=== varredura_origem ===
$ cat config.mk
export PLATFORM = sky130hd
export DESIGN_NAME = varredura_origem
export DESIGN_NICKNAME = d
export VERILOG_FILES = /design/src/rtl/varredura_origem.sv
export SDC_FILE = /design/constraint.sdc
export NUM_CORES = 1
export LEC_CHECK = 0
export CORE_AREA = 2 2 101 78
export DETAILED_ROUTE_END_ITERATION = 10
export DIE_AREA = 0 0 103 80
export HOLD_SLACK_MARGIN = 0.08
export PLACE_DENSITY = 0.85
export SLEW_MARGIN = 20
export SYNTH_ARGS = -nofsm -noshare
export SYNTH_HDL_FRONTEND = slang
export SYNTH_SLANG_ARGS = --single-unit
$ cat constraint.sdc
create_clock -name clk -period 3.8 [get_ports clk]
set_clock_uncertainty 0.2 [all_clocks]
set_input_delay 0.76 -clock clk [delete_from_list [all_inputs] [get_ports clk]]
set_output_delay 0.76 -clock clk [all_outputs]
set_load 0.005 [all_outputs]
$ cat src/rtl/varredura_origem.sv
// varredura_origem: raster scan of the source image, one RAM read per pixel, handing each
// pixel to the zoom replicator and exporting source coordinates and destination block origin.
module varredura_origem #(
    parameter int SRC_W  = 160,
    parameter int SRC_H  = 120,
    parameter int ADDR_W = 15
) (
    input  logic              clk,
    input  logic              rst,
    input  logic              start,
    input  logic [2:0]        escala,
    output logic [ADDR_W-1:0] mem_addr,
    input  logic [7:0]        mem_rdata,
    output logic              rep_enable,
    output logic [7:0]        rep_pixel,
    output logic [2:0]        rep_escala,
    input  logic              rep_done,
    output logic [7:0]        src_x,
    output logic [7:0]        src_y,
    output logic [10:0]       dst_base_x,
    output logic [10:0]       dst_base_y,
    output logic              busy,
    output logic              frame_done,
    output logic              err
);
    typedef enum logic [2:0] {IDLE, READ, DATA, REP, DONE} state_t;

    localparam logic [7:0] X_LAST = 8'(SRC_W - 1);
    localparam logic [7:0] Y_LAST = 8'(SRC_H - 1);

    state_t            state_q, state_d;
    logic [ADDR_W-1:0] addr_q, addr_d;
    logic [7:0]        x_q, x_d, y_q, y_d, pix_q, pix_d;
    logic [10:0]       bx_q, bx_d, by_q, by_d;
    logic [2:0]        esc_q, esc_d;
    logic              en_q, en_d, err_q, err_d;
    logic              last_px;

    assign last_px = (x_q == X_LAST) && (y_q == Y_LAST);

    always_comb begin
        state_d = state_q;
        addr_d  = addr_q;
        x_d     = x_q;
        y_d     = y_q;
        bx_d    = bx_q;
        by_d    = by_q;
        esc_d   = esc_q;
        pix_d   = pix_q;
        en_d    = 1'b0;
        err_d   = 1'b0;
        case (state_q)
            IDLE: if (start) begin
                if (escala != 3'd0) begin
                    esc_d   = escala;
                    addr_d  = '0;
                    x_d     = '0;
                    y_d     = '0;
                    bx_d    = '0;
                    by_d    = '0;
                    state_d = READ;
                end else begin
                    err_d = 1'b1;
                end
            end
            READ: state_d = DATA;
            DATA: begin
                pix_d   = mem_rdata;
                en_d    = 1'b1;
                state_d = REP;
            end
            REP: if (rep_done) begin
                if (last_px) begin
                    state_d = DONE;
                end else begin
                    // incremental origin update keeps multipliers out of the datapath
                    addr_d  = addr_q + ADDR_W'(1);
                    x_d     = (x_q == X_LAST) ? 8'd0 : x_q + 8'd1;
                    bx_d    = (x_q == X_LAST) ? 11'd0 : bx_q + 11'(esc_q);
                    y_d     = (x_q == X_LAST) ? y_q + 8'd1 : y_q;
                    by_d    = (x_q == X_LAST) ? by_q + 11'(esc_q) : by_q;
                    state_d = READ;
                end
            end
            DONE: state_d = IDLE;
            default: state_d = IDLE;
        endcase
    end

    always_ff @(posedge clk) begin
        if (rst) begin
            state_q <= IDLE;
            addr_q  <= '0;
            x_q     <= '0;
            y_q     <= '0;
            bx_q    <= '0;
            by_q    <= '0;
            esc_q   <= '0;
            pix_q   <= '0;
            en_q    <= 1'b0;
            err_q   <= 1'b0;
        end else begin
            state_q <= state_d;
            addr_q  <= addr_d;
            x_q     <= x_d;
            y_q     <= y_d;
            bx_q    <= bx_d;
            by_q    <= by_d;
            esc_q   <= esc_d;
            pix_q   <= pix_d;
            en_q    <= en_d;
            err_q   <= err_d;
        end
    end

    assign mem_addr   = addr_q;
    assign rep_enable = en_q;
    assign rep_pixel  = pix_q;
    assign rep_escala = esc_q;
    assign src_x      = x_q;
    assign src_y      = y_q;
    assign dst_base_x = bx_q;
    assign dst_base_y = by_q;
    assign busy       = (state_q != IDLE);
    assign frame_done = (state_q == DONE);
    assign err        = err_q;
endmodule

**varredura_origem: signal wires on met1**

The bar under the picture is 20 um long. Cells faint in the background.
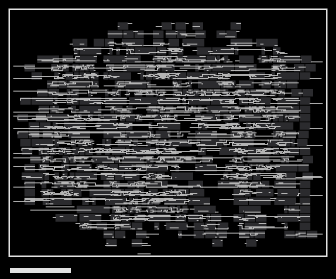
The layer holds 47% of the routed length. The longest straight run is 34.5 um. The layer carries 4450 um of wire. 450 nets have wire on it. The wires run mostly horizontal.
via count: 3402
met1 usage: 34.5%

==> notes.md <==
All stages included, the depth of the critical timing path comes to 3. In this run, distinct cell masters in the synthesized netlist total 59. The class occupying the most area after layout is reported as multi-input combinational cells. The worst register-to-register path has a setup slack of 1.14 ns. In this run, post-CTS repair resized a total of 0 instances. For this run, global-route usage on met2 was measured as 36.3%. For the sequential logic power, the log shows 759 uW. Per the post-place timing report, worst setup slack is 0.821 ns.

The routed length on met1 was 4450 um. For this design, Yosys synthesis ends with a cell count of 398. For the fmax, the log shows 0.370 GHz. The layout has 12 clock buffers. The run gives 0 as the number of antenna cells inserted. The worst setup path is launched from a flop. The tools report the capture point of the critical path as frame_done. The tools report the max-slew headroom at the worst pin as 46.4%. The run gives 2 as the buffer levels on the longest clock path.

Of the total standard cell area in the layout, the sequential portion is 30.0%. The area occupied by registers came out at 1380 sq um. The run gives 0% for the proportion of synthesized flip-flops having asynchronous set or reset. The core region area is 7230 sq um. The area of the die is 8240 sq um.

The final cell count without fillers is 579. For the number of failing hold endpoints at the final stage, the log shows 0. The routed wire length per instance is 16.5 um. The non-clock inverters instantiated in the layout total 7.

The cell with the most instances after synthesis is dfxtp_1. The via count of the first global-routing pass came out at 3195. Setup slack closes at 1.10 ns. The CTS report gives the tree buffer count as 9. Global routing consumed, over all layers together, 24.3% of the routing resources. In this design, the largest share of critical-path delay is due to buffers and inverters.

Setup repair after global routing left no endpoint under its margin. For reference, the post-synthesis area per instance comes to 8.91 sq um. The area used by multi-input combinational logic is 2010 sq um. The run gives 0 for the max-cap check violation count. Kind of capture point of the worst setup path: an output port. With the number of tap instances at 101, the met3 track demand over resource is 6.92%. For this block, the routed nets add up to 9540 um of wire.

Per the post-route antenna check, the number of violating nets is 0. The finished cells cover 4610 sq um. Registers are responsible for 47.6% of the overall power. Entering global routing, the biggest net connects 32 pins. The number of inserted filler cells in the final layout is 615, and the clock network latency to the later pin of the worst-skew pair is 0.35 ns.

The buffer-and-inverter tally for the worst setup path came out at 2. Yosys reports a chip area of 3540 sq um. The number of antenna violations at the first check in global routing came out at 0. For reference, the top cells by count after synthesis are dfxtp_1 (69), a21oi_1 (37), nor2_1 (37), nand2_1 (36), nand3_1 (25). The number of setup buffers added after CTS is 0. The power group with the largest share is registers. Per the post-synthesis report, the nets total 424. Looking at the setup timing report, the critical path kind is reg2out. The run gives 4240 um for the routed length on met2. Per STA, the worst path is made up of inv_1 -> nor3_1 -> clkdlybuf4s50_1.

The arrival time at the worst endpoint was 1.74 ns; the post-synthesis adder-cell area fraction was 4.31%. The run gives 0.000185 V for the worst-case vdd ir drop. The most crowded layer after global routing was met2. The run finished with clean final reports. The sequential cell area fraction in the yosys report was 39.0%. The endpoint identified for the worst register-to-register timing path is src_y[0].

In this run the static leakage power is 1.56 nW. Of the total synthesized cell area, the portion taken by AND-OR and OR-AND cells is 21.0%. The fraction of synthesized cell area taken by the top area cell type is 39.0%, and the fraction of synthesized cell area in xor and xnor cells is 4.20%. In this run the worst hold path is classified as reg2reg. Per report_power, the Combinational row totals 207 uW. The first detailed-routing pass ran for 5 iterations.

=== box_overlay ===
**box_overlay: signal wires on met1**

The bar under the picture is 50 um long. Cells faint in the background.
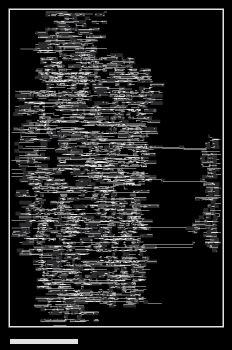
**box_overlay: the metal 2 layer**

Cells faint in the background.
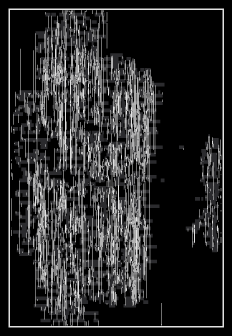
**src/rtl/box_overlay_pkg.sv**
```systemverilog
// box_overlay_pkg
//   Shared types and constants for the box_overlay block.
//   - state_t   : pixel-pump FSM states (read from upstream, write downstream)
//   - bounds_t  : inclusive box bounds in pixel coordinates, 12 bits each
//   - DEFAULT_BOX_COLOR : default border colour, {R,G,B}
package box_overlay_pkg;

    typedef enum logic {
        S_READ  = 1'b0,
        S_WRITE = 1'b1
    } state_t;

    typedef struct packed {
        logic [11:0] x_lo;
        logic [11:0] x_hi;
        logic [11:0] y_lo;
        logic [11:0] y_hi;
    } bounds_t;

    localparam logic [23:0] DEFAULT_BOX_COLOR = 24'hFF0000;

endpackage

```
**src/rtl/box_overlay_geom.sv**
```systemverilog
// box_geom
//   Combinational conversion of a box given as center + size into inclusive,
//   frame-clamped bounds. The low edge saturates at 0 and the high edge is
//   clamped to the last pixel of the frame. All arithmetic is 13-bit unsigned
//   so that center + size cannot overflow.
//
//   Parameters: WIDTH, HEIGHT - frame size in pixels / lines.
//   Inputs    : center_x, center_y, width, height (12 bits each).
//   Output    : bounds (x_lo, x_hi, y_lo, y_hi).
//   A zero width or height yields meaningless bounds; the caller gates on it.
module box_geom
    import box_overlay_pkg::*;
#(
    parameter int WIDTH  = 640,
    parameter int HEIGHT = 480
) (
    input  logic [11:0] center_x,
    input  logic [11:0] center_y,
    input  logic [11:0] width,
    input  logic [11:0] height,
    output bounds_t     bounds
);

    localparam logic [12:0] X_MAX = 13'(WIDTH - 1);
    localparam logic [12:0] Y_MAX = 13'(HEIGHT - 1);

    // Returns {lo, hi} for one axis.
    function automatic logic [23:0] axis_bounds(
        input logic [11:0] c,
        input logic [11:0] s,
        input logic [12:0] max_v
    );
        logic [12:0] half;
        logic [12:0] lo;
        logic [12:0] hi;
        half = {2'b00, s[11:1]};
        lo   = ({1'b0, c} >= half) ? ({1'b0, c} - half) : 13'd0;
        hi   = lo + {1'b0, s} - 13'd1;
        if (hi > max_v) begin
            hi = max_v;
        end
        return {lo[11:0], hi[11:0]};
    endfunction

    logic [23:0] x_pair;
    logic [23:0] y_pair;

    always_comb begin
        x_pair = axis_bounds(center_x, width, X_MAX);
        y_pair = axis_bounds(center_y, height, Y_MAX);
        bounds.x_lo = x_pair[23:12];
        bounds.x_hi = x_pair[11:0];
        bounds.y_lo = y_pair[23:12];
        bounds.y_hi = y_pair[11:0];
    end

endmodule

```
**src/rtl/box_overlay.sv**
```systemverilog
// box_overlay
//   Copies pixels from an upstream FIFO to a downstream FIFO, one pixel per
//   two cycles at most, replacing pixels on the border of the tracked box with
//   BOX_COLOR. Box updates are held in pending registers and committed when
//   the last pixel of a frame is written, so each frame uses one box.
//
//   Optional feature macro: BOX_OVERLAY_CROSSHAIR_EN
//     defined   -> pixels on the box center row/column inside the box are
//                  also drawn in BOX_COLOR (center values kept at commit).
//     undefined -> border only.
//
//   Ports:
//     clock_50, reset (async, active-low)
//     in_rd_en / in_dout / in_empty     upstream FIFO read port
//     out_wr_en / out_din / out_full    downstream FIFO write port
//     box_valid, center_x/y, width/height  tracker result strobe + box
//     box_active  applied box has nonzero width and height
//     frame_done  one-cycle pulse after the last pixel of a frame is written
module box_overlay
    import box_overlay_pkg::*;
#(
    parameter int          WIDTH     = 640,
    parameter int          HEIGHT    = 480,
    parameter int          THICK     = 2,
    parameter logic [23:0] BOX_COLOR = DEFAULT_BOX_COLOR
) (
    input  logic        clock_50,
    input  logic        reset,
    output logic        in_rd_en,
    input  logic [23:0] in_dout,
    input  logic        in_empty,
    output logic        out_wr_en,
    output logic [23:0] out_din,
    input  logic        out_full,
    input  logic        box_valid,
    input  logic [11:0] center_x,
    input  logic [11:0] center_y,
    input  logic [11:0] width,
    input  logic [11:0] height,
    output logic        box_active,
    output logic        frame_done
);

    localparam logic [11:0] X_LAST  = 12'(WIDTH - 1);
    localparam logic [11:0] Y_LAST  = 12'(HEIGHT - 1);
    localparam logic [12:0] THICK_W = 13'(THICK);

    state_t      state_q, state_d;
    logic [11:0] x_q, x_d;
    logic [11:0] y_q, y_d;
    logic [11:0] pend_cx_q, pend_cx_d;
    logic [11:0] pend_cy_q, pend_cy_d;
    logic [11:0] pend_w_q, pend_w_d;
    logic [11:0] pend_h_q, pend_h_d;
    bounds_t     act_q, act_d;
    logic        box_active_q, box_active_d;
    logic        frame_done_q, frame_done_d;

    logic        commit;
    logic [11:0] src_cx, src_cy, src_w, src_h;
    bounds_t     geom_bounds;
    logic        in_box;
    logic        on_edge;
    logic        on_cross;
    logic        border;
    logic [12:0] x_e, y_e;

    // ---------------- FSM: state register ----------------
    always_ff @(posedge clock_50 or negedge reset) begin
        if (!reset) begin
            state_q <= S_READ;
        end else begin
            state_q <= state_d;
        end
    end

    // ---------------- FSM: next state ----------------
    always_comb begin
        state_d = state_q;
        case (state_q)
            S_READ:  if (!in_empty) state_d = S_WRITE;
            S_WRITE: if (!out_full) state_d = S_READ;
            default: state_d = S_READ;
        endcase
    end

    // ---------------- FSM: outputs ----------------
    // Strobes are qualified by reset so nothing is popped or pushed while
    // reset is held, even though the state register already sits in S_READ.
    always_comb begin
        in_rd_en  = 1'b0;
        out_wr_en = 1'b0;
        out_din   = 24'h0;
        case (state_q)
            S_READ: begin
                in_rd_en = reset & ~in_empty;
            end
            S_WRITE: begin
                out_wr_en = reset & ~out_full;
                out_din   = border ? BOX_COLOR : in_dout;
            end
            default: begin
                in_rd_en = 1'b0;
            end
        endcase
    end

    // ---------------- Box source and geometry ----------------
    // A box_valid landing on the commit cycle goes straight to the active
    // bounds rather than waiting a whole frame in pending.
    assign commit = out_wr_en && (x_q == X_LAST) && (y_q == Y_LAST);
    assign src_cx = box_valid ? center_x : pend_cx_q;
    assign src_cy = box_valid ? center_y : pend_cy_q;
    assign src_w  = box_valid ? width    : pend_w_q;
    assign src_h  = box_valid ? height   : pend_h_q;

    box_geom #(
        .WIDTH (WIDTH),
        .HEIGHT(HEIGHT)
    ) u_geom (
        .center_x(src_cx),
        .center_y(src_cy),
        .width   (src_w),
        .height  (src_h),
        .bounds  (geom_bounds)
    );

    // ---------------- Raster counter, pending and commit ----------------
    always_comb begin
        x_d          = x_q;
        y_d          = y_q;
        pend_cx_d    = pend_cx_q;
        pend_cy_d    = pend_cy_q;
        pend_w_d     = pend_w_q;
        pend_h_d     = pend_h_q;
        act_d        = act_q;
        box_active_d = box_active_q;
        frame_done_d = commit;

        if (out_wr_en) begin
            if (x_q == X_LAST) begin
                x_d = 12'd0;
                y_d = (y_q == Y_LAST) ? 12'd0 : y_q + 12'd1;
            end else begin
                x_d = x_q + 12'd1;
            end
        end

        if (box_valid) begin
            pend_cx_d = center_x;
            pend_cy_d = center_y;
            pend_w_d  = width;
            pend_h_d  = height;
        end

        if (commit) begin
            act_d        = geom_bounds;
            box_active_d = (src_w != 12'd0) && (src_h != 12'd0);
        end
    end

    always_ff @(posedge clock_50 or negedge reset) begin
        if (!reset) begin
            x_q          <= 12'd0;
            y_q          <= 12'd0;
            pend_cx_q    <= 12'd0;
            pend_cy_q    <= 12'd0;
            pend_w_q     <= 12'd0;
            pend_h_q     <= 12'd0;
            act_q        <= '0;
            box_active_q <= 1'b0;
            frame_done_q <= 1'b0;
        end else begin
            x_q          <= x_d;
            y_q          <= y_d;
            pend_cx_q    <= pend_cx_d;
            pend_cy_q    <= pend_cy_d;
            pend_w_q     <= pend_w_d;
            pend_h_q     <= pend_h_d;
            act_q        <= act_d;
            box_active_q <= box_active_d;
            frame_done_q <= frame_done_d;
        end
    end

`ifdef BOX_OVERLAY_CROSSHAIR_EN
    logic [11:0] act_cx_q, act_cx_d;
    logic [11:0] act_cy_q, act_cy_d;

    always_comb begin
        act_cx_d = act_cx_q;
        act_cy_d = act_cy_q;
        if (commit) begin
            act_cx_d = src_cx;
            act_cy_d = src_cy;
        end
    end

    always_ff @(posedge clock_50 or negedge reset) begin
        if (!reset) begin
            act_cx_q <= 12'd0;
            act_cy_q <= 12'd0;
        end else begin
            act_cx_q <= act_cx_d;
            act_cy_q <= act_cy_d;
        end
    end

    assign on_cross = (x_q == act_cx_q) || (y_q == act_cy_q);
`else
    assign on_cross = 1'b0;
`endif

    // ---------------- Border decision ----------------
    // 13-bit compares so x + THICK cannot wrap near the top of the range.
    assign x_e     = {1'b0, x_q};
    assign y_e     = {1'b0, y_q};
    assign in_box  = box_active_q
                   && (x_e >= {1'b0, act_q.x_lo}) && (x_e <= {1'b0, act_q.x_hi})
                   && (y_e >= {1'b0, act_q.y_lo}) && (y_e <= {1'b0, act_q.y_hi});
    assign on_edge = (x_e < {1'b0, act_q.x_lo} + THICK_W)
                   || (x_e + THICK_W > {1'b0, act_q.x_hi})
                   || (y_e < {1'b0, act_q.y_lo} + THICK_W)
                   || (y_e + THICK_W > {1'b0, act_q.y_hi});
    assign border  = in_box && (on_edge || on_cross);

    assign box_active = box_active_q;
    assign frame_done = frame_done_q;

endmodule

```
**config.mk**
```make
export PLATFORM = sky130hd
export DESIGN_NAME = box_overlay
export DESIGN_NICKNAME = d
export VERILOG_FILES = /design/src/rtl/box_overlay_pkg.sv /design/src/rtl/box_overlay_geom.sv /design/src/rtl/box_overlay.sv
export SDC_FILE = /design/constraint.sdc
export NUM_CORES = 1
export LEC_CHECK = 0
export CORE_ASPECT_RATIO = 1.5
export CORE_MARGIN = 2
export CORE_UTILIZATION = 30
export CTS_BUF_LIST = sky130_fd_sc_hd__clkbuf_8
export CTS_CLUSTER_SIZE = 16
export DETAILED_ROUTE_END_ITERATION = 8
export GPL_TIMING_DRIVEN = 1
export MAX_ROUTING_LAYER = met4
export REMOVE_ABC_BUFFERS = 1
export SKIP_CTS_REPAIR_TIMING = 1
export SYNTH_ARGS = -nofsm -noshare
export SYNTH_HDL_FRONTEND = slang
export SYNTH_SLANG_ARGS = --single-unit
export TNS_END_PERCENT = 1
```
**constraint.sdc**
```tcl
create_clock -name clock_50 -period 13.15 [get_ports clock_50]
set_clock_uncertainty 0.1 [all_clocks]
set_input_delay 1.315 -clock clock_50 [delete_from_list [all_inputs] [get_ports clock_50]]
set_output_delay 1.315 -clock clock_50 [all_outputs]
set_load 0.02 [all_outputs]
```
==> notes.md <==
The flow ran to the end, and the final reports show no timing, DRC or antenna violations. The run gives 12100 sq um for the placed standard-cell area. The tools report the register-to-register setup slack as 7.56 ns.

The share of layout cells above drive strength 1 works out to 7.05%. Looking at the gate-level netlist, the highest instance count belongs to ha_1. In the final layout, the fill cell count is 3611.

The tools report the fraction of power consumed by combinational cells as 50.2%. In this run the number of cells on the critical path is 23. Setup violations remaining at the end of the flow were counted as 0. The clock buffers instantiated in the layout total 19. Max fanout on the critical path was recorded as 48. The run gives 6.88 ns for the final critical path time including I/O delays and setup.

In the detailed route, the total length drawn on met3 is 815 um. The area-dominant cell class after layout was multi-input combinational cells. Topmost layer with routed signal wires: met4.

The register with the highest flop count is act_q. The library cell used most frequently in the layout, excluding fill and tap cells, is ha_1. In the layout the commonest cells are ha_1 (166), inv_1 (140), dfrtp_1 (123). Of the total power, the clock network draws 21.3%. The clock root buffer was clkbuf_8. The post-layout instance area was 12400 sq um; the cell count of the worst reg-to-reg path was 21.

Per the timing report, the most critical flop-to-flop path originates at pend_w_q[2]. With the post-route worst hold slack at 0.382 ns, the I/O pin count is 105. The run gives 0.774 ns for the worst-margin pin slew. Power group with the largest share: combinational cells. The number of logic inverters in the finished layout is 141.

Switching power as a fraction of the total was reported as 41.9%. Family with the most delay on the worst path: AND-OR/OR-AND gates.
Notes on 'signal wires on met1' of box_overlay above:
The layer carries 11200 um of wire. 1425 nets have wire on it. The wires run mostly horizontal. The longest straight run is 36.8 um.
total routed wirelength: 26600 um
via count: 8592
met1 usage: 16.8%

Notes on 'the metal 2 layer' of box_overlay above:
The longest straight run is 109 um. 1242 nets have wire on it.


=== alu_arb_flat ===
## config.mk

```make
export PLATFORM = sky130hd
export DESIGN_NAME = alu_arb_flat
export DESIGN_NICKNAME = d
export VERILOG_FILES = /design/src/rtl/alu_arb_if.sv /design/src/rtl/alu_arb.sv /design/src/flat_wrapper.sv
export SDC_FILE = /design/constraint.sdc
export NUM_CORES = 1
export LEC_CHECK = 0
export ABC_AREA = 0
export CAP_MARGIN = 20
export CORE_MARGIN = 10
export CORE_UTILIZATION = 33
export DETAILED_ROUTE_END_ITERATION = 16
export GPL_TIMING_DRIVEN = 0
export HOLD_SLACK_MARGIN = 0.03
export PLACE_DENSITY = 0.84
export SLEW_MARGIN = 5
export SYNTH_ARGS = -nofsm -noshare
export SYNTH_HDL_FRONTEND = slang
export SYNTH_SLANG_ARGS = --single-unit
```

## constraint.sdc

```tcl
create_clock -name clk -period 1.7 [get_ports clk]
set_input_delay 0.34 -clock clk [delete_from_list [all_inputs] [get_ports clk]]
set_output_delay 0.34 -clock clk [all_outputs]
set_load 0.01 [all_outputs]
```

## src/rtl/alu_arb_if.sv

```systemverilog
// alu_arb_if: request/ALU/response bundle shared by the two-port ALU arbiter and its environment
interface alu_arb_if #(
    parameter int W = 32
) ();
    logic         Req0, Req1;
    logic [W-1:0] A0, A1, B0, B1;
    logic [3:0]   Op0, Op1;
    logic         Ack0, Ack1;
    logic         ALU_Start;
    logic [W-1:0] ALU_A, ALU_B;
    logic [3:0]   ALU_Op;
    logic         ALU_Done;
    logic [W-1:0] ALU_Y;
    logic         Rsp_Valid, Rsp_Id, Rsp_Err;
    logic [W-1:0] Rsp_Y;

    modport slave (
        input  Req0, Req1, A0, A1, B0, B1, Op0, Op1, ALU_Done, ALU_Y,
        output Ack0, Ack1, ALU_Start, ALU_A, ALU_B, ALU_Op, Rsp_Valid, Rsp_Id, Rsp_Err, Rsp_Y
    );

    modport master (
        output Req0, Req1, A0, A1, B0, B1, Op0, Op1, ALU_Done, ALU_Y,
        input  Ack0, Ack1, ALU_Start, ALU_A, ALU_B, ALU_Op, Rsp_Valid, Rsp_Id, Rsp_Err, Rsp_Y
    );
endinterface

```

## src/rtl/alu_arb.sv

```systemverilog
// alu_arb: two-port arbiter sharing one multi-cycle ALU, with opcode legality check and busy timeout
module alu_arb #(
    parameter int W       = 32,
    parameter int TIMEOUT = 15
) (
    input logic      clk,
    input logic      rst_n,
    alu_arb_if.slave bus
);
    typedef enum logic [1:0] {IDLE, BUSY, RESP} state_t;

    state_t       state_q, state_d;
    logic         last_q, last_d, grant_q, grant_d;
    logic         rsp_id_q, rsp_id_d, rsp_err_q, rsp_err_d;
    logic [7:0]   cnt_q, cnt_d;
    logic [W-1:0] alu_a_q, alu_a_d, alu_b_q, alu_b_d, rsp_y_q, rsp_y_d;
    logic [3:0]   alu_op_q, alu_op_d;
    logic         any_req, win, win_legal;
    logic [3:0]   win_op;

    // Pick the requester; a tie goes to the port that was not served last
    always_comb begin
        any_req   = bus.Req0 | bus.Req1;
        win       = (bus.Req0 & bus.Req1) ? ~last_q : bus.Req1;
        win_op    = win ? bus.Op1 : bus.Op0;
        win_legal = win_op inside {4'b0000, 4'b0001, 4'b0010, 4'b0011, 4'b0100, 4'b1100, 4'b1101};
    end

    // State and captured operands/response; reset abandons any operation in flight
    always_ff @(posedge clk) begin
        if (!rst_n) begin
            state_q   <= IDLE;
            last_q    <= 1'b1;
            grant_q   <= 1'b0;
            cnt_q     <= '0;
            alu_a_q   <= '0;
            alu_b_q   <= '0;
            alu_op_q  <= '0;
            rsp_y_q   <= '0;
            rsp_id_q  <= 1'b0;
            rsp_err_q <= 1'b0;
        end else begin
            state_q   <= state_d;
            last_q    <= last_d;
            grant_q   <= grant_d;
            cnt_q     <= cnt_d;
            alu_a_q   <= alu_a_d;
            alu_b_q   <= alu_b_d;
            alu_op_q  <= alu_op_d;
            rsp_y_q   <= rsp_y_d;
            rsp_id_q  <= rsp_id_d;
            rsp_err_q <= rsp_err_d;
        end
    end

    // Next state: grant in IDLE, wait for Done or timeout in BUSY, retire in RESP
    always_comb begin
        state_d   = state_q;
        last_d    = last_q;
        grant_d   = grant_q;
        cnt_d     = cnt_q;
        alu_a_d   = alu_a_q;
        alu_b_d   = alu_b_q;
        alu_op_d  = alu_op_q;
        rsp_y_d   = rsp_y_q;
        rsp_id_d  = rsp_id_q;
        rsp_err_d = rsp_err_q;
        case (state_q)
            IDLE: if (any_req) begin
                grant_d  = win;
                alu_a_d  = win ? bus.A1 : bus.A0;
                alu_b_d  = win ? bus.B1 : bus.B0;
                alu_op_d = win_op;
                cnt_d    = '0;
                state_d  = win_legal ? BUSY : RESP;
                if (!win_legal) begin
                    rsp_y_d   = '0;
                    rsp_err_d = 1'b1;
                    rsp_id_d  = win;
                end
            end
            BUSY: begin
                cnt_d = cnt_q + 8'd1;
                if (bus.ALU_Done || cnt_q == 8'(TIMEOUT - 1)) begin
                    state_d   = RESP;
                    rsp_y_d   = bus.ALU_Done ? bus.ALU_Y : '0;
                    rsp_err_d = ~bus.ALU_Done;
                    rsp_id_d  = grant_q;
                end
            end
            RESP: begin
                last_d  = grant_q;
                state_d = IDLE;
            end
            default: state_d = IDLE;
        endcase
    end

    // Outputs: accept pulse in IDLE, start pulse on the first BUSY cycle, response valid in RESP
    always_comb begin
        bus.Ack0      = (state_q == IDLE) && any_req && !win;
        bus.Ack1      = (state_q == IDLE) && any_req && win;
        bus.ALU_Start = (state_q == BUSY) && (cnt_q == '0);
        bus.Rsp_Valid = (state_q == RESP);
    end

    assign bus.ALU_A   = alu_a_q;
    assign bus.ALU_B   = alu_b_q;
    assign bus.ALU_Op  = alu_op_q;
    assign bus.Rsp_Y   = rsp_y_q;
    assign bus.Rsp_Id  = rsp_id_q;
    assign bus.Rsp_Err = rsp_err_q;
endmodule

```

## src/flat_wrapper.sv

```systemverilog
// flat-port wrapper written by rule: the top's interface ports become plain ports
module alu_arb_flat 
#(
    parameter int W       = 32,
    parameter int TIMEOUT = 15
)
  (clk, rst_n, bus_Req0, bus_Req1, bus_A0, bus_A1, bus_B0, bus_B1, bus_Op0, bus_Op1, bus_ALU_Done, bus_ALU_Y, bus_Ack0, bus_Ack1, bus_ALU_Start, bus_ALU_A, bus_ALU_B, bus_ALU_Op, bus_Rsp_Valid, bus_Rsp_Id, bus_Rsp_Err, bus_Rsp_Y);
  alu_arb_if #(.W(W)) bus_i ();
  input logic clk;
  input logic rst_n;
  input wire logic [$bits(bus_i.Req0)-1:0] bus_Req0;
  input wire logic [$bits(bus_i.Req1)-1:0] bus_Req1;
  input wire logic [$bits(bus_i.A0)-1:0] bus_A0;
  input wire logic [$bits(bus_i.A1)-1:0] bus_A1;
  input wire logic [$bits(bus_i.B0)-1:0] bus_B0;
  input wire logic [$bits(bus_i.B1)-1:0] bus_B1;
  input wire logic [$bits(bus_i.Op0)-1:0] bus_Op0;
  input wire logic [$bits(bus_i.Op1)-1:0] bus_Op1;
  input wire logic [$bits(bus_i.ALU_Done)-1:0] bus_ALU_Done;
  input wire logic [$bits(bus_i.ALU_Y)-1:0] bus_ALU_Y;
  output wire logic [$bits(bus_i.Ack0)-1:0] bus_Ack0;
  output wire logic [$bits(bus_i.Ack1)-1:0] bus_Ack1;
  output wire logic [$bits(bus_i.ALU_Start)-1:0] bus_ALU_Start;
  output wire logic [$bits(bus_i.ALU_A)-1:0] bus_ALU_A;
  output wire logic [$bits(bus_i.ALU_B)-1:0] bus_ALU_B;
  output wire logic [$bits(bus_i.ALU_Op)-1:0] bus_ALU_Op;
  output wire logic [$bits(bus_i.Rsp_Valid)-1:0] bus_Rsp_Valid;
  output wire logic [$bits(bus_i.Rsp_Id)-1:0] bus_Rsp_Id;
  output wire logic [$bits(bus_i.Rsp_Err)-1:0] bus_Rsp_Err;
  output wire logic [$bits(bus_i.Rsp_Y)-1:0] bus_Rsp_Y;
  assign bus_i.Req0 = bus_Req0;
  assign bus_i.Req1 = bus_Req1;
  assign bus_i.A0 = bus_A0;
  assign bus_i.A1 = bus_A1;
  assign bus_i.B0 = bus_B0;
  assign bus_i.B1 = bus_B1;
  assign bus_i.Op0 = bus_Op0;
  assign bus_i.Op1 = bus_Op1;
  assign bus_i.ALU_Done = bus_ALU_Done;
  assign bus_i.ALU_Y = bus_ALU_Y;
  assign bus_Ack0 = bus_i.Ack0;
  assign bus_Ack1 = bus_i.Ack1;
  assign bus_ALU_Start = bus_i.ALU_Start;
  assign bus_ALU_A = bus_i.ALU_A;
  assign bus_ALU_B = bus_i.ALU_B;
  assign bus_ALU_Op = bus_i.ALU_Op;
  assign bus_Rsp_Valid = bus_i.Rsp_Valid;
  assign bus_Rsp_Id = bus_i.Rsp_Id;
  assign bus_Rsp_Err = bus_i.Rsp_Err;
  assign bus_Rsp_Y = bus_i.Rsp_Y;
  alu_arb #(.W(W), .TIMEOUT(TIMEOUT)) u_core (.clk(clk), .rst_n(rst_n), .bus(bus_i));
endmodule
```

**alu_arb_flat: signal wires on met1**

The bar under the picture is 50 um long. Cells faint in the background.
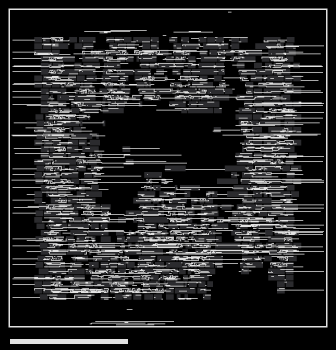
The layer holds 36% of the routed length. The longest straight run is 40.5 um. 824 nets have wire on it. The layer carries 7410 um of wire.
met1 usage: 21.8%
via count: 5012
total routed wirelength: 20600 um

**alu_arb_flat: the metal 2 layer**

Cells faint in the background.
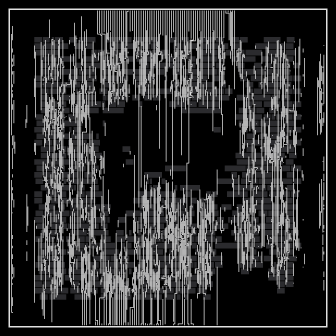
844 nets have wire on it. The wires run mostly vertical. The layer holds 49% of the routed length.
met2 layer usage reported by global route: 37.7%

**alu_arb_flat: signal wires on met3**

The bar under the picture is 50 um long. Cells faint in the background.
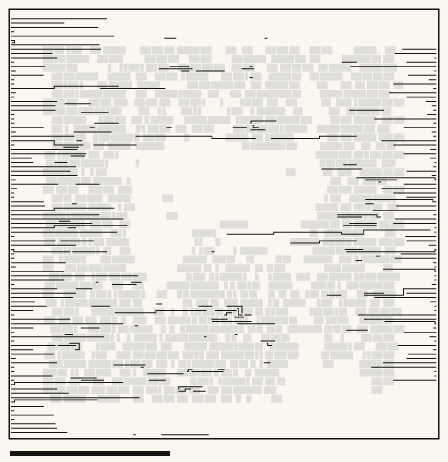
The layer holds 13% of the routed length. 232 nets have wire on it.
met3 Use GR: 11.0%

==> notes.md <==
Warnings reported by Yosys during synthesis add up to 0. Hold timing on the final database bottoms out at a slack of 0.443 ns. Ranked by power, first place goes to clock. In this run, power in flip-flops and latches comes to 3.07 mW. Per the layout report, the design carries 341 non-clock buffers. Among the non-sequential cells, AND-OR/OR-AND gates take the most area.

Looking at the clock tree report, the H-tree level count equals 4. The synthesized design spends more area on one cell type than any other, namely dfxtp_1. For the multi-input logic cell count, the log shows 249.

The cell type of the slowest stage on the worst timing path is a311o_2. The core region area was 12600 sq um. CTS saw 114 sinks.

The post-route worst setup slack was -0.115 ns. The run gives 584 for the post-synthesis net count. The stage logs contain a warning count of 30. Routability-driven placement finished with a final weighted congestion of 0.843. For the clock group, total power comes out at 3.85 mW. The sequential cells in the finished layout cover a total of 2300 sq um.

Internal power comes to 6.74 mW. The most numerous logic cell after layout is clkdlybuf4s50_1. The top cell types in the final layout, fill and taps aside, are clkdlybuf4s50_1 (242), dfxtp_1 (107), nor2_1 (81). The fraction of synthesized cell area taken by the top area cell type came out at 53.6%. The synthesized instance count is 408. STA reports a reg2reg setup slack of -0.11 ns. The total routing usage reported by global routing came out at 21.6%. Sorting the synthesis cell report by count puts at the top dfxtp_1. The portion of synthesized area spent on multiplexers is 1.47%.

The run gives 5345 as the via count of the first global-routing pass. The flow ran to the end, but the final reports show violations. In the final routing, the length of wire on met1 measures 7410 um. For this run, the register share of the synthesized area comes to 53.6%. The number of logic stages on the critical path including buffering is 8, and the port buffer count is 278. The tools report the endpoint of the worst hold path as u_core.bus.ALU_Op[3].

With the buffer levels on the longest clock path at 2, the pre-CTS worst setup slack is -1.10 ns. With the hold buffer count at cts at 0, the sequential share of cell area is 27.7%. The proportion of synthesized flip-flops having asynchronous set or reset was 0%; the average size of a mapped cell was 10.4 sq um. Topmost layer with routed signal wires: met4. The run gives 34 as the final-report setup violation count. The leakage component of the power was reported as 3.55 nW. For the arrival time at the worst endpoint, the log shows 2.12 ns.

In this run, the number of DRC markers left after iteration 0 of detailed routing was 657. The final critical path time including I/O delays and setup works out to 1.81 ns. The checks that failed: negative setup slack.

=== apb_master_bridge_flat ===
**apb_master_bridge_flat: signal wires on met1**

The bar under the picture is 20 um long. Cells faint in the background.
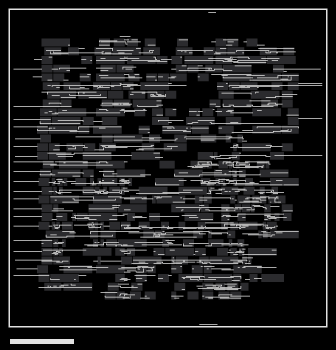
File: src/rtl/apb_master_bridge_if.sv
// Command/response handshake plus APB3 bus bundle for apb_master_bridge.
// master: bridge side (drives cmd_ready, rsp_*, P* outputs); slave: the other side.
interface apb_master_bridge_if #(
  parameter int ADDR_WIDTH = 32,
  parameter int DATA_WIDTH = 8
);
  logic                  cmd_valid;
  logic                  cmd_ready;
  logic                  cmd_write;
  logic [ADDR_WIDTH-1:0] cmd_addr;
  logic [DATA_WIDTH-1:0] cmd_wdata;
  logic                  rsp_valid;
  logic                  rsp_ready;
  logic [DATA_WIDTH-1:0] rsp_rdata;
  logic                  rsp_err;
  logic                  rsp_timeout;
  logic                  PSELx;
  logic                  PENABLE;
  logic                  PWRITE;
  logic [ADDR_WIDTH-1:0] PADDR;
  logic [DATA_WIDTH-1:0] PWDATA;
  logic [DATA_WIDTH-1:0] PRDATA;
  logic                  PREADY;
  logic                  PSLVERR;

  modport master (
    input  cmd_valid, cmd_write, cmd_addr, cmd_wdata, rsp_ready,
    input  PRDATA, PREADY, PSLVERR,
    output cmd_ready, rsp_valid, rsp_rdata, rsp_err, rsp_timeout,
    output PSELx, PENABLE, PWRITE, PADDR, PWDATA
  );

  modport slave (
    output cmd_valid, cmd_write, cmd_addr, cmd_wdata, rsp_ready,
    output PRDATA, PREADY, PSLVERR,
    input  cmd_ready, rsp_valid, rsp_rdata, rsp_err, rsp_timeout,
    input  PSELx, PENABLE, PWRITE, PADDR, PWDATA
  );
endinterface

File: src/rtl/apb_master_bridge.sv
// APB3 requester: one command at a time -> SETUP/ACCESS transfer -> held response.
// Ports: i_pclk, i_preset (async active-high), io_bus (cmd, rsp and APB signals).
module apb_master_bridge #(
  parameter int ADDR_WIDTH     = 32,
  parameter int DATA_WIDTH     = 8,
  parameter int TIMEOUT_CYCLES = 16
) (
  input  logic                 i_pclk,
  input  logic                 i_preset,
  apb_master_bridge_if.master  io_bus
);

  localparam int CW =
    (TIMEOUT_CYCLES > 0) ? $clog2(TIMEOUT_CYCLES + 1) : 1;
  localparam logic [CW-1:0] TO_LIMIT = CW'(TIMEOUT_CYCLES);

  typedef enum logic [1:0] {
    IDLE,
    SETUP,
    ACCESS
  } state_t;

  state_t                r_state, w_state_nxt;
  logic [CW-1:0]         r_cnt, w_cnt_nxt, w_cnt_inc;
  logic                  r_psel, w_psel_nxt;
  logic                  r_pen, w_pen_nxt;
  logic                  r_pwrite, w_pwrite_nxt;
  logic [ADDR_WIDTH-1:0] r_paddr, w_paddr_nxt;
  logic [DATA_WIDTH-1:0] r_pwdata, w_pwdata_nxt;
  logic                  r_rvalid, w_rvalid_nxt;
  logic [DATA_WIDTH-1:0] r_rdata, w_rdata_nxt;
  logic                  r_rerr, w_rerr_nxt;
  logic                  r_rto, w_rto_nxt;
  logic                  w_cmd_ready;
  logic                  w_accept;

  // No new command while a response is still outstanding.
  assign w_cmd_ready = (r_state == IDLE) && !r_rvalid && !i_preset;
  assign w_accept    = w_cmd_ready && io_bus.cmd_valid;
  assign w_cnt_inc   = r_cnt + CW'(1);

  always_comb begin
    w_state_nxt  = r_state;
    w_cnt_nxt    = r_cnt;
    w_psel_nxt   = r_psel;
    w_pen_nxt    = r_pen;
    w_pwrite_nxt = r_pwrite;
    w_paddr_nxt  = r_paddr;
    w_pwdata_nxt = r_pwdata;
    w_rvalid_nxt = r_rvalid;
    w_rdata_nxt  = r_rdata;
    w_rerr_nxt   = r_rerr;
    w_rto_nxt    = r_rto;
    if (r_rvalid && io_bus.rsp_ready)
      w_rvalid_nxt = 1'b0;
    unique case (r_state)
      IDLE: begin
        if (w_accept) begin
          w_state_nxt  = SETUP;
          w_psel_nxt   = 1'b1;
          w_pen_nxt    = 1'b0;
          w_pwrite_nxt = io_bus.cmd_write;
          w_paddr_nxt  = io_bus.cmd_addr;
          w_pwdata_nxt = io_bus.cmd_write ?
                         io_bus.cmd_wdata : '0;
        end
      end
      SETUP: begin
        w_state_nxt = ACCESS;
        w_pen_nxt   = 1'b1;
        w_cnt_nxt   = '0;
      end
      ACCESS: begin
        if (io_bus.PREADY) begin
          w_state_nxt  = IDLE;
          w_psel_nxt   = 1'b0;
          w_pen_nxt    = 1'b0;
          w_rvalid_nxt = 1'b1;
          w_rdata_nxt  = r_pwrite ? '0 : io_bus.PRDATA;
          w_rerr_nxt   = io_bus.PSLVERR;
          w_rto_nxt    = 1'b0;
        end else if (TIMEOUT_CYCLES > 0 &&
                     w_cnt_inc == TO_LIMIT) begin
          // Abort on the last allowed wait cycle.
          w_state_nxt  = IDLE;
          w_psel_nxt   = 1'b0;
          w_pen_nxt    = 1'b0;
          w_rvalid_nxt = 1'b1;
          w_rdata_nxt  = '0;
          w_rerr_nxt   = 1'b1;
          w_rto_nxt    = 1'b1;
        end else if (TIMEOUT_CYCLES > 0) begin
          w_cnt_nxt = w_cnt_inc;
        end
      end
      default: begin
        w_state_nxt = IDLE;
        w_psel_nxt  = 1'b0;
        w_pen_nxt   = 1'b0;
      end
    endcase
  end

  always_ff @(posedge i_pclk or posedge i_preset) begin
    if (i_preset) begin
      r_state  <= IDLE;
      r_cnt    <= '0;
      r_psel   <= 1'b0;
      r_pen    <= 1'b0;
      r_pwrite <= 1'b0;
      r_paddr  <= '0;
      r_pwdata <= '0;
      r_rvalid <= 1'b0;
      r_rdata  <= '0;
      r_rerr   <= 1'b0;
      r_rto    <= 1'b0;
    end else begin
      r_state  <= w_state_nxt;
      r_cnt    <= w_cnt_nxt;
      r_psel   <= w_psel_nxt;
      r_pen    <= w_pen_nxt;
      r_pwrite <= w_pwrite_nxt;
      r_paddr  <= w_paddr_nxt;
      r_pwdata <= w_pwdata_nxt;
      r_rvalid <= w_rvalid_nxt;
      r_rdata  <= w_rdata_nxt;
      r_rerr   <= w_rerr_nxt;
      r_rto    <= w_rto_nxt;
    end
  end

  assign io_bus.cmd_ready   = w_cmd_ready;
  assign io_bus.PSELx       = r_psel;
  assign io_bus.PENABLE     = r_pen;
  assign io_bus.PWRITE      = r_pwrite;
  assign io_bus.PADDR       = r_paddr;
  assign io_bus.PWDATA      = r_pwdata;
  assign io_bus.rsp_valid   = r_rvalid;
  assign io_bus.rsp_rdata   = r_rdata;
  assign io_bus.rsp_err     = r_rerr;
  assign io_bus.rsp_timeout = r_rto;

endmodule

File: src/flat_wrapper.sv
// flat-port wrapper written by rule: the top's interface ports become plain ports
module apb_master_bridge_flat 
#(
  parameter int ADDR_WIDTH     = 32,
  parameter int DATA_WIDTH     = 8,
  parameter int TIMEOUT_CYCLES = 16
)
  (i_pclk, i_preset, io_bus_cmd_valid, io_bus_cmd_write, io_bus_cmd_addr, io_bus_cmd_wdata, io_bus_rsp_ready, io_bus_PRDATA, io_bus_PREADY, io_bus_PSLVERR, io_bus_cmd_ready, io_bus_rsp_valid, io_bus_rsp_rdata, io_bus_rsp_err, io_bus_rsp_timeout, io_bus_PSELx, io_bus_PENABLE, io_bus_PWRITE, io_bus_PADDR, io_bus_PWDATA);
  apb_master_bridge_if #(.ADDR_WIDTH(ADDR_WIDTH), .DATA_WIDTH(DATA_WIDTH)) io_bus_i ();
  input  logic i_pclk;
  input  logic i_preset;
  input wire logic [$bits(io_bus_i.cmd_valid)-1:0] io_bus_cmd_valid;
  input wire logic [$bits(io_bus_i.cmd_write)-1:0] io_bus_cmd_write;
  input wire logic [$bits(io_bus_i.cmd_addr)-1:0] io_bus_cmd_addr;
  input wire logic [$bits(io_bus_i.cmd_wdata)-1:0] io_bus_cmd_wdata;
  input wire logic [$bits(io_bus_i.rsp_ready)-1:0] io_bus_rsp_ready;
  input wire logic [$bits(io_bus_i.PRDATA)-1:0] io_bus_PRDATA;
  input wire logic [$bits(io_bus_i.PREADY)-1:0] io_bus_PREADY;
  input wire logic [$bits(io_bus_i.PSLVERR)-1:0] io_bus_PSLVERR;
  output wire logic [$bits(io_bus_i.cmd_ready)-1:0] io_bus_cmd_ready;
  output wire logic [$bits(io_bus_i.rsp_valid)-1:0] io_bus_rsp_valid;
  output wire logic [$bits(io_bus_i.rsp_rdata)-1:0] io_bus_rsp_rdata;
  output wire logic [$bits(io_bus_i.rsp_err)-1:0] io_bus_rsp_err;
  output wire logic [$bits(io_bus_i.rsp_timeout)-1:0] io_bus_rsp_timeout;
  output wire logic [$bits(io_bus_i.PSELx)-1:0] io_bus_PSELx;
  output wire logic [$bits(io_bus_i.PENABLE)-1:0] io_bus_PENABLE;
  output wire logic [$bits(io_bus_i.PWRITE)-1:0] io_bus_PWRITE;
  output wire logic [$bits(io_bus_i.PADDR)-1:0] io_bus_PADDR;
  output wire logic [$bits(io_bus_i.PWDATA)-1:0] io_bus_PWDATA;
  assign io_bus_i.cmd_valid = io_bus_cmd_valid;
  assign io_bus_i.cmd_write = io_bus_cmd_write;
  assign io_bus_i.cmd_addr = io_bus_cmd_addr;
  assign io_bus_i.cmd_wdata = io_bus_cmd_wdata;
  assign io_bus_i.rsp_ready = io_bus_rsp_ready;
  assign io_bus_i.PRDATA = io_bus_PRDATA;
  assign io_bus_i.PREADY = io_bus_PREADY;
  assign io_bus_i.PSLVERR = io_bus_PSLVERR;
  assign io_bus_cmd_ready = io_bus_i.cmd_ready;
  assign io_bus_rsp_valid = io_bus_i.rsp_valid;
  assign io_bus_rsp_rdata = io_bus_i.rsp_rdata;
  assign io_bus_rsp_err = io_bus_i.rsp_err;
  assign io_bus_rsp_timeout = io_bus_i.rsp_timeout;
  assign io_bus_PSELx = io_bus_i.PSELx;
  assign io_bus_PENABLE = io_bus_i.PENABLE;
  assign io_bus_PWRITE = io_bus_i.PWRITE;
  assign io_bus_PADDR = io_bus_i.PADDR;
  assign io_bus_PWDATA = io_bus_i.PWDATA;
  apb_master_bridge #(.ADDR_WIDTH(ADDR_WIDTH), .DATA_WIDTH(DATA_WIDTH), .TIMEOUT_CYCLES(TIMEOUT_CYCLES)) u_core (.i_pclk(i_pclk), .i_preset(i_preset), .io_bus(io_bus_i));
endmodule
File: config.mk
export PLATFORM = sky130hd
export DESIGN_NAME = apb_master_bridge_flat
export DESIGN_NICKNAME = d
export VERILOG_FILES = /design/src/rtl/apb_master_bridge_if.sv /design/src/rtl/apb_master_bridge.sv /design/src/flat_wrapper.sv
export SDC_FILE = /design/constraint.sdc
export NUM_CORES = 1
export LEC_CHECK = 0
export ABC_AREA = 0
export CAP_MARGIN = 0
export CORE_MARGIN = 8
export CORE_UTILIZATION = 39
export CTS_CLUSTER_DIAMETER = 150
export DETAILED_ROUTE_END_ITERATION = 16
export PLACE_DENSITY_LB_ADDON = 0.08
export SLEW_MARGIN = 15
export SYNTH_ARGS = -nofsm -noshare
export SYNTH_HDL_FRONTEND = slang
export SYNTH_SLANG_ARGS = --single-unit
File: constraint.sdc
create_clock -name i_pclk -period 1.62 [get_ports i_pclk]
set_input_delay 0.243 -clock i_pclk [delete_from_list [all_inputs] [get_ports i_pclk]]
set_output_delay 0.243 -clock i_pclk [all_outputs]
set_load 0.005 [all_outputs]
==> notes.md <==
Most numerous logic cell after layout: clkdlybuf4s50_1. Non-clock buffering takes up 30.6% of total cell area after layout. The number of antenna cells inserted is 0, and the number of enable flip-flop cells is 0. Placed standard-cell area: 3900 sq um.

The tools report the number of post-CTS setup repair buffers as 1. The type of the most critical hold path was in2reg. CTS added clock buffers totalling 9. Most crowded layer after global routing: met2.

The run gives 0 as the number of antenna violations at the first check in global routing. The script logs the ratio of routed vias to standard cells as 4.83. The HPWL after detailed placement is 4920 um.

Combinational logic burns 41.3% of the power. Power attributed to the clock group is 1.23 mW. Combinational cells consume a total of 2.57 mW.

For the worst flop-to-flop path, the logic depth is 4. On met3, the global router reports a usage of 5.71%. After Yosys synthesis, full adders, half adders and majority gates account for 0.471% of the synthesized area. Per STA, the startpoint of the critical path is u_core.r_state[0]. The post-synthesis net count came out at 257. The number of multi-input combinational cells in the layout is 123. For reference, XOR and XNOR gates occupy 0% of the area reported after synthesis. Once the clock tree was built, the resizer swapped 5 gates to a different size.

The run finished with clean final reports. The run gives 3 for the depth of the worst hold-timing path. Per the OpenROAD power report, switching power amounts to 1.67 mW. The tightest hold path in the finished design has a slack of 0.473 ns.

The pre-CTS worst setup slack is -0.164 ns, and the clock input transition at the sequential cells of the worst setup and hold paths is 0.06 ns. Across the whole layout, storage elements account for 1500 sq um. The warning tally printed by Yosys for this design is 0.

The cell area that synthesis handed to floorplanning was 2660 sq um. The tool flagged a number of max-cap violations equal to 0. The report lists the cells along the critical path as nor4_4 -> nand2_4 -> buf_6 -> mux2_4.

The weighted congestion at the end of routability-driven global placement is 0.763, and the share of layout cells above drive strength 1 is 21.5%. Setup slack on the worst reg-to-reg path comes out at 0.06 ns. The fraction of synthesized cell area taken by the top area cell type works out to 56.5%. The flop and latch count out of synthesis came out at 60. The share of final layout cell area taken by clock buffers and inverters is 4.36%. In the synthesized netlist the dominant register cell turns out to be dfrtp_1. The sequential cell area fraction in the yosys report came out at 56.5%.

By instance count, the leading cell after synthesis is dfrtp_1. With the number of logic stages on the critical path including buffering at 4, the core utilization before placement is 39.8%. The power report shows net switching accounting for 26.8% of the total.

The first global-routing pass estimated 11200 um of wire. In this run the mean area of a mapped cell was 13.2 sq um. The critical path's slowest stage uses the library cell dfrtp_1. The flow inserted 80 tap cells. The clock network latency to the later pin of the worst-skew pair is 0.33 ns. The setup path with the least slack is of type reg2reg.

The run gives 0 for the hold buffer count at cts. Counting every instance in the synthesized netlist gives 201. Counting tap cells, the placed design contains a total of 392 instances.
## Picture notes: 'signal wires on met1' of apb_master_bridge_flat
The longest straight run is 30.4 um. The layer carries 2990 um of wire. 348 nets have wire on it.
total routed wirelength: 6920 um
met1 usage: 17.1%
via count: 1984


=== fetch_queue ===
--- config.mk ---
export PLATFORM = sky130hd
export DESIGN_NAME = fetch_queue
export DESIGN_NICKNAME = d
export VERILOG_FILES = /design/src/rtl/fetch_queue.sv
export SDC_FILE = /design/constraint.sdc
export NUM_CORES = 1
export LEC_CHECK = 0
export ABC_CLOCK_PERIOD_IN_PS = 2700
export CAP_MARGIN = 15
export CORE_ASPECT_RATIO = 1.1
export CORE_MARGIN = 3
export CORE_UTILIZATION = 49
export DETAILED_ROUTE_END_ITERATION = 10
export PLACE_DENSITY_LB_ADDON = 0.05
export REMOVE_ABC_BUFFERS = 1
export SLEW_MARGIN = 20
export SYNTH_ARGS = -nofsm -noshare
export SYNTH_HDL_FRONTEND = slang
export SYNTH_SLANG_ARGS = --single-unit
--- constraint.sdc ---
create_clock -name clk -period 2.7 [get_ports clk]
set_input_delay 0.27 -clock clk [delete_from_list [all_inputs] [get_ports clk]]
set_output_delay 0.27 -clock clk [all_outputs]
set_load 0.03 [all_outputs]
--- src/rtl/fetch_queue.sv ---
// Fetch stage: owns the PC, reads a combinational ROM and queues {pc, instr}
// pairs for decode; execute redirects flush the queue and restart fetch.
module fetch_queue #(
    parameter int DATA_WIDTH = 32,
    parameter int ADDR_WIDTH = 27,
    parameter int DEPTH      = 4,
    parameter int RESET_PC   = 0,
    localparam int PW        = $clog2(DEPTH),
    localparam int CW        = PW + 1
) (
    input  logic                  clk,
    input  logic                  rst_n,
    output logic [ADDR_WIDTH-1:0] address,
    input  logic [DATA_WIDTH-1:0] data,
    input  logic                  redirect,
    input  logic [ADDR_WIDTH-1:0] redirect_pc,
    output logic                  out_valid,
    input  logic                  out_ready,
    output logic [DATA_WIDTH-1:0] out_instr,
    output logic [ADDR_WIDTH-1:0] out_pc,
    output logic [CW-1:0]         count
);

    logic [ADDR_WIDTH-1:0] pc;
    logic [PW-1:0]         wr;
    logic [PW-1:0]         rd;
    logic [DATA_WIDTH-1:0] instr_q [DEPTH];
    logic [ADDR_WIDTH-1:0] pc_q    [DEPTH];
    logic                  push;
    logic                  pop;

    assign address   = pc;
    assign out_valid = (count != '0);
    assign out_instr = instr_q[rd];
    assign out_pc    = pc_q[rd];

    // A full queue still accepts a fetch when the head leaves this cycle
    assign pop  = out_valid & out_ready & ~redirect;
    assign push = ~redirect & ((count < CW'(DEPTH)) | pop);

    always_ff @(posedge clk or negedge rst_n) begin
        if (!rst_n) begin
            pc    <= ADDR_WIDTH'(RESET_PC);
            wr    <= '0;
            rd    <= '0;
            count <= '0;
        end else if (redirect) begin
            pc    <= redirect_pc;
            wr    <= '0;
            rd    <= '0;
            count <= '0;
        end else begin
            if (push) begin
                pc <= pc + 1'b1;
                wr <= wr + 1'b1;
            end
            if (pop) begin
                rd <= rd + 1'b1;
            end
            count <= count + CW'(push) - CW'(pop);
        end
    end

    // Entry storage needs no reset: contents are only observed when counted
    always_ff @(posedge clk) begin
        if (push) begin
            instr_q[wr] <= data;
            pc_q[wr]    <= pc;
        end
    end

endmodule

==> notes.md <==
The total overflow left after global routing is 0. For this design, the slowest cell found on the critical path is clkdlybuf4s50_1. The count of cells resized by post-cts repair is 33.

The critical path runs through a total of 3 cells. In the final report, the number of endpoints failing setup comes to 0. TritonCTS built the clock tree. With the iteration count of the initial detailed-routing pass at 5, the multi-input logic cell count is 236.

The final critical path time including I/O delays and setup works out to 2.59 ns. The number of inserted filler cells in the final layout was 1516. The internal portion of the total power is 8.95 mW. The maximum fanout encountered on the critical timing path came out at 5.

Hold-check failures listed in the final report amount to 0. In the layout the commonest cells are edfxtp_1 (236), clkdlybuf4s50_1 (94), mux4_2 (59). The worst-margin pin slew is 0.630 ns, and the met2 layer usage reported by global route is 32.0%.

The flow ran to the end, and the final reports show no timing, DRC or antenna violations. For this design the ratio of total power to cell area is 944 nW/um^2. The run gives 10 for the cell count of the worst reg-to-reg path.

For this configuration, the core starts out at a cell density of 50.8%. The fraction of synthesized cell area taken by the top area cell type was 66.6%. The run gives 0.42 ns as the register-to-register setup slack. Sorting the synthesized cells by how often they occur yields edfxtp_1 (236), mux4_2 (59), dfrtp_1 (34). Per the final report, the share of cell area in non-clock buffers is 13.9%.

Summing all multiplexer cells gives an area fraction of 12.7%. The analysis attributes to cell leakage a power of 4.72 nW. The first global-routing pass estimated 35400 um of wire. The flow reports that sequential cells draw 42.6% of the design power. The number of core rows is 55. The detailed router used layers up to and including met4.

The run gives 10600 sq um for the chip area from the yosys synthesis statistics. instr_q holds more flip-flops than any other register. The largest single stage delay on the critical path is 0.62 ns. Across the placement rows, the number of tap cells is 285. The synthesis run identifies the leading combinational cell family as multiplexers.

Headroom to the max-slew limit came out at 57.9%. The number of logic inverters in the finished layout is 11, and the post-layout instance area is 13600 sq um. Max-cap check violation count: 0.

For the post-synthesis cell count, the log shows 549. The number of setup buffers added after CTS is 3. Of the available clock period, the critical path in the final layout requires 96.0%.

By area the synthesized netlist is led by edfxtp_1 (67%), mux4_2 (12%), dfrtp_1 (8.0%), xnor2_1 (0.91%), ha_1 (0.82%). Summed over all sequential cells, the power is 5.48 mW. The final max-slew violation count recorded for this run is 0. The floorplan step set the die width to 146 um.

For the total instance count after detailed placement, the log shows 981. The run gives 21.7 um for the routed wire length per instance. Counting both buffers and inverters, the worst setup path holds a total of 2. Hold buffer count at cts: 0. The buffer_ports step reported a buffer count of 152.

Across the whole layout, multi-input logic makes up 18.6% of the cell area. Total cells reported by yosys after synthesis: 549. Clock tree synthesis inserted a total of 28 buffers.
**fetch_queue: signal wires on met1**

The bar under the picture is 50 um long. Cells faint in the background.
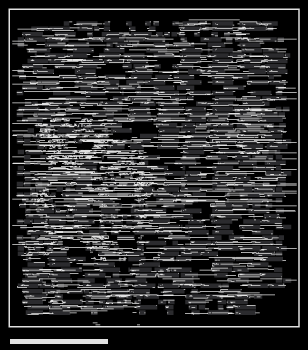
The longest straight run is 35.9 um. The wires run mostly horizontal. 727 nets have wire on it. The layer carries 9920 um of wire. The layer holds 44% of the routed length.
via count: 5799
total routed wirelength: 22400 um

**fetch_queue: the metal 2 layer**

Cells faint in the background.
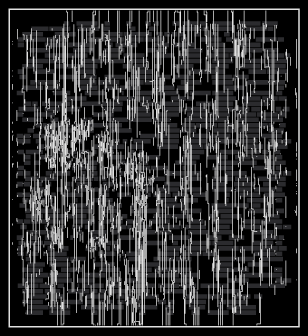
The wires run mostly vertical. The layer holds 49% of the routed length. The layer carries 11000 um of wire. The longest straight run is 64.8 um.

**fetch_queue: signal wires on met3**

The bar under the picture is 50 um long. Cells faint in the background.
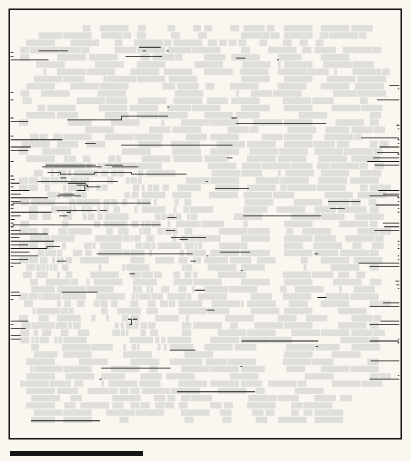
The wires run mostly horizontal. The layer carries 1200 um of wire. The layer holds 5.3% of the routed length. 121 nets have wire on it. The longest straight run is 55.2 um.


=== row_encoder ===
[src/rtl/row_pkg.sv]
// rtl/row_pkg.sv - shared row constants and FSM state type for row_encoder / row_decoder
package row_pkg;

  localparam int ROW_ROWS  = 16;
  localparam int ROW_IDX_W = $clog2(ROW_ROWS);

  typedef enum logic {
    IDLE = 1'b0,
    BUSY = 1'b1
  } row_state_e;

endpackage

[src/rtl/row_prio_enc.sv]
// rtl/row_prio_enc.sv - masked priority encoder: first set bit of vec_i at or above start_i, wrapping
module row_prio_enc
  import row_pkg::*;
#(
  parameter int ROWS = ROW_ROWS
) (
  input  logic [ROWS-1:0]         vec_i,
  input  logic [$clog2(ROWS)-1:0] start_i,
  output logic [$clog2(ROWS)-1:0] idx_o,
  output logic                    any_o
);

  localparam int IDX_W = $clog2(ROWS);

  int pos;

  always_comb begin
    idx_o = '0;
    any_o = 1'b0;
    pos   = 0;
    for (int i = 0; i < ROWS; i++) begin
      pos = (int'(start_i) + i) % ROWS;
      if (!any_o && vec_i[pos]) begin
        idx_o = IDX_W'(pos);
        any_o = 1'b1;
      end
    end
  end

endmodule

[src/rtl/row_encoder.sv]
// rtl/row_encoder.sv - issues the set rows of a request vector as binary indices, one per beat.
// ROW_ENCODER_RR_EN selects round-robin instead of lowest-index-first selection.
module row_encoder
  import row_pkg::*;
#(
  parameter int ROWS = ROW_ROWS
) (
  input  logic                    clk,
  input  logic                    rst_n,
  input  logic [ROWS-1:0]         in_req,
  input  logic                    in_valid,
  output logic                    in_ready,
  output logic [$clog2(ROWS)-1:0] out_idx,
  output logic                    out_valid,
  input  logic                    out_ready,
  output logic                    out_last,
  output logic                    done,
  output logic [$clog2(ROWS):0]   pend_cnt
);

  localparam int IDX_W = $clog2(ROWS);

  row_state_e       state_q, state_d;
  logic [ROWS-1:0]  pend_q, pend_d;
  logic             done_q, done_d;
  logic [IDX_W-1:0] start;
  logic [IDX_W-1:0] sel_idx;
  logic             sel_any;
  logic [IDX_W:0]   cnt;

`ifdef ROW_ENCODER_RR_EN
  // Points one past the last issued row; kept across vectors.
  logic [IDX_W-1:0] ptr_q, ptr_d;
  assign start = ptr_q;
`else
  assign start = '0;
`endif

  row_prio_enc #(.ROWS(ROWS)) u_sel (
    .vec_i   (pend_q),
    .start_i (start),
    .idx_o   (sel_idx),
    .any_o   (sel_any)
  );

  always_comb begin
    cnt = '0;
    for (int i = 0; i < ROWS; i++) begin
      cnt = cnt + (IDX_W+1)'(pend_q[i]);
    end
  end

  always_ff @(posedge clk or negedge rst_n) begin
    if (!rst_n) begin
      state_q <= IDLE;
      pend_q  <= '0;
      done_q  <= 1'b0;
`ifdef ROW_ENCODER_RR_EN
      ptr_q   <= '0;
`endif
    end else begin
      state_q <= state_d;
      pend_q  <= pend_d;
      done_q  <= done_d;
`ifdef ROW_ENCODER_RR_EN
      ptr_q   <= ptr_d;
`endif
    end
  end

  always_comb begin
    state_d = state_q;
    pend_d  = pend_q;
    done_d  = 1'b0;
`ifdef ROW_ENCODER_RR_EN
    ptr_d   = ptr_q;
`endif
    case (state_q)
      IDLE: begin
        if (in_valid) begin
          if (|in_req) begin
            pend_d  = in_req;
            state_d = BUSY;
          end else begin
            done_d = 1'b1;
          end
        end
      end
      BUSY: begin
        if (out_ready && sel_any) begin
          pend_d[sel_idx] = 1'b0;
`ifdef ROW_ENCODER_RR_EN
          ptr_d = (sel_idx == IDX_W'(ROWS-1)) ? '0 : sel_idx + 1'b1;
`endif
          if (cnt == (IDX_W+1)'(1)) begin
            state_d = IDLE;
            done_d  = 1'b1;
          end
        end
      end
      default: state_d = IDLE;
    endcase
  end

  always_comb begin
    in_ready  = (state_q == IDLE);
    out_valid = (state_q == BUSY);
    out_idx   = sel_idx;
    out_last  = (state_q == BUSY) && (cnt == (IDX_W+1)'(1));
    done      = done_q;
    pend_cnt  = cnt;
  end

endmodule
[config.mk]
export PLATFORM = sky130hd
export DESIGN_NAME = row_encoder
export DESIGN_NICKNAME = d
export VERILOG_FILES = /design/src/rtl/row_pkg.sv /design/src/rtl/row_prio_enc.sv /design/src/rtl/row_encoder.sv
export SDC_FILE = /design/constraint.sdc
export NUM_CORES = 1
export LEC_CHECK = 0
export ABC_AREA = 1
export CORE_MARGIN = 2
export CORE_UTILIZATION = 40
export DETAILED_ROUTE_END_ITERATION = 16
export PLACE_DENSITY = 0.62
export SYNTH_ARGS = -nofsm -noshare
export SYNTH_HDL_FRONTEND = slang
export SYNTH_SLANG_ARGS = --single-unit
[constraint.sdc]
create_clock -name clk -period 10.1 [get_ports clk]
set_input_delay 3.03 -clock clk [delete_from_list [all_inputs] [get_ports clk]]
set_output_delay 3.03 -clock clk [all_outputs]
set_load 0.05 [all_outputs]
**row_encoder: signal wires on met1**

The bar under the picture is 20 um long. Cells faint in the background.
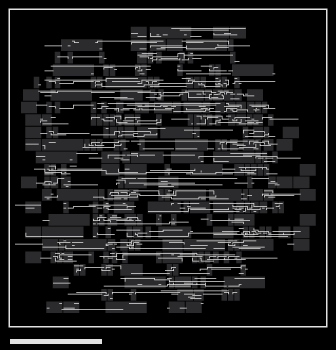
The longest straight run is 25.3 um. The layer carries 1910 um of wire. The wires run mostly horizontal. 268 nets have wire on it.
met1 usage: 27.9%
total routed wirelength: 3990 um
via count: 1570

**row_encoder: the metal 2 layer**

Cells faint in the background.
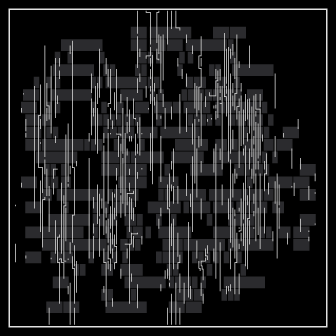
The wires run mostly vertical. The layer carries 1850 um of wire.
met2 layer usage reported by global route: 32.6%

==> notes.md <==
Clock cells make up 2.65% of the layout cell area. The run gives 100% for the proportion of synthesized flip-flops having asynchronous set or reset. Setup repair after global routing left no endpoint under its margin.

After its last routability iteration, the placer logged a weighted congestion of 0.911. The number of core rows was 23. With the arrival time at the worst endpoint at 4.89 ns, the clock input transition at the sequential cells of the worst setup and hold paths is 0.08 ns. The depth of the worst hold-timing path was 2. The number of OpenROAD warnings was 28.

For this design, the slowest cell found on the critical path is clkdlybuf4s50_1. The final timing report gives a worst setup slack of 2.18 ns. Met3 track demand over resource: 1.95%.

Global routing put the most usage on met2. The number of logic inverters in the finished layout is 34. The kind of capture point of the worst setup path is an output port. The share of synthesized cell area in and, or, nand and nor gates was 41.4%. The top cell types in the final layout, fill and taps aside, are nand2_1 (100), inv_1 (33), clkdlybuf4s50_1 (32). The final report lists a non-filler cell total of 318.

The run gives 0.26 ns as the clock network latency to the later pin of the worst-skew pair. The number of antenna diodes in the final layout is 0. The routed length on met2 was 1850 um.

By count the netlist is led by nand2_1 (100), inv_1 (33), dfrtp_1 (18), fa_1 (10). The longest incremental delay of any stage on the critical path is reported as 0.85 ns. Core utilization before placement: 41.7%. The via density per instance was 4.94. Per the layout area report, the combinational fraction of cell area is 51.1%. The logs give 1 for the deepest level of the CTS H-tree and 1060 sq um for the area used by multi-input combinational logic.

In this run the remaining antenna-violating nets after routing total 0. The final design was reported to hold multi-input combinational gates totalling 180. The run gives 450 sq um as the area occupied by registers.

The buffer-and-inverter tally for the worst setup path is 4, and the via count of the first global-routing pass is 1488. After routing the design area is 2080 sq um. The post-route worst hold slack is 0.480 ns, and the placed standard-cell area is 2020 sq um. TritonRoute output was used to compute an average wire per cell of 12.5 um. Summing the areas of all xor and xnor instances in the mapped netlist gives 0.521% of the synthesized area. The flow inserted 50 tap cells. Endpoints with negative setup slack in the final report add up to 0.

In the per-layer breakdown of the detailed-route log, met1 shows 1910 um. For this design the top-level I/O count stands at 33. The run gives 5 for the maximum fanout encountered on the critical timing path. The final cycle utilization of the critical path is 78.4%. The final core utilization is 51.6%. Most numerous logic cell after layout: nand2_1. By instance count, the cell type seen most on the critical path is fa_1. After layout, the setup clock skew is reported as 0.00548 ns.

Data on the critical path is required at its endpoint by 7.07 ns. Number of DRC violations after detailed-routing iteration 0: 87. The area added between synthesis and finish was 23.7%. In the post-synthesis netlist, the biggest area contributors are dfrtp_1 (27%), nand2_1 (22%), fa_1 (12%), inv_1 (7.4%), ha_1 (5.2%).

The endpoint of the worst hold path is reported as pend_q[0]. The tools report the capture point of the critical path as out_last. The run gives 4030 sq um as the core region area. After detailed placement, the design holds a cell count of 314.

The number of flip-flops under the largest register name is 16. The flow ran to the end, and the final reports show no timing, DRC or antenna violations.

=== uart_rx_param ===
**uart_rx_param: signal wires on met1**

The bar under the picture is 20 um long. Cells faint in the background.
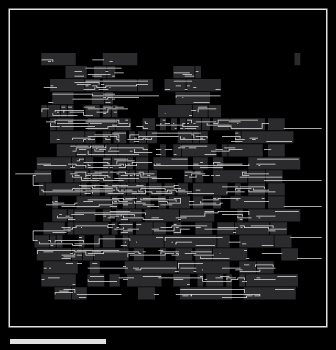
**uart_rx_param: the metal 2 layer**

Cells faint in the background.
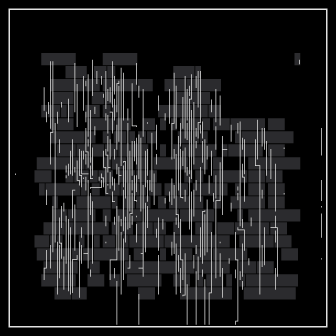
`src/rtl/uart_rx_param.sv`:
```
// Parametrised oversampling UART receiver with a valid/ready holding register.
// Define UART_RX_MAJORITY_EN for 3-sample majority voting; otherwise each bit is sampled once.
module uart_rx_param #(
    parameter int CLK_FREQ   = 50000000,
    parameter int BAUD       = 115200,
    parameter int OVERSAMPLE = 16,
    parameter int DATA_BITS  = 8,
    parameter int PARITY     = 0,
    parameter int STOP_BITS  = 1
) (
    input  logic                 clk,
    input  logic                 rst,
    input  logic                 RxD_in,
    output logic [DATA_BITS-1:0] rx_data,
    output logic                 rx_valid,
    input  logic                 rx_ready,
    output logic                 parity_err,
    output logic                 frame_err,
    output logic                 overrun,
    output logic                 busy
);

    localparam int DIV_RAW = CLK_FREQ / (BAUD * OVERSAMPLE);
    localparam int DIV     = (DIV_RAW < 1) ? 1 : DIV_RAW;
    localparam int DW      = (DIV > 1) ? $clog2(DIV) : 1;
    localparam int TW      = $clog2(OVERSAMPLE);

    localparam logic [DW-1:0] DIV_LAST  = DW'(DIV - 1);
    localparam logic [TW-1:0] T_LAST    = TW'(OVERSAMPLE - 1);
`ifdef UART_RX_MAJORITY_EN
    localparam logic [TW-1:0] T_PRE     = TW'(OVERSAMPLE / 2 - 1);
    localparam logic [TW-1:0] T_MID     = TW'(OVERSAMPLE / 2);
    localparam logic [TW-1:0] T_DEC     = TW'(OVERSAMPLE / 2 + 1);
`else
    localparam logic [TW-1:0] T_DEC     = TW'(OVERSAMPLE / 2);
`endif
    localparam logic [3:0]    DATA_LAST = 4'(DATA_BITS - 1);
    localparam logic [3:0]    STOP_LAST = 4'(STOP_BITS - 1);
    localparam logic          PAR_ODD   = (PARITY == 1);

    typedef enum logic [2:0] {IDLE, START, DATA, PAR, STOP, WAIT_HIGH} state_t;

    function automatic logic maj3(input logic a, input logic b, input logic c);
        return (a & b) | (a & c) | (b & c);
    endfunction

    state_t               state, state_n;
    logic                 rxd_m, rxd_s, rxd_d;
    logic [DW-1:0]        div_cnt;
    logic [TW-1:0]        tcnt;
    logic [3:0]           bit_cnt;
    logic [DATA_BITS-1:0] shreg;
    logic                 par_bad, stop_bad;
    logic                 start_edge, tick, at_dec, at_wrap, bit_val;
    logic                 complete, load;

    // Input synchroniser plus one-cycle delay for falling-edge detection
    always_ff @(posedge clk) begin
        if (rst) begin
            rxd_m <= 1'b1;
            rxd_s <= 1'b1;
            rxd_d <= 1'b1;
        end else begin
            rxd_m <= RxD_in;
            rxd_s <= rxd_m;
            rxd_d <= rxd_s;
        end
    end

    assign start_edge = (state == IDLE) && rxd_d && !rxd_s;
    assign tick       = (div_cnt == DIV_LAST);
    assign at_dec     = tick && (tcnt == T_DEC);
    assign at_wrap    = tick && (tcnt == T_LAST);
    assign load       = complete && (!rx_valid || rx_ready);
    assign busy       = (state != IDLE);

`ifdef UART_RX_MAJORITY_EN
    logic s_pre, s_mid;

    always_ff @(posedge clk) begin
        if (tick && tcnt == T_PRE) s_pre <= rxd_s;
        if (tick && tcnt == T_MID) s_mid <= rxd_s;
    end

    assign bit_val = maj3(s_pre, s_mid, rxd_s);
`else
    assign bit_val = rxd_s;
`endif

    // Tick divider and tick/bit counters, realigned on every start edge
    always_ff @(posedge clk) begin
        if (rst || start_edge || tick) div_cnt <= '0;
        else                           div_cnt <= div_cnt + 1'b1;

        if (rst || start_edge)           tcnt <= '0;
        else if (tick && state != IDLE)  tcnt <= tcnt + 1'b1;

        if (rst || start_edge) begin
            bit_cnt <= '0;
        end else if (at_wrap) begin
            if ((state == DATA && bit_cnt == DATA_LAST) || state == PAR)
                bit_cnt <= '0;
            else if (state == DATA || state == STOP)
                bit_cnt <= bit_cnt + 1'b1;
        end
    end

    always_ff @(posedge clk) begin
        if (rst) state <= IDLE;
        else     state <= state_n;
    end

    always_comb begin
        state_n  = state;
        complete = 1'b0;
        case (state)
            IDLE:      if (start_edge) state_n = START;
            START: begin
                if (at_dec && bit_val) state_n = IDLE;
                else if (at_wrap)      state_n = DATA;
            end
            DATA:      if (at_wrap && bit_cnt == DATA_LAST)
                           state_n = (PARITY != 0) ? PAR : STOP;
            PAR:       if (at_wrap) state_n = STOP;
            STOP: begin
                if (at_dec && bit_cnt == STOP_LAST) begin
                    complete = 1'b1;
                    state_n  = bit_val ? IDLE : WAIT_HIGH;
                end
            end
            WAIT_HIGH: if (rxd_s) state_n = IDLE;
            default:   state_n = IDLE;
        endcase
    end

    // Frame assembly: data shift register and per-frame error flags
    always_ff @(posedge clk) begin
        if (at_dec && state == DATA)
            shreg <= {bit_val, shreg[DATA_BITS-1:1]};

        if (rst || start_edge)
            par_bad <= 1'b0;
        else if (at_dec && state == PAR)
            par_bad <= ((^shreg) ^ bit_val) != PAR_ODD;

        if (rst || start_edge)
            stop_bad <= 1'b0;
        else if (at_dec && state == STOP && !bit_val)
            stop_bad <= 1'b1;
    end

    // Holding register; a completion in the transfer cycle keeps rx_valid high
    always_ff @(posedge clk) begin
        if (rst) begin
            rx_data    <= '0;
            rx_valid   <= 1'b0;
            parity_err <= 1'b0;
            frame_err  <= 1'b0;
            overrun    <= 1'b0;
        end else begin
            overrun <= complete && !load;
            if (load) begin
                rx_data    <= shreg;
                parity_err <= (PARITY != 0) && par_bad;
                frame_err  <= stop_bad || !bit_val;
                rx_valid   <= 1'b1;
            end else if (rx_valid && rx_ready) begin
                rx_valid <= 1'b0;
            end
        end
    end

endmodule

```
`config.mk`:
```
export PLATFORM = sky130hd
export DESIGN_NAME = uart_rx_param
export DESIGN_NICKNAME = d
export VERILOG_FILES = /design/src/rtl/uart_rx_param.sv
export SDC_FILE = /design/constraint.sdc
export NUM_CORES = 1
export LEC_CHECK = 0
export CORE_MARGIN = 5
export CORE_UTILIZATION = 54
export CTS_CLUSTER_SIZE = 25
export DETAILED_ROUTE_END_ITERATION = 8
export PLACE_DENSITY = 0.85
export SETUP_SLACK_MARGIN = 0.3
export SYNTH_ARGS = -nofsm -noshare
export SYNTH_HDL_FRONTEND = slang
export SYNTH_SLANG_ARGS = --single-unit
```
`constraint.sdc`:
```
create_clock -name clk -period 3.4 [get_ports clk]
set_input_delay 0.34 -clock clk [delete_from_list [all_inputs] [get_ports clk]]
set_output_delay 0.34 -clock clk [all_outputs]
set_load 0.03 [all_outputs]
```
==> notes.md <==
The flow ran to the end, and the final reports show no timing, DRC or antenna violations. The final design was reported to hold multi-input combinational gates totalling 110. The detailed router finished its first iteration with 56 violations.

The run gives 3.10% for the fraction of synthesized cell area in xor and xnor cells. The capture instance of the worst register-to-register path is frame_err. The transition time recorded at the tightest slew-check pin is 0.628 ns. Excluding fillers, the count of instances in the completed layout stands at 225. The fraction of cell area in multi-input combinational cells is reported as 39.8%. The fraction of final cell area spent on non-clock buffers in this run is 8.20%. The synthesis report lists the most area-consuming cells as dfxtp_1 (37%), edfxtp_1 (14%), mux2i_1 (5.9%), nor2_1 (5.3%), ha_1 (4.4%). Cell count of the worst reg-to-reg path: 7. The top cell type in the final layout, fill and taps aside, is dfxtp_1. The post-synthesis net count was 175. After synthesis, the chip area reported by Yosys is 1700 sq um.

According to the hold report, the worst path is of the reg2reg type. Post-layout instance area: 1920 sq um. The total DRC errors in the routed layout is 0.

Worst reg2reg path startpoint: div_cnt[0]. The clock network accounts for 26.0% of the total power. Per the GRT congestion report, total overflow comes to 0.

Per report_power, the sequential group accounts for 57.4% of the total. Counting both buffers and inverters, the worst setup path holds a total of 2. In the final layout, the registers with the most flip-flops are rx_data: 8 flops, shreg: 8 flops, div_cnt: 5 flops.

The total instance count after detailed placement came out at 217. The net count of the finished layout is 190. Per the finish-stage timing summary, setup violations number 0.

The number of logic inverters in the finished layout came out at 8. The slowest stage of the critical path is the clkdlybuf4s50_1 cell. The layout report lists the multi-input gate area as 764 sq um. With the area fraction in mux cells at 6.57%, the total cells reported by yosys after synthesis is 165. For this design the static power due to leakage is 0.724 nW. In this run, synthesis inferred 8 flip-flops with an integrated enable.

The launch point of the worst min-delay path is recorded as rxd_m. The wire length on met3 was 121 um; the met3 track demand over resource was 7.31%. Area occupied by registers: 861 sq um.

The run gives 29 for the number of OpenROAD warnings. The floorplan step defined a core boundary enclosing 3030 sq um. Hold-check failures listed in the final report amount to 0. Sequential elements use 50.8% of the synthesized area.

The hold buffer count at cts came out at 0. Entering global routing, the biggest net connects 20 pins. Across all checked pins, the minimum headroom to the slew limit is 58.0%. The share of synthesized cell area in and, or, nand and nor gates works out to 20.2%. By area, the combinational part of the netlist is dominated by simple AND/OR/NAND/NOR gates. The floorplan report gives the top-level pin count as 17. The final antenna diode tally reported by the flow is 0. After clock tree synthesis, the repair step resized 0 gates. The tools report the startpoint type of the worst setup path as a flop. The setup path with the least slack is of type reg2out.

By instance count, the leading cell after synthesis is dfxtp_1. For the weighted congestion at the end of routability-driven global placement, the log shows 0.807. After layout, the worst path uses 64.0% of the clock period.

Input and output buffers added on the ports amount to 15. Once the clock tree was built, the setup fixing pass inserted 0 buffers. The topmost layer with routed signal wires was met4. The biggest slice of the area belongs to sequential cells. Looking at the VDD voltage map, the peak drop is 0.000318 V.

In the synthesized netlist, the cells that appear most often are dfxtp_1 (31), nor2_1 (24), mux2i_1 (10), nor3_1 (10). Post-route worst hold slack: 0.446 ns. The via count of the first global-routing pass is 1227, and the iteration count of the initial detailed-routing pass is 4. Per the cell usage report, the commonest logic cells after layout are dfxtp_1 (31), nor2_1 (24), clkdlybuf4s50_1 (15). Per the final layout report, the fraction of cells sized above drive strength 1 comes to 11.0%. The total power per unit cell area is 464 nW/um^2.
About 'signal wires on met1' of uart_rx_param:
175 nets have wire on it. The longest straight run is 19.8 um. The layer carries 1420 um of wire. The wires run mostly horizontal.
met1 usage: 19.8%
via count: 1221

About 'the metal 2 layer' of uart_rx_param:
166 nets have wire on it. The wires run mostly vertical. The layer carries 1580 um of wire.
total routed wirelength: 3180 um
met2 layer usage reported by global route: 28.8%


=== icache_refill_ctrl ===
**icache_refill_ctrl: the metal 2 layer**

Cells faint in the background.
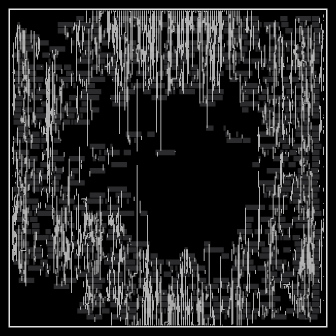
--- config.mk ---
export PLATFORM = sky130hd
export DESIGN_NAME = icache_refill_ctrl
export DESIGN_NICKNAME = d
export VERILOG_FILES = /design/src/rtl/icache_refill_ctrl.sv
export SDC_FILE = /design/constraint.sdc
export NUM_CORES = 1
export LEC_CHECK = 0
export CORE_UTILIZATION = 30
export DETAILED_ROUTE_END_ITERATION = 12
export PLACE_DENSITY = 0.74
export SLEW_MARGIN = 20
export SYNTH_ARGS = -nofsm -noshare
export SYNTH_HDL_FRONTEND = slang
export SYNTH_SLANG_ARGS = --single-unit
--- constraint.sdc ---
create_clock -name clock -period 2.2 [get_ports clock]
set_input_delay 0.33 -clock clock [delete_from_list [all_inputs] [get_ports clock]]
set_output_delay 0.33 -clock clock [all_outputs]
set_load 0.03 [all_outputs]
--- src/rtl/icache_refill_ctrl.sv ---
// icache_refill_ctrl
// Requester side of the instruction-memory block-read handshake. Takes a
// single-block miss from the L1 I-cache, holds mem_ren and the block address
// stable until the memory answers, captures the returned block and writes it
// into the cache line with a one-cycle fill strobe. A flush (abort) cancels an
// outstanding read. A watchdog gives up on a memory that never answers and
// leaves a sticky error flag behind.
// Every output is a register, so no input reaches an output combinationally.
module icache_refill_ctrl #(
  parameter int ADDR_W    = 10,
  parameter int BLOCK_W   = 128,
  parameter int INDEX_W   = 5,
  parameter int TIMEOUT_W = 8
) (
  input  logic                      clock,
  input  logic                      reset,
  input  logic                      miss,
  input  logic [ADDR_W-1:0]         miss_block_addr,
  input  logic                      abort,
  output logic                      busy,
  output logic                      mem_ren,
  output logic [ADDR_W-1:0]         mem_block_address,
  input  logic                      mem_ready,
  input  logic [BLOCK_W-1:0]        mem_dout,
  output logic                      fill_we,
  output logic [INDEX_W-1:0]        fill_index,
  output logic [ADDR_W-INDEX_W-1:0] fill_tag,
  output logic [BLOCK_W-1:0]        fill_data,
  output logic                      done,
  output logic                      err
);

  typedef enum logic [1:0] {
    IDLE = 2'd0,
    WAIT = 2'd1,
    FILL = 2'd2
  } state_t;

  // The watchdog gives up once the incremented count reaches all-ones, which
  // allows 2^TIMEOUT_W-1 WAIT cycles for the memory to answer.
  localparam logic [TIMEOUT_W-1:0] WD_LIMIT = {TIMEOUT_W{1'b1}};

  state_t              state;
  logic [ADDR_W-1:0]   addr_q;
  logic [TIMEOUT_W-1:0] watchdog;
  logic [TIMEOUT_W-1:0] watchdog_inc;
  logic                wd_expired;

  // Next watchdog value and whether this WAIT cycle is the last one allowed
  always_comb begin
    watchdog_inc = watchdog + TIMEOUT_W'(1);
    wd_expired   = (watchdog_inc == WD_LIMIT);
  end

  // Refill FSM with all outputs registered alongside the state
  always_ff @(posedge clock) begin
    if (reset) begin
      state             <= IDLE;
      addr_q            <= '0;
      watchdog          <= '0;
      busy              <= 1'b0;
      mem_ren           <= 1'b0;
      mem_block_address <= '0;
      fill_we           <= 1'b0;
      done              <= 1'b0;
      fill_index        <= '0;
      fill_tag          <= '0;
      fill_data         <= '0;
      err               <= 1'b0;
    end else begin
      fill_we <= 1'b0;
      done    <= 1'b0;
      case (state)
        IDLE: begin
          // abort together with miss drops the miss; mem_ready is ignored here
          if (miss && !abort) begin
            addr_q            <= miss_block_addr;
            mem_block_address <= miss_block_addr;
            watchdog          <= '0;
            mem_ren           <= 1'b1;
            busy              <= 1'b1;
            state             <= WAIT;
          end
        end

        WAIT: begin
          watchdog <= watchdog_inc;
          if (abort) begin
            // Flush wins over a same-cycle memory answer
            mem_ren <= 1'b0;
            busy    <= 1'b0;
            state   <= IDLE;
          end else if (mem_ready) begin
            // A same-cycle answer wins over the watchdog
            fill_data  <= mem_dout;
            fill_index <= addr_q[INDEX_W-1:0];
            fill_tag   <= addr_q[ADDR_W-1:INDEX_W];
            fill_we    <= 1'b1;
            done       <= 1'b1;
            mem_ren    <= 1'b0;
            state      <= FILL;
          end else if (wd_expired) begin
            err     <= 1'b1;
            mem_ren <= 1'b0;
            busy    <= 1'b0;
            state   <= IDLE;
          end
        end

        FILL: begin
          // The fill strobe is already out and cannot be cancelled. The edge
          // closing FILL also serves as the IDLE miss sample, so a held miss
          // restarts the read after exactly one ren-low cycle.
          if (miss && !abort) begin
            addr_q            <= miss_block_addr;
            mem_block_address <= miss_block_addr;
            watchdog          <= '0;
            mem_ren           <= 1'b1;
            busy              <= 1'b1;
            state             <= WAIT;
          end else begin
            busy  <= 1'b0;
            state <= IDLE;
          end
        end

        default: begin
          mem_ren <= 1'b0;
          busy    <= 1'b0;
          state   <= IDLE;
        end
      endcase
    end
  end

endmodule

==> notes.md <==
The clock network latency to the later pin of the worst-skew pair is 0.42 ns. With the post-synthesis adder-cell area fraction at 0.431%, the final core utilization is 50.7%. The run finished with clean final reports. Area fraction in mux cells: 0.258%. Looking at the gate-level netlist, the highest instance count belongs to nand2_1.

The pre-CTS worst setup slack was 0.159 ns. Setup repair after global routing left no endpoint under its margin. In the final report, the number of hold violations comes to 0. The sequential cell area fraction in the yosys report was 55.8%. The critical path is of the reg2reg type.

Subtracting the final worst setup slack from the clock period gives 1.93 ns. The total area inside the core boundary comes to 18800 sq um. The share of layout cells above drive strength 1 is 4.84%, and the fraction of synthesized cell area in xor and xnor cells is 0.151%. Synthesis instantiated 38 different standard cells from the library. The clock net in this run drives a total of 162 sinks. The run gives 1480 um as the wire length on met3. For the total instance count after detailed placement, the log shows 1240.

Yosys reported a register bit count of 162. 513 cells are multi-input combinational gates. With the final-report setup violation count at 0, the post-layout instance area is 9540 sq um.

Kind of capture point of the worst setup path: a flop. The tree is rooted in a clkbuf_16. The final layout report lists a non-clock buffer count of 303.

The floorplan report gives the top-level pin count as 296. The power in combinational cells is 605 uW, and the iteration count of the initial detailed-routing pass is 4. The commonest register cell is dfxtp_1.
About 'the metal 2 layer' of icache_refill_ctrl:
920 nets have wire on it. The longest straight run is 62.6 um. The layer carries 8100 um of wire.
met2 layer usage reported by global route: 28.1%
total routed wirelength: 17100 um
via count: 5776


=== pc_sequencer ===
### config.mk
export PLATFORM = sky130hd
export DESIGN_NAME = pc_sequencer
export DESIGN_NICKNAME = d
export VERILOG_FILES = /design/src/rtl/pc_pkg.sv /design/src/rtl/pc_ras.sv /design/src/rtl/pc_sequencer.sv
export SDC_FILE = /design/constraint.sdc
export NUM_CORES = 1
export LEC_CHECK = 0
export ABC_AREA = 1
export ABC_CLOCK_PERIOD_IN_PS = 3140
export CAP_MARGIN = 20
export CELL_PAD_IN_SITES_DETAIL_PLACEMENT = 1
export CELL_PAD_IN_SITES_GLOBAL_PLACEMENT = 1
export CORE_ASPECT_RATIO = 1.1
export CORE_UTILIZATION = 30
export DETAILED_ROUTE_END_ITERATION = 7
export PLACE_DENSITY = 0.75
export SLEW_MARGIN = 10
export SYNTH_ARGS = -nofsm -noshare
export SYNTH_HDL_FRONTEND = slang
export SYNTH_SLANG_ARGS = --single-unit
### constraint.sdc
create_clock -name clock -period 3.14 [get_ports clock]
set_clock_uncertainty 0.2 [all_clocks]
set_input_delay 0.628 -clock clock [delete_from_list [all_inputs] [get_ports clock]]
set_output_delay 0.628 -clock clock [all_outputs]
set_load 0.1 [all_outputs]
### src/rtl/pc_pkg.sv
// pc_pkg: MIPS control-flow opcodes and the next-PC source selector shared by the PC sequencer.
package pc_pkg;
   localparam logic [5:0] OP_RTYPE = 6'b000000;
   localparam logic [5:0] OP_J     = 6'b000010;
   localparam logic [5:0] OP_JAL   = 6'b000011;
   localparam logic [5:0] OP_BEQ   = 6'b000100;
   localparam logic [5:0] OP_BNE   = 6'b000101;
   localparam logic [5:0] FUNCT_JR = 6'b001000;
   typedef enum logic [2:0] {SEL_SEQ, SEL_BRANCH, SEL_TARGET, SEL_RAS, SEL_JR} next_pc_sel_t;
endpackage

### src/rtl/pc_ras.sv
// pc_ras: circular return-address stack; a push while full overwrites the oldest entry and sets a sticky flag.
module pc_ras #(
   parameter int W     = 32,
   parameter int DEPTH = 4
) (
   input  logic                       clock,
   input  logic                       reset,
   input  logic                       i_push,
   input  logic                       i_pop,
   input  logic [W-1:0]               i_data,
   output logic [W-1:0]               o_top,
   output logic [$clog2(DEPTH):0]     o_count,
   output logic                       o_overflow
);
   localparam int PW = $clog2(DEPTH);
   logic [W-1:0]  r_mem [DEPTH];
   logic [PW-1:0] r_ptr;
   logic [PW:0]   r_count;
   logic          r_ovf;
   logic          w_full;
   assign w_full     = r_count == (PW+1)'(DEPTH);
   assign o_top      = r_mem[r_ptr - 1'b1];
   assign o_count    = r_count;
   assign o_overflow = r_ovf;
   // When full, r_ptr has wrapped onto the oldest slot, so a push naturally overwrites it.
   always_ff @(posedge clock or posedge reset) begin
      if (reset) begin
         r_ptr   <= '0;
         r_count <= '0;
         r_ovf   <= 1'b0;
      end else if (i_push) begin
         r_ptr   <= r_ptr + 1'b1;
         r_count <= w_full ? r_count : r_count + 1'b1;
         r_ovf   <= r_ovf | w_full;
      end else if (i_pop && r_count != '0) begin
         r_ptr   <= r_ptr - 1'b1;
         r_count <= r_count - 1'b1;
      end
   end
   always_ff @(posedge clock) begin
      if (i_push) r_mem[r_ptr] <= i_data;
   end
endmodule

### src/rtl/pc_sequencer.sv
// pc_sequencer: fetch PC register with j/jal/jr/beq/bne next-PC selection, stall and return-address stack.
module pc_sequencer
   import pc_pkg::*;
#(
   parameter int                ADDR_W    = 32,
   parameter int                INC       = 1,
   parameter logic [ADDR_W-1:0] RESET_PC  = '0,
   parameter int                RAS_DEPTH = 4,
   parameter int                RAS_EN    = 1
) (
   input  logic                         clock,
   input  logic                         reset,
   input  logic                         stall,
   input  logic [5:0]                   opcode,
   input  logic [5:0]                   funct,
   input  logic                         Branch,
   input  logic                         zero,
   input  logic                         Jump,
   input  logic [ADDR_W-1:0]            targetAddress,
   input  logic [ADDR_W-1:0]            SignExtend,
   input  logic [ADDR_W-1:0]            jr_target,
   output logic [ADDR_W-1:0]            pc,
   output logic [ADDR_W-1:0]            link_addr,
   output logic [$clog2(RAS_DEPTH):0]   ras_count,
   output logic                         ras_overflow
);
   logic [ADDR_W-1:0] r_pc;
   logic [ADDR_W-1:0] w_next_pc, w_link, w_branch, w_top;
   logic              w_j, w_jal, w_jr, w_br, w_push, w_pop;
   next_pc_sel_t      w_sel;
   assign w_link    = r_pc + ADDR_W'(INC);
   assign w_branch  = w_link + SignExtend * ADDR_W'(INC);
   assign pc        = r_pc;
   assign link_addr = w_link;
   always_comb begin
      w_j   = opcode == OP_J & Jump;
      w_jal = opcode == OP_JAL & Jump;
      w_jr  = opcode == OP_RTYPE & funct == FUNCT_JR & Jump;
      w_br  = Branch & ((opcode == OP_BEQ & zero) | (opcode == OP_BNE & !zero));
      w_sel = (w_j | w_jal) ? SEL_TARGET :
              w_jr ? ((RAS_EN != 0 && ras_count != '0) ? SEL_RAS : SEL_JR) :
              w_br ? SEL_BRANCH : SEL_SEQ;
      w_next_pc = w_sel == SEL_TARGET ? targetAddress :
                  w_sel == SEL_RAS    ? w_top :
                  w_sel == SEL_JR     ? jr_target :
                  w_sel == SEL_BRANCH ? w_branch : w_link;
      w_push = !stall & w_jal & !w_j;
      w_pop  = !stall & w_sel == SEL_RAS;
   end
   always_ff @(posedge clock or posedge reset) begin
      if (reset) r_pc <= RESET_PC;
      else if (!stall) r_pc <= w_next_pc;
   end
   pc_ras #(.W(ADDR_W), .DEPTH(RAS_DEPTH)) u_ras (
      .clock      (clock),
      .reset      (reset),
      .i_push     (w_push),
      .i_pop      (w_pop),
      .i_data     (w_link),
      .o_top      (w_top),
      .o_count    (ras_count),
      .o_overflow (ras_overflow)
   );
endmodule

**pc_sequencer: signal wires on met1**

The bar under the picture is 50 um long. Cells faint in the background.
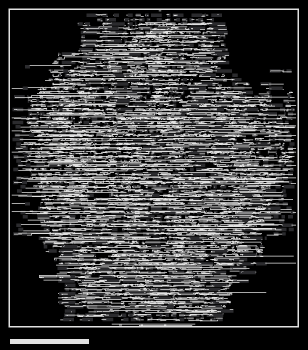
1809 nets have wire on it. The wires run mostly horizontal. The layer holds 40% of the routed length.
total routed wirelength: 55000 um
met1 usage: 34.9%
via count: 12.2k

==> notes.md <==
The flow ran to the end, but the final reports show violations. The checks that failed: negative setup slack. The cell with the most instances after synthesis was nand2_1.

After synthesis, the largest family of logic cells by area is simple AND/OR/NAND/NOR gates. The total instance count after detailed placement came out at 2188. The final timing report derives a shortest allowable period of 3.57 ns.

The run gives 0 as the count of warnings emitted by yosys. For this design, the sink count on the clock tree is 166. The signal on the critical path passes through buf_4 -> nand2_2 -> nor2_4 -> nand2_4 -> buf_4 -> nor2_4 -> buf_6 -> xor2_4 -> ha_4 -> nand2_4 -> inv_1 -> nand2_2 -> nand2_1 -> a21oi_2 -> nand2_4 -> a21oi_2 -> nand2_1 -> nand3_2 -> nand2_1 -> nand2_1 -> nand2_2 -> a21oi_2.

TritonCTS built the clock tree. The synthesized design spends more area on one cell type than any other, namely edfxtp_1. The routed length on met1 is 21900 um, and the routed wire length per instance is 24.0 um. Buffer count excluding the clock tree in the final layout: 464. The worst register-to-register path has a setup slack of -0.43 ns.

The layout has 18 clock buffers. Row generation in the floorplan step produced 72 rows. STA classifies the critical path endpoint as a flop. The final cell count without fillers came out at 2291. Measured on the finished design, the core utilization comes to 52.0%. In this run the tool buffered the top-level ports with 181 buffer cells. The critical path in this run is classified as reg2reg. The sequential share of cell area was 26.4%; the largest net degree at the start of global routing was 66. The via count of the first global-routing pass is 12.6k, and the number of failing hold endpoints at the final stage is 0. The register with the most flip-flops in the layout has 128 of them. The fraction of synthesized cell area in xor and xnor cells came out at 2.98%. After the first detailed-routing iteration, the DRC count stood at 1018.

Register with the highest flop count: u_ras.r_mem. Worst reg2reg path startpoint: pc[6]. Checking max transition, the worst relative margin is 51.3%.

The endpoint of the worst hold path is reported as u_ras.o_overflow. The type of the most critical hold path is reg2reg. The area added between synthesis and finish works out to 70.2%.

For the sequential group, total power comes out at 2.83 mW. The run gives 49 for the final-report setup violation count. Leaving out buffers and inverters, the combinational logic in the layout accounts for 7230 sq um. The post-layout instance area was 18300 sq um; the sequential cell area fraction in the yosys report was 44.6%. The core region area is 35200 sq um. The run gives 0 as the number of antenna cells inserted.

The post-route worst setup slack was -0.430 ns; the summed negative setup slack over all endpoints was -10.53 ns. The fraction of synthesized cell area taken by the top area cell type was 35.7%. The timing report gives the clock slew at the launch and capture registers of the worst setup and hold paths as 0.08 ns.
**pc_sequencer: the metal 2 layer**

Cells faint in the background.
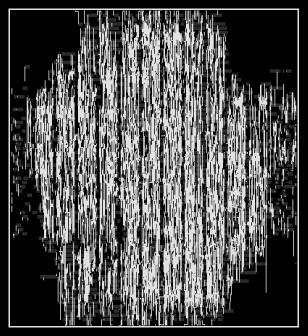
The layer carries 26.9 mm of wire. The layer holds 49% of the routed length.
met2 layer usage reported by global route: 46.9%


=== uart_frame_rx ===
**uart_frame_rx: signal wires on met1**

The bar under the picture is 20 um long. Cells faint in the background.
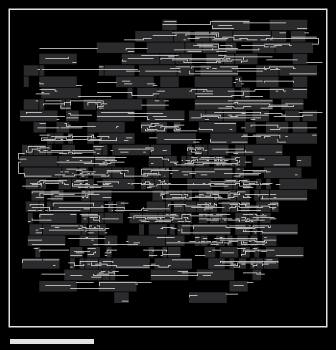
**uart_frame_rx: the metal 2 layer**

Cells faint in the background.
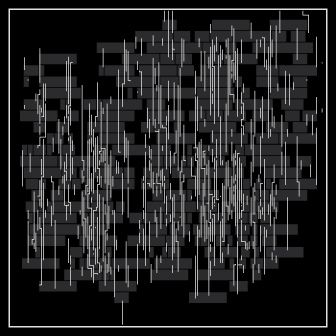
**uart_frame_rx: signal wires on met3**

The bar under the picture is 20 um long. Cells faint in the background.
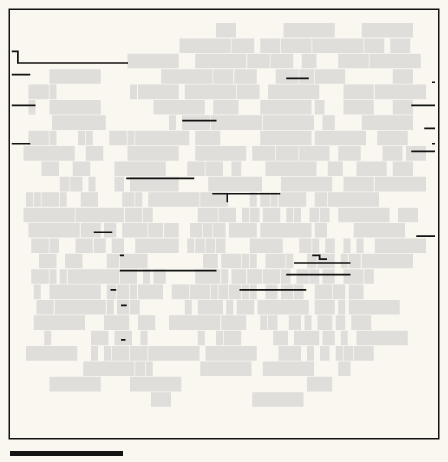
$ cat src/rtl/uart_frame_rx.sv
// UART frame receiver: 16x oversampling, majority vote over samples 6..11,
// optional parity, 1 or 2 checked stop bits, break detection.
module uart_frame_rx #(
   parameter int DIV       = 325,
   parameter int DATA_BITS = 8,
   parameter int PARITY    = 0,
   parameter int STOP_BITS = 1
) (
   input  logic                 clk,
   input  logic                 rst,
   input  logic                 uart_rx,
   output logic [DATA_BITS-1:0] data,
   output logic                 valid,
   output logic                 parity_err,
   output logic                 frame_err,
   output logic                 break_det,
   output logic                 busy
);

   typedef enum logic [2:0] {ST_IDLE, ST_START, ST_DATA, ST_PAR, ST_STOP} state_t;

   state_t               state, state_d;
   logic                 rx_meta, rx_s, rx_prev;
   logic [2:0]           warm;
   logic [15:0]          div_cnt;
   logic [3:0]           idx;
   logic [2:0]           vote, vote_nxt;
   logic [3:0]           bit_cnt;
   logic [DATA_BITS-1:0] shreg;
   logic                 par_bit, stop0, ferr_acc;
   logic                 tick, at_mid, at_end, bit_val, fall, done, first_stop;

   // warm[2] only rises once rx_prev holds a value that really came from the pin,
   // so a line held low across reset release cannot look like a falling edge
   assign fall       = warm[2] && rx_prev && !rx_s;
   assign tick       = (state != ST_IDLE) && (div_cnt == 16'(DIV - 1));
   assign at_mid     = tick && (idx == 4'd11);
   assign at_end     = tick && (idx == 4'd15);
   assign vote_nxt   = vote + {2'b00, rx_s};
   assign bit_val    = (vote_nxt >= 3'd4);
   assign first_stop = (bit_cnt == 4'd0) ? bit_val : stop0;
   assign busy       = (state != ST_IDLE);

   always_comb begin
      state_d = state;
      done    = 1'b0;
      case (state)
         ST_IDLE:  if (fall) state_d = ST_START;
         ST_START: begin
            if (at_mid && vote_nxt >= 3'd3) state_d = ST_IDLE;
            else if (at_end)                state_d = ST_DATA;
         end
         ST_DATA:  if (at_end && bit_cnt == 4'(DATA_BITS))
                      state_d = (PARITY != 0) ? ST_PAR : ST_STOP;
         ST_PAR:   if (at_end) state_d = ST_STOP;
         ST_STOP:  if (at_mid && bit_cnt == 4'(STOP_BITS - 1)) begin
                      state_d = ST_IDLE;
                      done    = 1'b1;
                   end
         default:  state_d = ST_IDLE;
      endcase
   end

   always_ff @(posedge clk or posedge rst) begin
      if (rst) state <= ST_IDLE;
      else     state <= state_d;
   end

   always_ff @(posedge clk or posedge rst) begin
      if (rst) begin
         rx_meta    <= 1'b1;
         rx_s       <= 1'b1;
         rx_prev    <= 1'b1;
         warm       <= '0;
         div_cnt    <= '0;
         idx        <= '0;
         vote       <= '0;
         bit_cnt    <= '0;
         shreg      <= '0;
         par_bit    <= 1'b0;
         stop0      <= 1'b0;
         ferr_acc   <= 1'b0;
         data       <= '0;
         valid      <= 1'b0;
         parity_err <= 1'b0;
         frame_err  <= 1'b0;
         break_det  <= 1'b0;
      end else begin
         rx_meta <= uart_rx;
         rx_s    <= rx_meta;
         rx_prev <= rx_s;
         warm    <= {warm[1:0], 1'b1};
         valid   <= 1'b0;

         if (state == ST_IDLE) begin
            div_cnt  <= '0;
            idx      <= '0;
            vote     <= '0;
            bit_cnt  <= '0;
            ferr_acc <= 1'b0;
         end else begin
            div_cnt <= tick ? 16'd0 : div_cnt + 16'd1;
            if (tick) begin
               idx <= idx + 4'd1;
               if (idx == 4'd0)                     vote <= '0;
               else if (idx >= 4'd6 && idx <= 4'd11) vote <= vote_nxt;
            end
         end

         if (state == ST_DATA && at_mid) begin
            shreg   <= {bit_val, shreg[DATA_BITS-1:1]};
            bit_cnt <= bit_cnt + 4'd1;
         end
         if (state == ST_PAR && at_mid) par_bit <= bit_val;
         // bit_cnt is reused as the stop-bit index once the data bits are in
         if (at_end && state_d != state) bit_cnt <= '0;
         if (state == ST_STOP && at_end)  bit_cnt <= bit_cnt + 4'd1;
         if (state == ST_STOP && at_mid) begin
            if (!bit_val)          ferr_acc <= 1'b1;
            if (bit_cnt == 4'd0)   stop0    <= bit_val;
         end

         if (done) begin
            valid      <= 1'b1;
            data       <= shreg;
            parity_err <= (PARITY != 0) && ((^shreg ^ par_bit) != (PARITY == 1));
            frame_err  <= ferr_acc | !bit_val;
            break_det  <= (shreg == '0) && (PARITY == 0 || !par_bit) && !first_stop;
         end
      end
   end

endmodule

$ cat config.mk
export PLATFORM = sky130hd
export DESIGN_NAME = uart_frame_rx
export DESIGN_NICKNAME = d
export VERILOG_FILES = /design/src/rtl/uart_frame_rx.sv
export SDC_FILE = /design/constraint.sdc
export NUM_CORES = 1
export LEC_CHECK = 0
export ABC_CLOCK_PERIOD_IN_PS = 2800
export CORE_MARGIN = 2
export CORE_UTILIZATION = 54
export DETAILED_ROUTE_END_ITERATION = 10
export GPL_ROUTABILITY_DRIVEN = 1
export PLACE_DENSITY = 0.83
export SLEW_MARGIN = 10
export SYNTH_ARGS = -nofsm -noshare
export SYNTH_HDL_FRONTEND = slang
export SYNTH_SLANG_ARGS = --single-unit
$ cat constraint.sdc
create_clock -name clk -period 2.8 [get_ports clk]
set_input_delay 0.56 -clock clk [delete_from_list [all_inputs] [get_ports clk]]
set_output_delay 0.56 -clock clk [all_outputs]
set_load 0.02 [all_outputs]
==> notes.md <==
Data arrives at the worst endpoint at 1.78 ns. Measured on the final layout, buffering overhead outside the clock network stands at 5.90%. With the number of different library cells in the post-synthesis netlist at 46, the number of DRC violations after detailed-routing iteration 0 is 137.

The number of clock buffer instances in the layout is 6. CTS built an H-tree with a depth of 2. With the internal cell power at 1.13 mW, the number of inserted filler cells in the final layout is 414. The type recorded for the worst min-delay path is reg2reg. The area used by multi-input combinational logic is 1280 sq um, and the maximum fanout encountered on the critical timing path is 10. From bottom edge to top edge, the die measures 75.7 um. Together, buffers and inverters on the worst path number 2.

Clock-pin slew was measured on the worst setup and hold paths at 0.10 ns. For the multi-input logic cell count, the log shows 168. The number of tap instances came out at 70. The final report lists a non-filler cell total of 332. Hold-check failures listed in the final report amount to 0. The run gives 45.4% for the sequential share of cell area. Number of OpenROAD warnings: 30.

The run gives 83.6% for the final cycle utilization of the critical path. Setup repair after global routing left no endpoint under its margin. Of the total power, combinational logic draws 11.0%. The critical path goes through nor3_1 -> inv_1 -> clkdlybuf4s50_1. Per the slew report, the remaining headroom to the max-slew limit stands at 58.1%.

The hold buffer count at cts was 0. The run finished with clean final reports. Most numerous logic cell after layout: dfrtp_1.

Once synthesis finished, the tally of register bits stood at 56. The fraction of synthesized cell area in xor and xnor cells came out at 5.68%. The run gives 0.427 GHz as the fmax. Registers take 1410 sq um.

The proportion of synthesized flip-flops having asynchronous set or reset came out at 100%. The via count of the first global-routing pass was 1834. The total cells reported by yosys after synthesis came out at 243. For this run, the leading register cell type out of synthesis is dfrtp_1. The largest net degree at the start of global routing was 31; the total number of clock tree sinks was 56. In this run switching power makes up 27.1% of total power.

The portion of total power attributed to the clock network came out at 28.0%. The run gives 0.651 ns as the pre-CTS worst setup slack. The number of enable flip-flop cells works out to 0. Of all cell types, the one taking the most synthesized area is dfrtp_1. The leakage component of the power was reported as 1.48 nW. Looking at the max-slew report, the worst-margin pin has a slew of 0.622 ns. The clock tree skew after final layout was 0.00707 ns; the worst-case vdd ir drop was 0.000349 V. Synthesis produced a netlist whose cell count is 243. After synthesis, the largest area contributor takes up 47.8% of total cell area. The root buffer cell chosen for the clock tree is clkbuf_8.

The largest share of the power goes to registers. The number of logic inverters in the finished layout works out to 12. Of the combinational cells, the family taking the most area is simple AND/OR/NAND/NOR gates. Worst setup path startpoint: state[0]. The sequential logic power is 946 uW.
Notes on 'signal wires on met1' of uart_frame_rx above:
The wires run mostly horizontal. The layer holds 47% of the routed length. The layer carries 2270 um of wire.

Notes on 'the metal 2 layer' of uart_frame_rx above:
The layer carries 2340 um of wire. The layer holds 49% of the routed length. The longest straight run is 30.4 um. The wires run mostly vertical.
via count: 1828
met2 layer usage reported by global route: 32.5%

Notes on 'signal wires on met3' of uart_frame_rx above:
The longest straight run is 19.3 um. The wires run mostly horizontal. The layer carries 136 um of wire.
met3 Use GR: 3.57%
total routed wirelength: 4820 um


=== fetch_stage_flat ===
$ cat src/rtl/fetch_pkg.sv
// Shared fetch-stage types and constants.
// FETCH_SQUASH_EN selects wrong-path squashing over an architectural delay slot.
package fetch_pkg;

    localparam int INSN_W = 32;
    localparam int ADDR_W = 64;

    localparam logic [INSN_W-1:0] NOP_INSN = 32'h910003FF;

    localparam int IMM26_LSB = 0;
    localparam int IMM26_MSB = 25;
    localparam int IMM19_LSB = 5;
    localparam int IMM19_MSB = 23;

    localparam logic [ADDR_W-1:0] DEF_RESET_PC = '0;

    typedef struct packed {
        logic [INSN_W-1:0] insn;
        logic [ADDR_W-1:0] pc;
        logic [ADDR_W-1:0] pc4;
        logic              valid;
    } if_id_t;

endpackage

$ cat src/rtl/fetch_if.sv
// Instruction-memory bus between fetch and a combinational instruction memory.
interface fetch_if
    import fetch_pkg::*;
();

    logic [ADDR_W-1:0] imem_addr;
    logic [INSN_W-1:0] imem_data;

    modport master (output imem_addr, input imem_data);
    modport slave  (input imem_addr, output imem_data);

endinterface

$ cat src/rtl/fetch_stage_branch_target.sv
// Decode-stage branch target: PC-relative (imm26/imm19) or register (BR).
module branch_target
    import fetch_pkg::*;
(
    input  logic [ADDR_W-1:0] id_pc,
    input  logic [INSN_W-1:0] instruction,
    input  logic              uncond_br,
    input  logic              br_reg,
    input  logic [ADDR_W-1:0] br_reg_val,
    output logic [ADDR_W-1:0] target
);

    localparam int IMM26_W = IMM26_MSB - IMM26_LSB + 1;
    localparam int IMM19_W = IMM19_MSB - IMM19_LSB + 1;

    logic [ADDR_W-1:0] offset;
    logic              unused_bits;

    assign unused_bits = ^{instruction[INSN_W-1:IMM26_MSB+1], br_reg_val[1:0]};

    always_comb begin
        offset = '0;
        if (uncond_br)
            offset = {{(ADDR_W-IMM26_W){instruction[IMM26_MSB]}},
                      instruction[IMM26_MSB:IMM26_LSB]};
        else
            offset = {{(ADDR_W-IMM19_W){instruction[IMM19_MSB]}},
                      instruction[IMM19_MSB:IMM19_LSB]};

        target = id_pc + (offset << 2);
        // Register targets drop the low bits silently.
        if (br_reg)
            target = {br_reg_val[ADDR_W-1:2], 2'b00};
    end

endmodule

$ cat src/rtl/fetch_stage.sv
// PC register, imem addressing and IF/ID pipeline register.
// FETCH_SQUASH_EN: replace the taken-branch slot with a NOP bubble.
module fetch_stage
    import fetch_pkg::*;
#(
    parameter logic [ADDR_W-1:0] RESET_PC = DEF_RESET_PC
) (
    input  logic              clk,
    input  logic              reset,
    input  logic              stall,
    input  logic              br_taken,
    input  logic              uncond_br,
    input  logic              br_reg,
    input  logic [ADDR_W-1:0] br_reg_val,
    fetch_if.master           imem,
    output logic [INSN_W-1:0] instruction,
    output logic [ADDR_W-1:0] id_pc,
    output logic [ADDR_W-1:0] PCReg,
    output logic              id_valid
);

    localparam if_id_t IFID_RST = '{
        insn:  NOP_INSN,
        pc:    '0,
        pc4:   64'd4,
        valid: 1'b0
    };

    logic [ADDR_W-1:0] pc_q;
    logic [ADDR_W-1:0] pc_d;
    logic [ADDR_W-1:0] target;
    if_id_t            ifid_q;
    if_id_t            ifid_d;
    logic              br_eff;

    assign br_eff = br_taken & ifid_q.valid & ~stall;

    branch_target u_target (
        .id_pc       (ifid_q.pc),
        .instruction (ifid_q.insn),
        .uncond_br   (uncond_br),
        .br_reg      (br_reg),
        .br_reg_val  (br_reg_val),
        .target      (target)
    );

    always_comb begin
        pc_d   = pc_q + 64'd4;
        ifid_d = '{
            insn:  imem.imem_data,
            pc:    pc_q,
            pc4:   pc_q + 64'd4,
            valid: 1'b1
        };
        if (stall) begin
            pc_d   = pc_q;
            ifid_d = ifid_q;
        end else if (br_eff) begin
            pc_d = target;
`ifdef FETCH_SQUASH_EN
            ifid_d.insn  = NOP_INSN;
            ifid_d.valid = 1'b0;
`endif
        end
    end

    always_ff @(posedge clk) begin
        if (!reset) begin
            pc_q   <= RESET_PC;
            ifid_q <= IFID_RST;
        end else begin
            pc_q   <= pc_d;
            ifid_q <= ifid_d;
        end
    end

    assign imem.imem_addr = pc_q;
    assign instruction    = ifid_q.insn;
    assign id_pc          = ifid_q.pc;
    assign PCReg          = ifid_q.pc4;
    assign id_valid       = ifid_q.valid;

endmodule

$ cat src/flat_wrapper.sv
// flat-port wrapper written by rule: the top's interface ports become plain ports
module fetch_stage_flat import fetch_pkg::*;
#(
    parameter logic [ADDR_W-1:0] RESET_PC = DEF_RESET_PC
)
  (clk, reset, stall, br_taken, uncond_br, br_reg, br_reg_val, instruction, id_pc, PCReg, id_valid, imem_imem_addr, imem_imem_data);
  fetch_if imem_i ();
  input  logic clk;
  input  logic reset;
  input  logic stall;
  input  logic br_taken;
  input  logic uncond_br;
  input  logic br_reg;
  input  logic [ADDR_W-1:0] br_reg_val;
  output logic [INSN_W-1:0] instruction;
  output logic [ADDR_W-1:0] id_pc;
  output logic [ADDR_W-1:0] PCReg;
  output logic id_valid;
  output wire logic [$bits(imem_i.imem_addr)-1:0] imem_imem_addr;
  input wire logic [$bits(imem_i.imem_data)-1:0] imem_imem_data;
  assign imem_imem_addr = imem_i.imem_addr;
  assign imem_i.imem_data = imem_imem_data;
  fetch_stage #(.RESET_PC(RESET_PC)) u_core (.clk(clk), .reset(reset), .stall(stall), .br_taken(br_taken), .uncond_br(uncond_br), .br_reg(br_reg), .br_reg_val(br_reg_val), .imem(imem_i), .instruction(instruction), .id_pc(id_pc), .PCReg(PCReg), .id_valid(id_valid));
endmodule
$ cat config.mk
export PLATFORM = sky130hd
export DESIGN_NAME = fetch_stage_flat
export DESIGN_NICKNAME = d
export VERILOG_FILES = /design/src/rtl/fetch_pkg.sv /design/src/rtl/fetch_if.sv /design/src/rtl/fetch_stage_branch_target.sv /design/src/rtl/fetch_stage.sv /design/src/flat_wrapper.sv
export SDC_FILE = /design/constraint.sdc
export NUM_CORES = 1
export LEC_CHECK = 0
export CAP_MARGIN = 25
export CORE_UTILIZATION = 52
export DETAILED_ROUTE_END_ITERATION = 8
export GPL_TIMING_DRIVEN = 0
export PLACE_DENSITY = 0.82
export RECOVER_POWER = 100
export SLEW_MARGIN = 25
export SYNTH_ARGS = -nofsm -noshare
export SYNTH_HDL_FRONTEND = slang
export SYNTH_SLANG_ARGS = --single-unit
$ cat constraint.sdc
create_clock -name clk -period 6 [get_ports clk]
set_input_delay 1.5 -clock clk [delete_from_list [all_inputs] [get_ports clk]]
set_output_delay 1.5 -clock clk [all_outputs]
set_load 0.02 [all_outputs]
**fetch_stage_flat: placed standard cells**

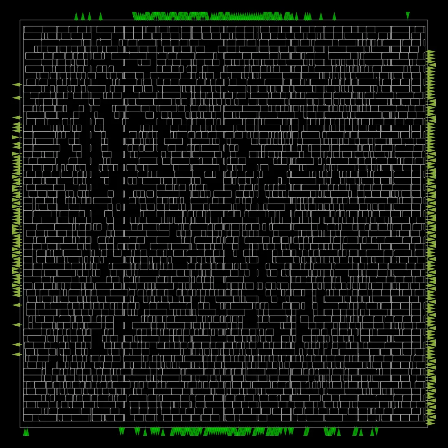
number of sequential cells: 223
fin util: 70.2%
number of fill cells: 2253
tapcell count: 372

==> notes.md <==
Per the slew report, the remaining headroom to the max-slew limit stands at 18.7%. Routed length on met2: 28100 um. The critical path's slowest stage uses the library cell a211oi_1. The share of synthesized cell area in and, or, nand and nor gates is 20.3%.

The worst-case vdd ir drop was 0.000242 V; the sequential cell area fraction in the yosys report was 31.0%. The flow ran to the end, and the final reports show no timing, DRC or antenna violations. The most common logic cells in the final layout are nor2_1 (243), dlygate4sd3_1 (229), dfxtp_1 (223). Broken down by cell family, the worst path's largest delay share belongs to AND-OR/OR-AND gates. For the power share of the sequential group, the log shows 39.6%.

The power report lists cell-internal power as 2.82 mW. For the count of cells resized by post-cts repair, the log shows 0. Sequential cells consume a total of 1.60 mW.

The post-synthesis net count was 2019; the number of DRC violations after detailed-routing iteration 0 was 2006. Per the timing report, the achievable frequency comes out to 0.170 GHz. Largest area contributor in the synthesized netlist: dfxtp_1. The tools report the deepest level of the CTS H-tree as 1.

The flow reports power dissipated in combinational cells as 764 uW. STA lists the startpoint of the worst register-to-register path as u_core.instruction[5]. Per the final report, the share of cell area in non-clock buffers is 20.0%. STA classifies the critical path startpoint as an input port.

Power group with the largest share: clock. Counting the buffers created by CTS gives 26.

=== acumulador_bcd ===
File: config.mk
export PLATFORM = sky130hd
export DESIGN_NAME = acumulador_bcd
export DESIGN_NICKNAME = d
export VERILOG_FILES = /design/src/rtl/acumulador_bcd_pkg.sv /design/src/rtl/acumulador_bcd_bin2bcd.sv /design/src/rtl/acumulador_bcd.sv
export SDC_FILE = /design/constraint.sdc
export NUM_CORES = 1
export LEC_CHECK = 0
export CAP_MARGIN = 20
export CORE_MARGIN = 5
export CORE_UTILIZATION = 62
export DETAILED_ROUTE_END_ITERATION = 10
export PLACE_DENSITY = 0.88
export SYNTH_ARGS = -nofsm -noshare
export SYNTH_HDL_FRONTEND = slang
export SYNTH_SLANG_ARGS = --single-unit
File: constraint.sdc
create_clock -name clk -period 5.2 [get_ports clk]
set_input_delay 1.3 -clock clk [delete_from_list [all_inputs] [get_ports clk]]
set_output_delay 1.3 -clock clk [all_outputs]
set_load 0.05 [all_outputs]
File: src/rtl/acumulador_bcd_pkg.sv
// Shared types and constant helpers for the BCD accumulator slice.
//   state_t    : sequencer states (IDLE, SUM, CONV, DONE)
//   clog2      : ceiling log2, usable in parameter expressions
//   bcd_digits : decimal digits needed to hold 2^sw - 1
//   add3       : double-dabble nibble correction (add 3 when >= 5)
package acumulador_pkg;

  typedef enum logic [1:0] {
    IDLE,
    SUM,
    CONV,
    DONE
  } state_t;

  function automatic int clog2(input int unsigned v);
    int r;
    r = 0;
    for (longint unsigned x = 1; x < longint'(v); x = x << 1) r++;
    return r;
  endfunction

  function automatic int bcd_digits(input int sw);
    int d;
    d = 0;
    for (longint unsigned v = (64'd1 << sw) - 64'd1; v != 0; v = v / 64'd10) d++;
    return (d == 0) ? 1 : d;
  endfunction

  function automatic logic [3:0] add3(input logic [3:0] n);
    return (n >= 4'd5) ? n + 4'd3 : n;
  endfunction

endpackage

File: src/rtl/acumulador_bcd_bin2bcd.sv
// Sequential binary-to-BCD converter (shift-add-3), one bit per cycle.
//   clk, rst : clock, synchronous active-high reset
//   go       : held high while the operand is still being formed; clears the
//              engine, which then runs SW shifts once go drops
//   bin      : binary operand, must stay stable while shifting
//   bcd      : result of the shift taking place this cycle; it is the final
//              conversion in the cycle fin is high
//   fin      : high during the last shift cycle
module bin2bcd_seq
  import acumulador_pkg::*;
#(
  parameter  int SW = 6,
  localparam int DI = bcd_digits(SW),
  localparam int CW = clog2(SW + 1)
) (
  input  logic            clk,
  input  logic            rst,
  input  logic            go,
  input  logic [SW-1:0]   bin,
  output logic [4*DI-1:0] bcd,
  output logic            fin
);

  logic [4*DI-1:0] work;
  logic [4*DI-1:0] adj;
  logic [SW-1:0]   sr;
  logic [SW-1:0]   src;
  logic [CW-1:0]   cnt;
  logic            run;

  // The first shift reads bin directly, so the operand can be finalised on
  // the very edge that drops go without costing a load cycle.
  always_comb begin
    src = (cnt == '0) ? bin : sr;
    run = !go && (cnt != CW'(SW));
    fin = run && (cnt == CW'(SW - 1));
    for (int unsigned i = 0; i < DI; i++) adj[4*i +: 4] = add3(work[4*i +: 4]);
    bcd = (4*DI)'({adj, src[SW-1]});
  end

  always_ff @(posedge clk) begin
    if (rst) begin
      work <= '0;
      sr   <= '0;
      cnt  <= CW'(SW);
    end else if (go) begin
      work <= '0;
      sr   <= '0;
      cnt  <= '0;
    end else if (run) begin
      work <= bcd;
      sr   <= {src[SW-2:0], 1'b0};
      cnt  <= cnt + CW'(1);
    end
  end

endmodule

File: src/rtl/acumulador_bcd.sv
// Multi-operand accumulator with sequential binary-to-BCD output.
//   clk, rst : clock, synchronous active-high reset
//   entrada  : operand data bus (W bits), written to reg[sel] on load
//   load     : operand write strobe (IDLE only, ignored when sel >= N)
//   sel      : operand register index
//   start    : begin sum-and-convert (IDLE only)
//   busy     : high in every state but IDLE
//   done     : one-cycle pulse, saida/ovf valid in the same cycle
//   saida    : packed BCD result, digit 0 in [3:0], saturates to all 9s
//   ovf      : sum exceeded 10^DIGITS - 1
module acumulador_bcd
  import acumulador_pkg::*;
#(
  parameter  int W      = 4,
  parameter  int N      = 3,
  parameter  int DIGITS = 2,
  localparam int SW     = W + clog2(N),
  localparam int SELW   = (clog2(N) > 1) ? clog2(N) : 1
) (
  input  logic                clk,
  input  logic                rst,
  input  logic [W-1:0]        entrada,
  input  logic                load,
  input  logic [SELW-1:0]     sel,
  input  logic                start,
  output logic                busy,
  output logic                done,
  output logic [4*DIGITS-1:0] saida,
  output logic                ovf
);

  localparam int DI = bcd_digits(SW);

  state_t              state, next;
  logic [W-1:0]        regs [N];
  logic [SW-1:0]       acc;
  logic [SELW-1:0]     idx;
  logic [4*DI-1:0]     bcd;
  logic                fin;
  logic [4*DIGITS-1:0] low_digits;
  logic                high_digits;

  bin2bcd_seq #(.SW(SW)) conv (
    .clk (clk),
    .rst (rst),
    .go  (state == SUM),
    .bin (acc),
    .bcd (bcd),
    .fin (fin)
  );

  // Conversion is exact, so "sum >= 10^DIGITS" is the same as any digit
  // above the displayed ones being non-zero.
  if (DI > DIGITS) begin : g_trunc
    assign low_digits  = bcd[4*DIGITS-1:0];
    assign high_digits = |bcd[4*DI-1:4*DIGITS];
  end else begin : g_fit
    assign low_digits  = (4*DIGITS)'(bcd);
    assign high_digits = 1'b0;
  end

  always_ff @(posedge clk) begin
    if (rst) state <= IDLE;
    else     state <= next;
  end

  always_comb begin
    next = state;
    case (state)
      IDLE:    if (start) next = SUM;
      SUM:     if (32'(idx) == 32'(N - 1)) next = CONV;
      CONV:    if (fin) next = DONE;
      DONE:    next = IDLE;
      default: next = IDLE;
    endcase
    busy = (state != IDLE);
    done = (state == DONE);
  end

  // saida/ovf are written on the edge entering DONE (using the converter's
  // final in-flight shift) so they are already valid while done is high.
  always_ff @(posedge clk) begin
    if (rst) begin
      for (int unsigned i = 0; i < N; i++) regs[i] <= '0;
      acc   <= '0;
      idx   <= '0;
      saida <= '0;
      ovf   <= 1'b0;
    end else begin
      case (state)
        IDLE: begin
          if (load && (32'(sel) < 32'(N))) regs[sel] <= entrada;
          if (start) begin
            acc <= '0;
            idx <= '0;
          end
        end
        SUM: begin
          acc <= acc + SW'(regs[idx]);
          idx <= idx + SELW'(1);
        end
        CONV: begin
          if (fin) begin
            if (high_digits) begin
              saida <= {DIGITS{4'h9}};
              ovf   <= 1'b1;
            end else begin
              saida <= low_digits;
              ovf   <= 1'b0;
            end
          end
        end
        default: ;
      endcase
    end
  end

endmodule

**acumulador_bcd: signal wires on met1**

The bar under the picture is 20 um long. Cells faint in the background.
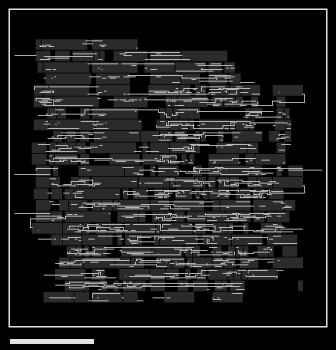
268 nets have wire on it. The layer holds 46% of the routed length. The longest straight run is 30.4 um.

==> notes.md <==
The run finished with clean final reports. Per the breakdown, switching nets consume 36.3% of all power. In this run, power in the clock network comes to 269 uW. The class of the most critical setup path is reg2out.

Per the GRT congestion report, total overflow comes to 0. The data-path buffer share of cell area in the final layout is 6.74%. At the placement stage, the worst setup path has a slack of 2.15 ns. The run gives 15.1% for the post-synthesis compound-gate area fraction. The largest registers in the layout are regs: 16 flops, conv.work: 8 flops, saida: 8 flops. Per the detail_route report, DRC violations left total 0.

For the max-slew headroom at the worst pin, the log shows 67.4%. The clock H-tree reported by CTS has 2 levels. On the critical path the largest part of the delay comes from buffers and inverters. The number of hold buffers added after CTS was 0. The tools report the global-route wire length before repair as 8060 um. The post-route worst setup slack was 1.84 ns. The register-to-register setup slack is 2.88 ns, and the final tally of max-slew violations is 0.

After global routing, the most crowded layer is met2. The capture instance of the worst register-to-register path is acc[4]. Yosys reports that the most numerous cell types are dfxtp_1 (36), nor2_1 (21), ha_1 (17), edfxtp_1 (16), inv_1 (14). The cell-mix breakdown from Yosys lists the adder-cell area share as 8.94%. According to the I/O placement log, the pin count is 21. The run gives 74.8 um for the die boundary height. The area used by multi-input combinational logic was 1310 sq um; the clock input transition at the sequential cells of the worst setup and hold paths was 0.09 ns. The total power per unit cell area was 440 nW/um^2. Walking the worst path, the cells encountered are inv_1 -> ha_1 -> inv_1 -> clkdlybuf4s50_1. The average size of a mapped cell is 10.7 sq um, and the area added between synthesis and finish is 12.6%.

Per the layout report, the design carries 303 filler cells. Per the detail_route report, routed wire per instance is 14.5 um. Sequential logic power: 542 uW.

The largest total area in the synthesized netlist belongs to dfxtp_1. Detailed routing inserted a total of 1779 vias. The met3 track demand over resource was 4.54%.

Register with the highest flop count: regs. Among the non-sequential cells, simple AND/OR/NAND/NOR gates take the most area. Sequential cells account for 42.0% of the total power. The share of synthesized cell area in and, or, nand and nor gates came out at 17.9%. Number of antenna violations at the first check in global routing: 0. The violation tally recorded at the end of detailed-routing iteration 0 is 68.

The sequential share of cell area is 41.0%, and the port buffer count is 19. The post-synth register bit count is 52. The dominant register cell was dfxtp_1.

The share of the final layout cell area in multi-input gates came out at 44.7%. Summing all multiplexer cells gives an area fraction of 6.30%. The final layout contains 293 nets. The tools report the internal cell power as 821 uW.

Clock root buffer: clkbuf_8. Buffer count excluding the clock tree in the final layout: 20. In the synthesized netlist the async set-or-reset flop fraction comes to 0%.

Excluding fillers, the count of instances in the completed layout stands at 316. The tools report the kind of capture point of the worst setup path as an output port. Setup repair after global routing left no endpoint under its margin.

Met2 layer usage reported by global route: 32.1%. Using the TritonRoute via totals, the vias-per-cell ratio works out to 5.63. The total CTS buffers is 5, and the worst path required time is 3.90 ns.

The tools report the post-layout instance area as 2930 sq um. Per report_power, the clock group accounts for 20.9% of the total. The top cell types in the final layout, fill and taps aside, are dfxtp_1 (36), nor2_1 (21), clkdlybuf4s50_1 (19).

X dimension of the die: 74.8 um. Of all nets on the critical path, the largest fanout is 6.


## Gallery

Placed standard cells.
image #1
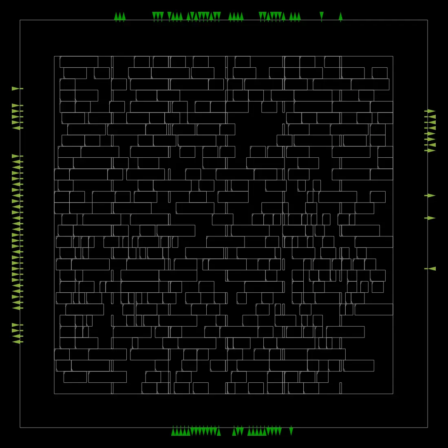
image #2
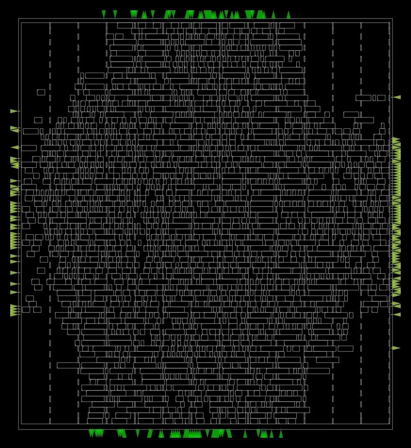
image #3
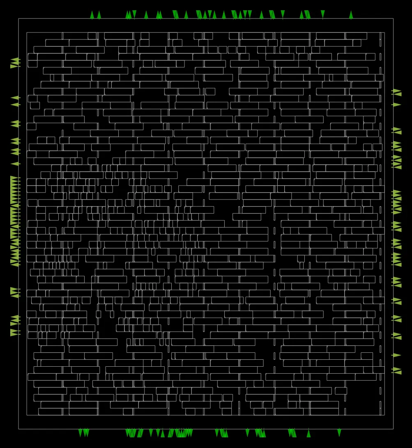
image #4
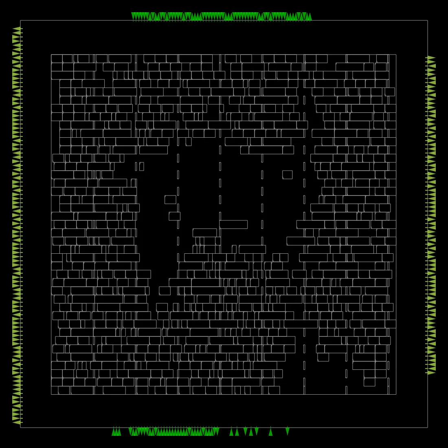
image #5
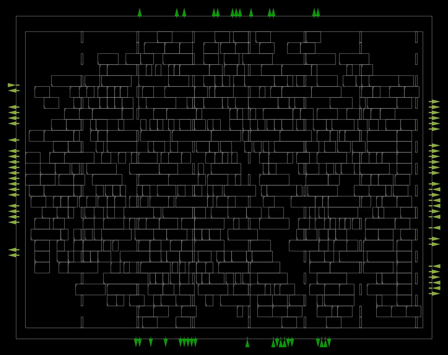
image #6
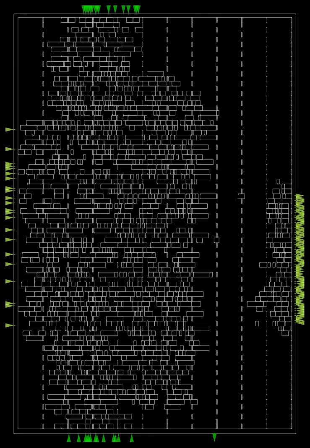
Image #6 is box_overlay.
Image #3 is fetch_queue.
Image #5 is varredura_origem.
Image #1 is apb_master_bridge_flat.
Image #4 is alu_arb_flat.
Image #2 is pc_sequencer.
Of these, lowest utilization: image #6


==> layout pictures side by side <==
Sequential cells colored by netlist name.
(a)
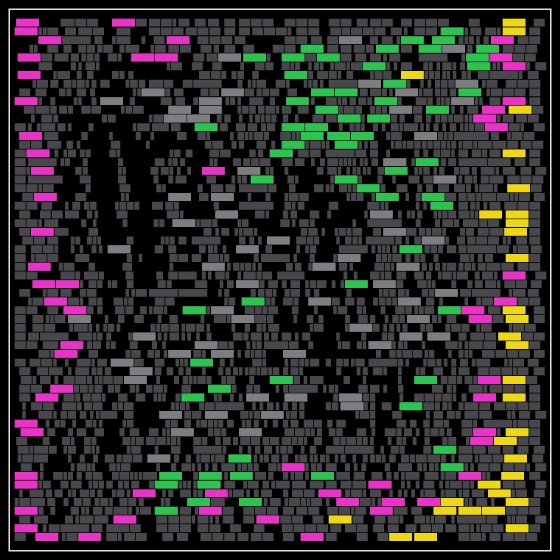
(b)
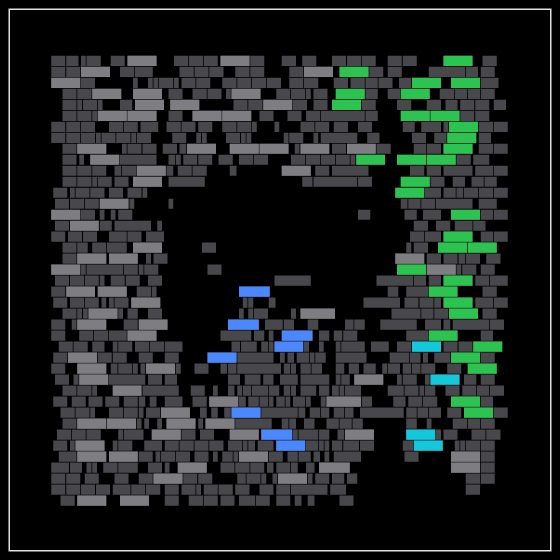
(c)
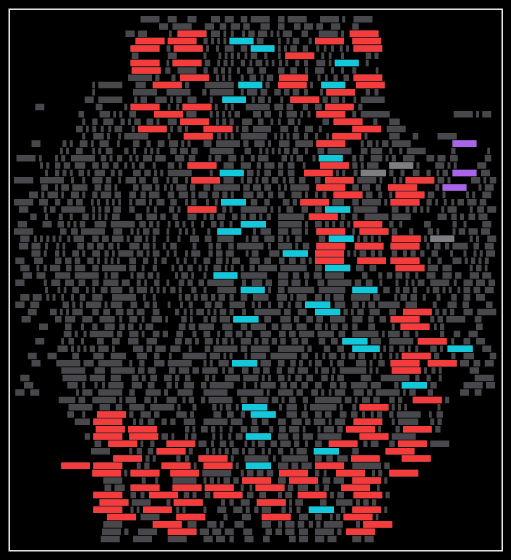
(d)
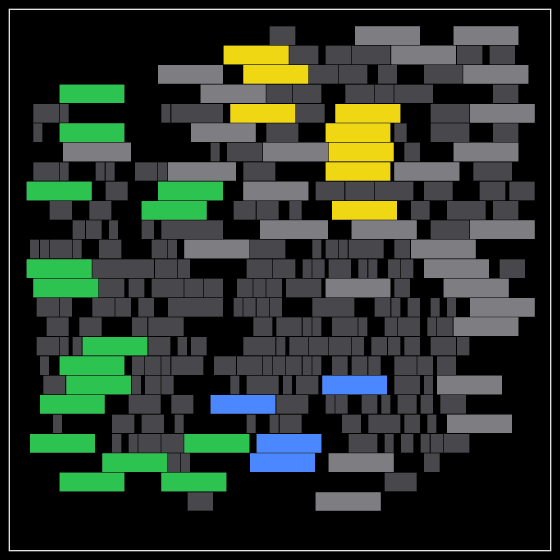
(e)
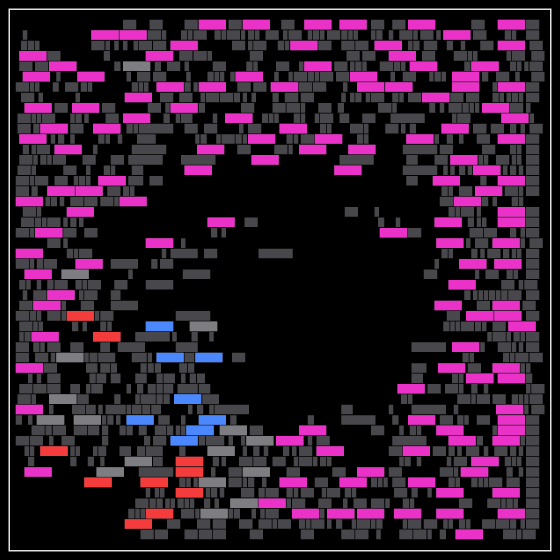
(f)
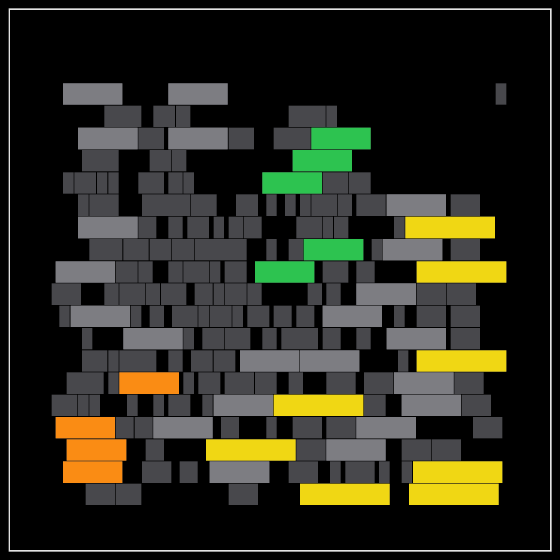
fetch_stage_flat is (a).
uart_rx_param is (f).
icache_refill_ctrl is (e).
pc_sequencer is (c).
uart_frame_rx is (d).
alu_arb_flat is (b).
- most sequential cells: (a)
- fewest sequential cells: (f)

No activity file was given, so power comes from the tool's default toggle rates.
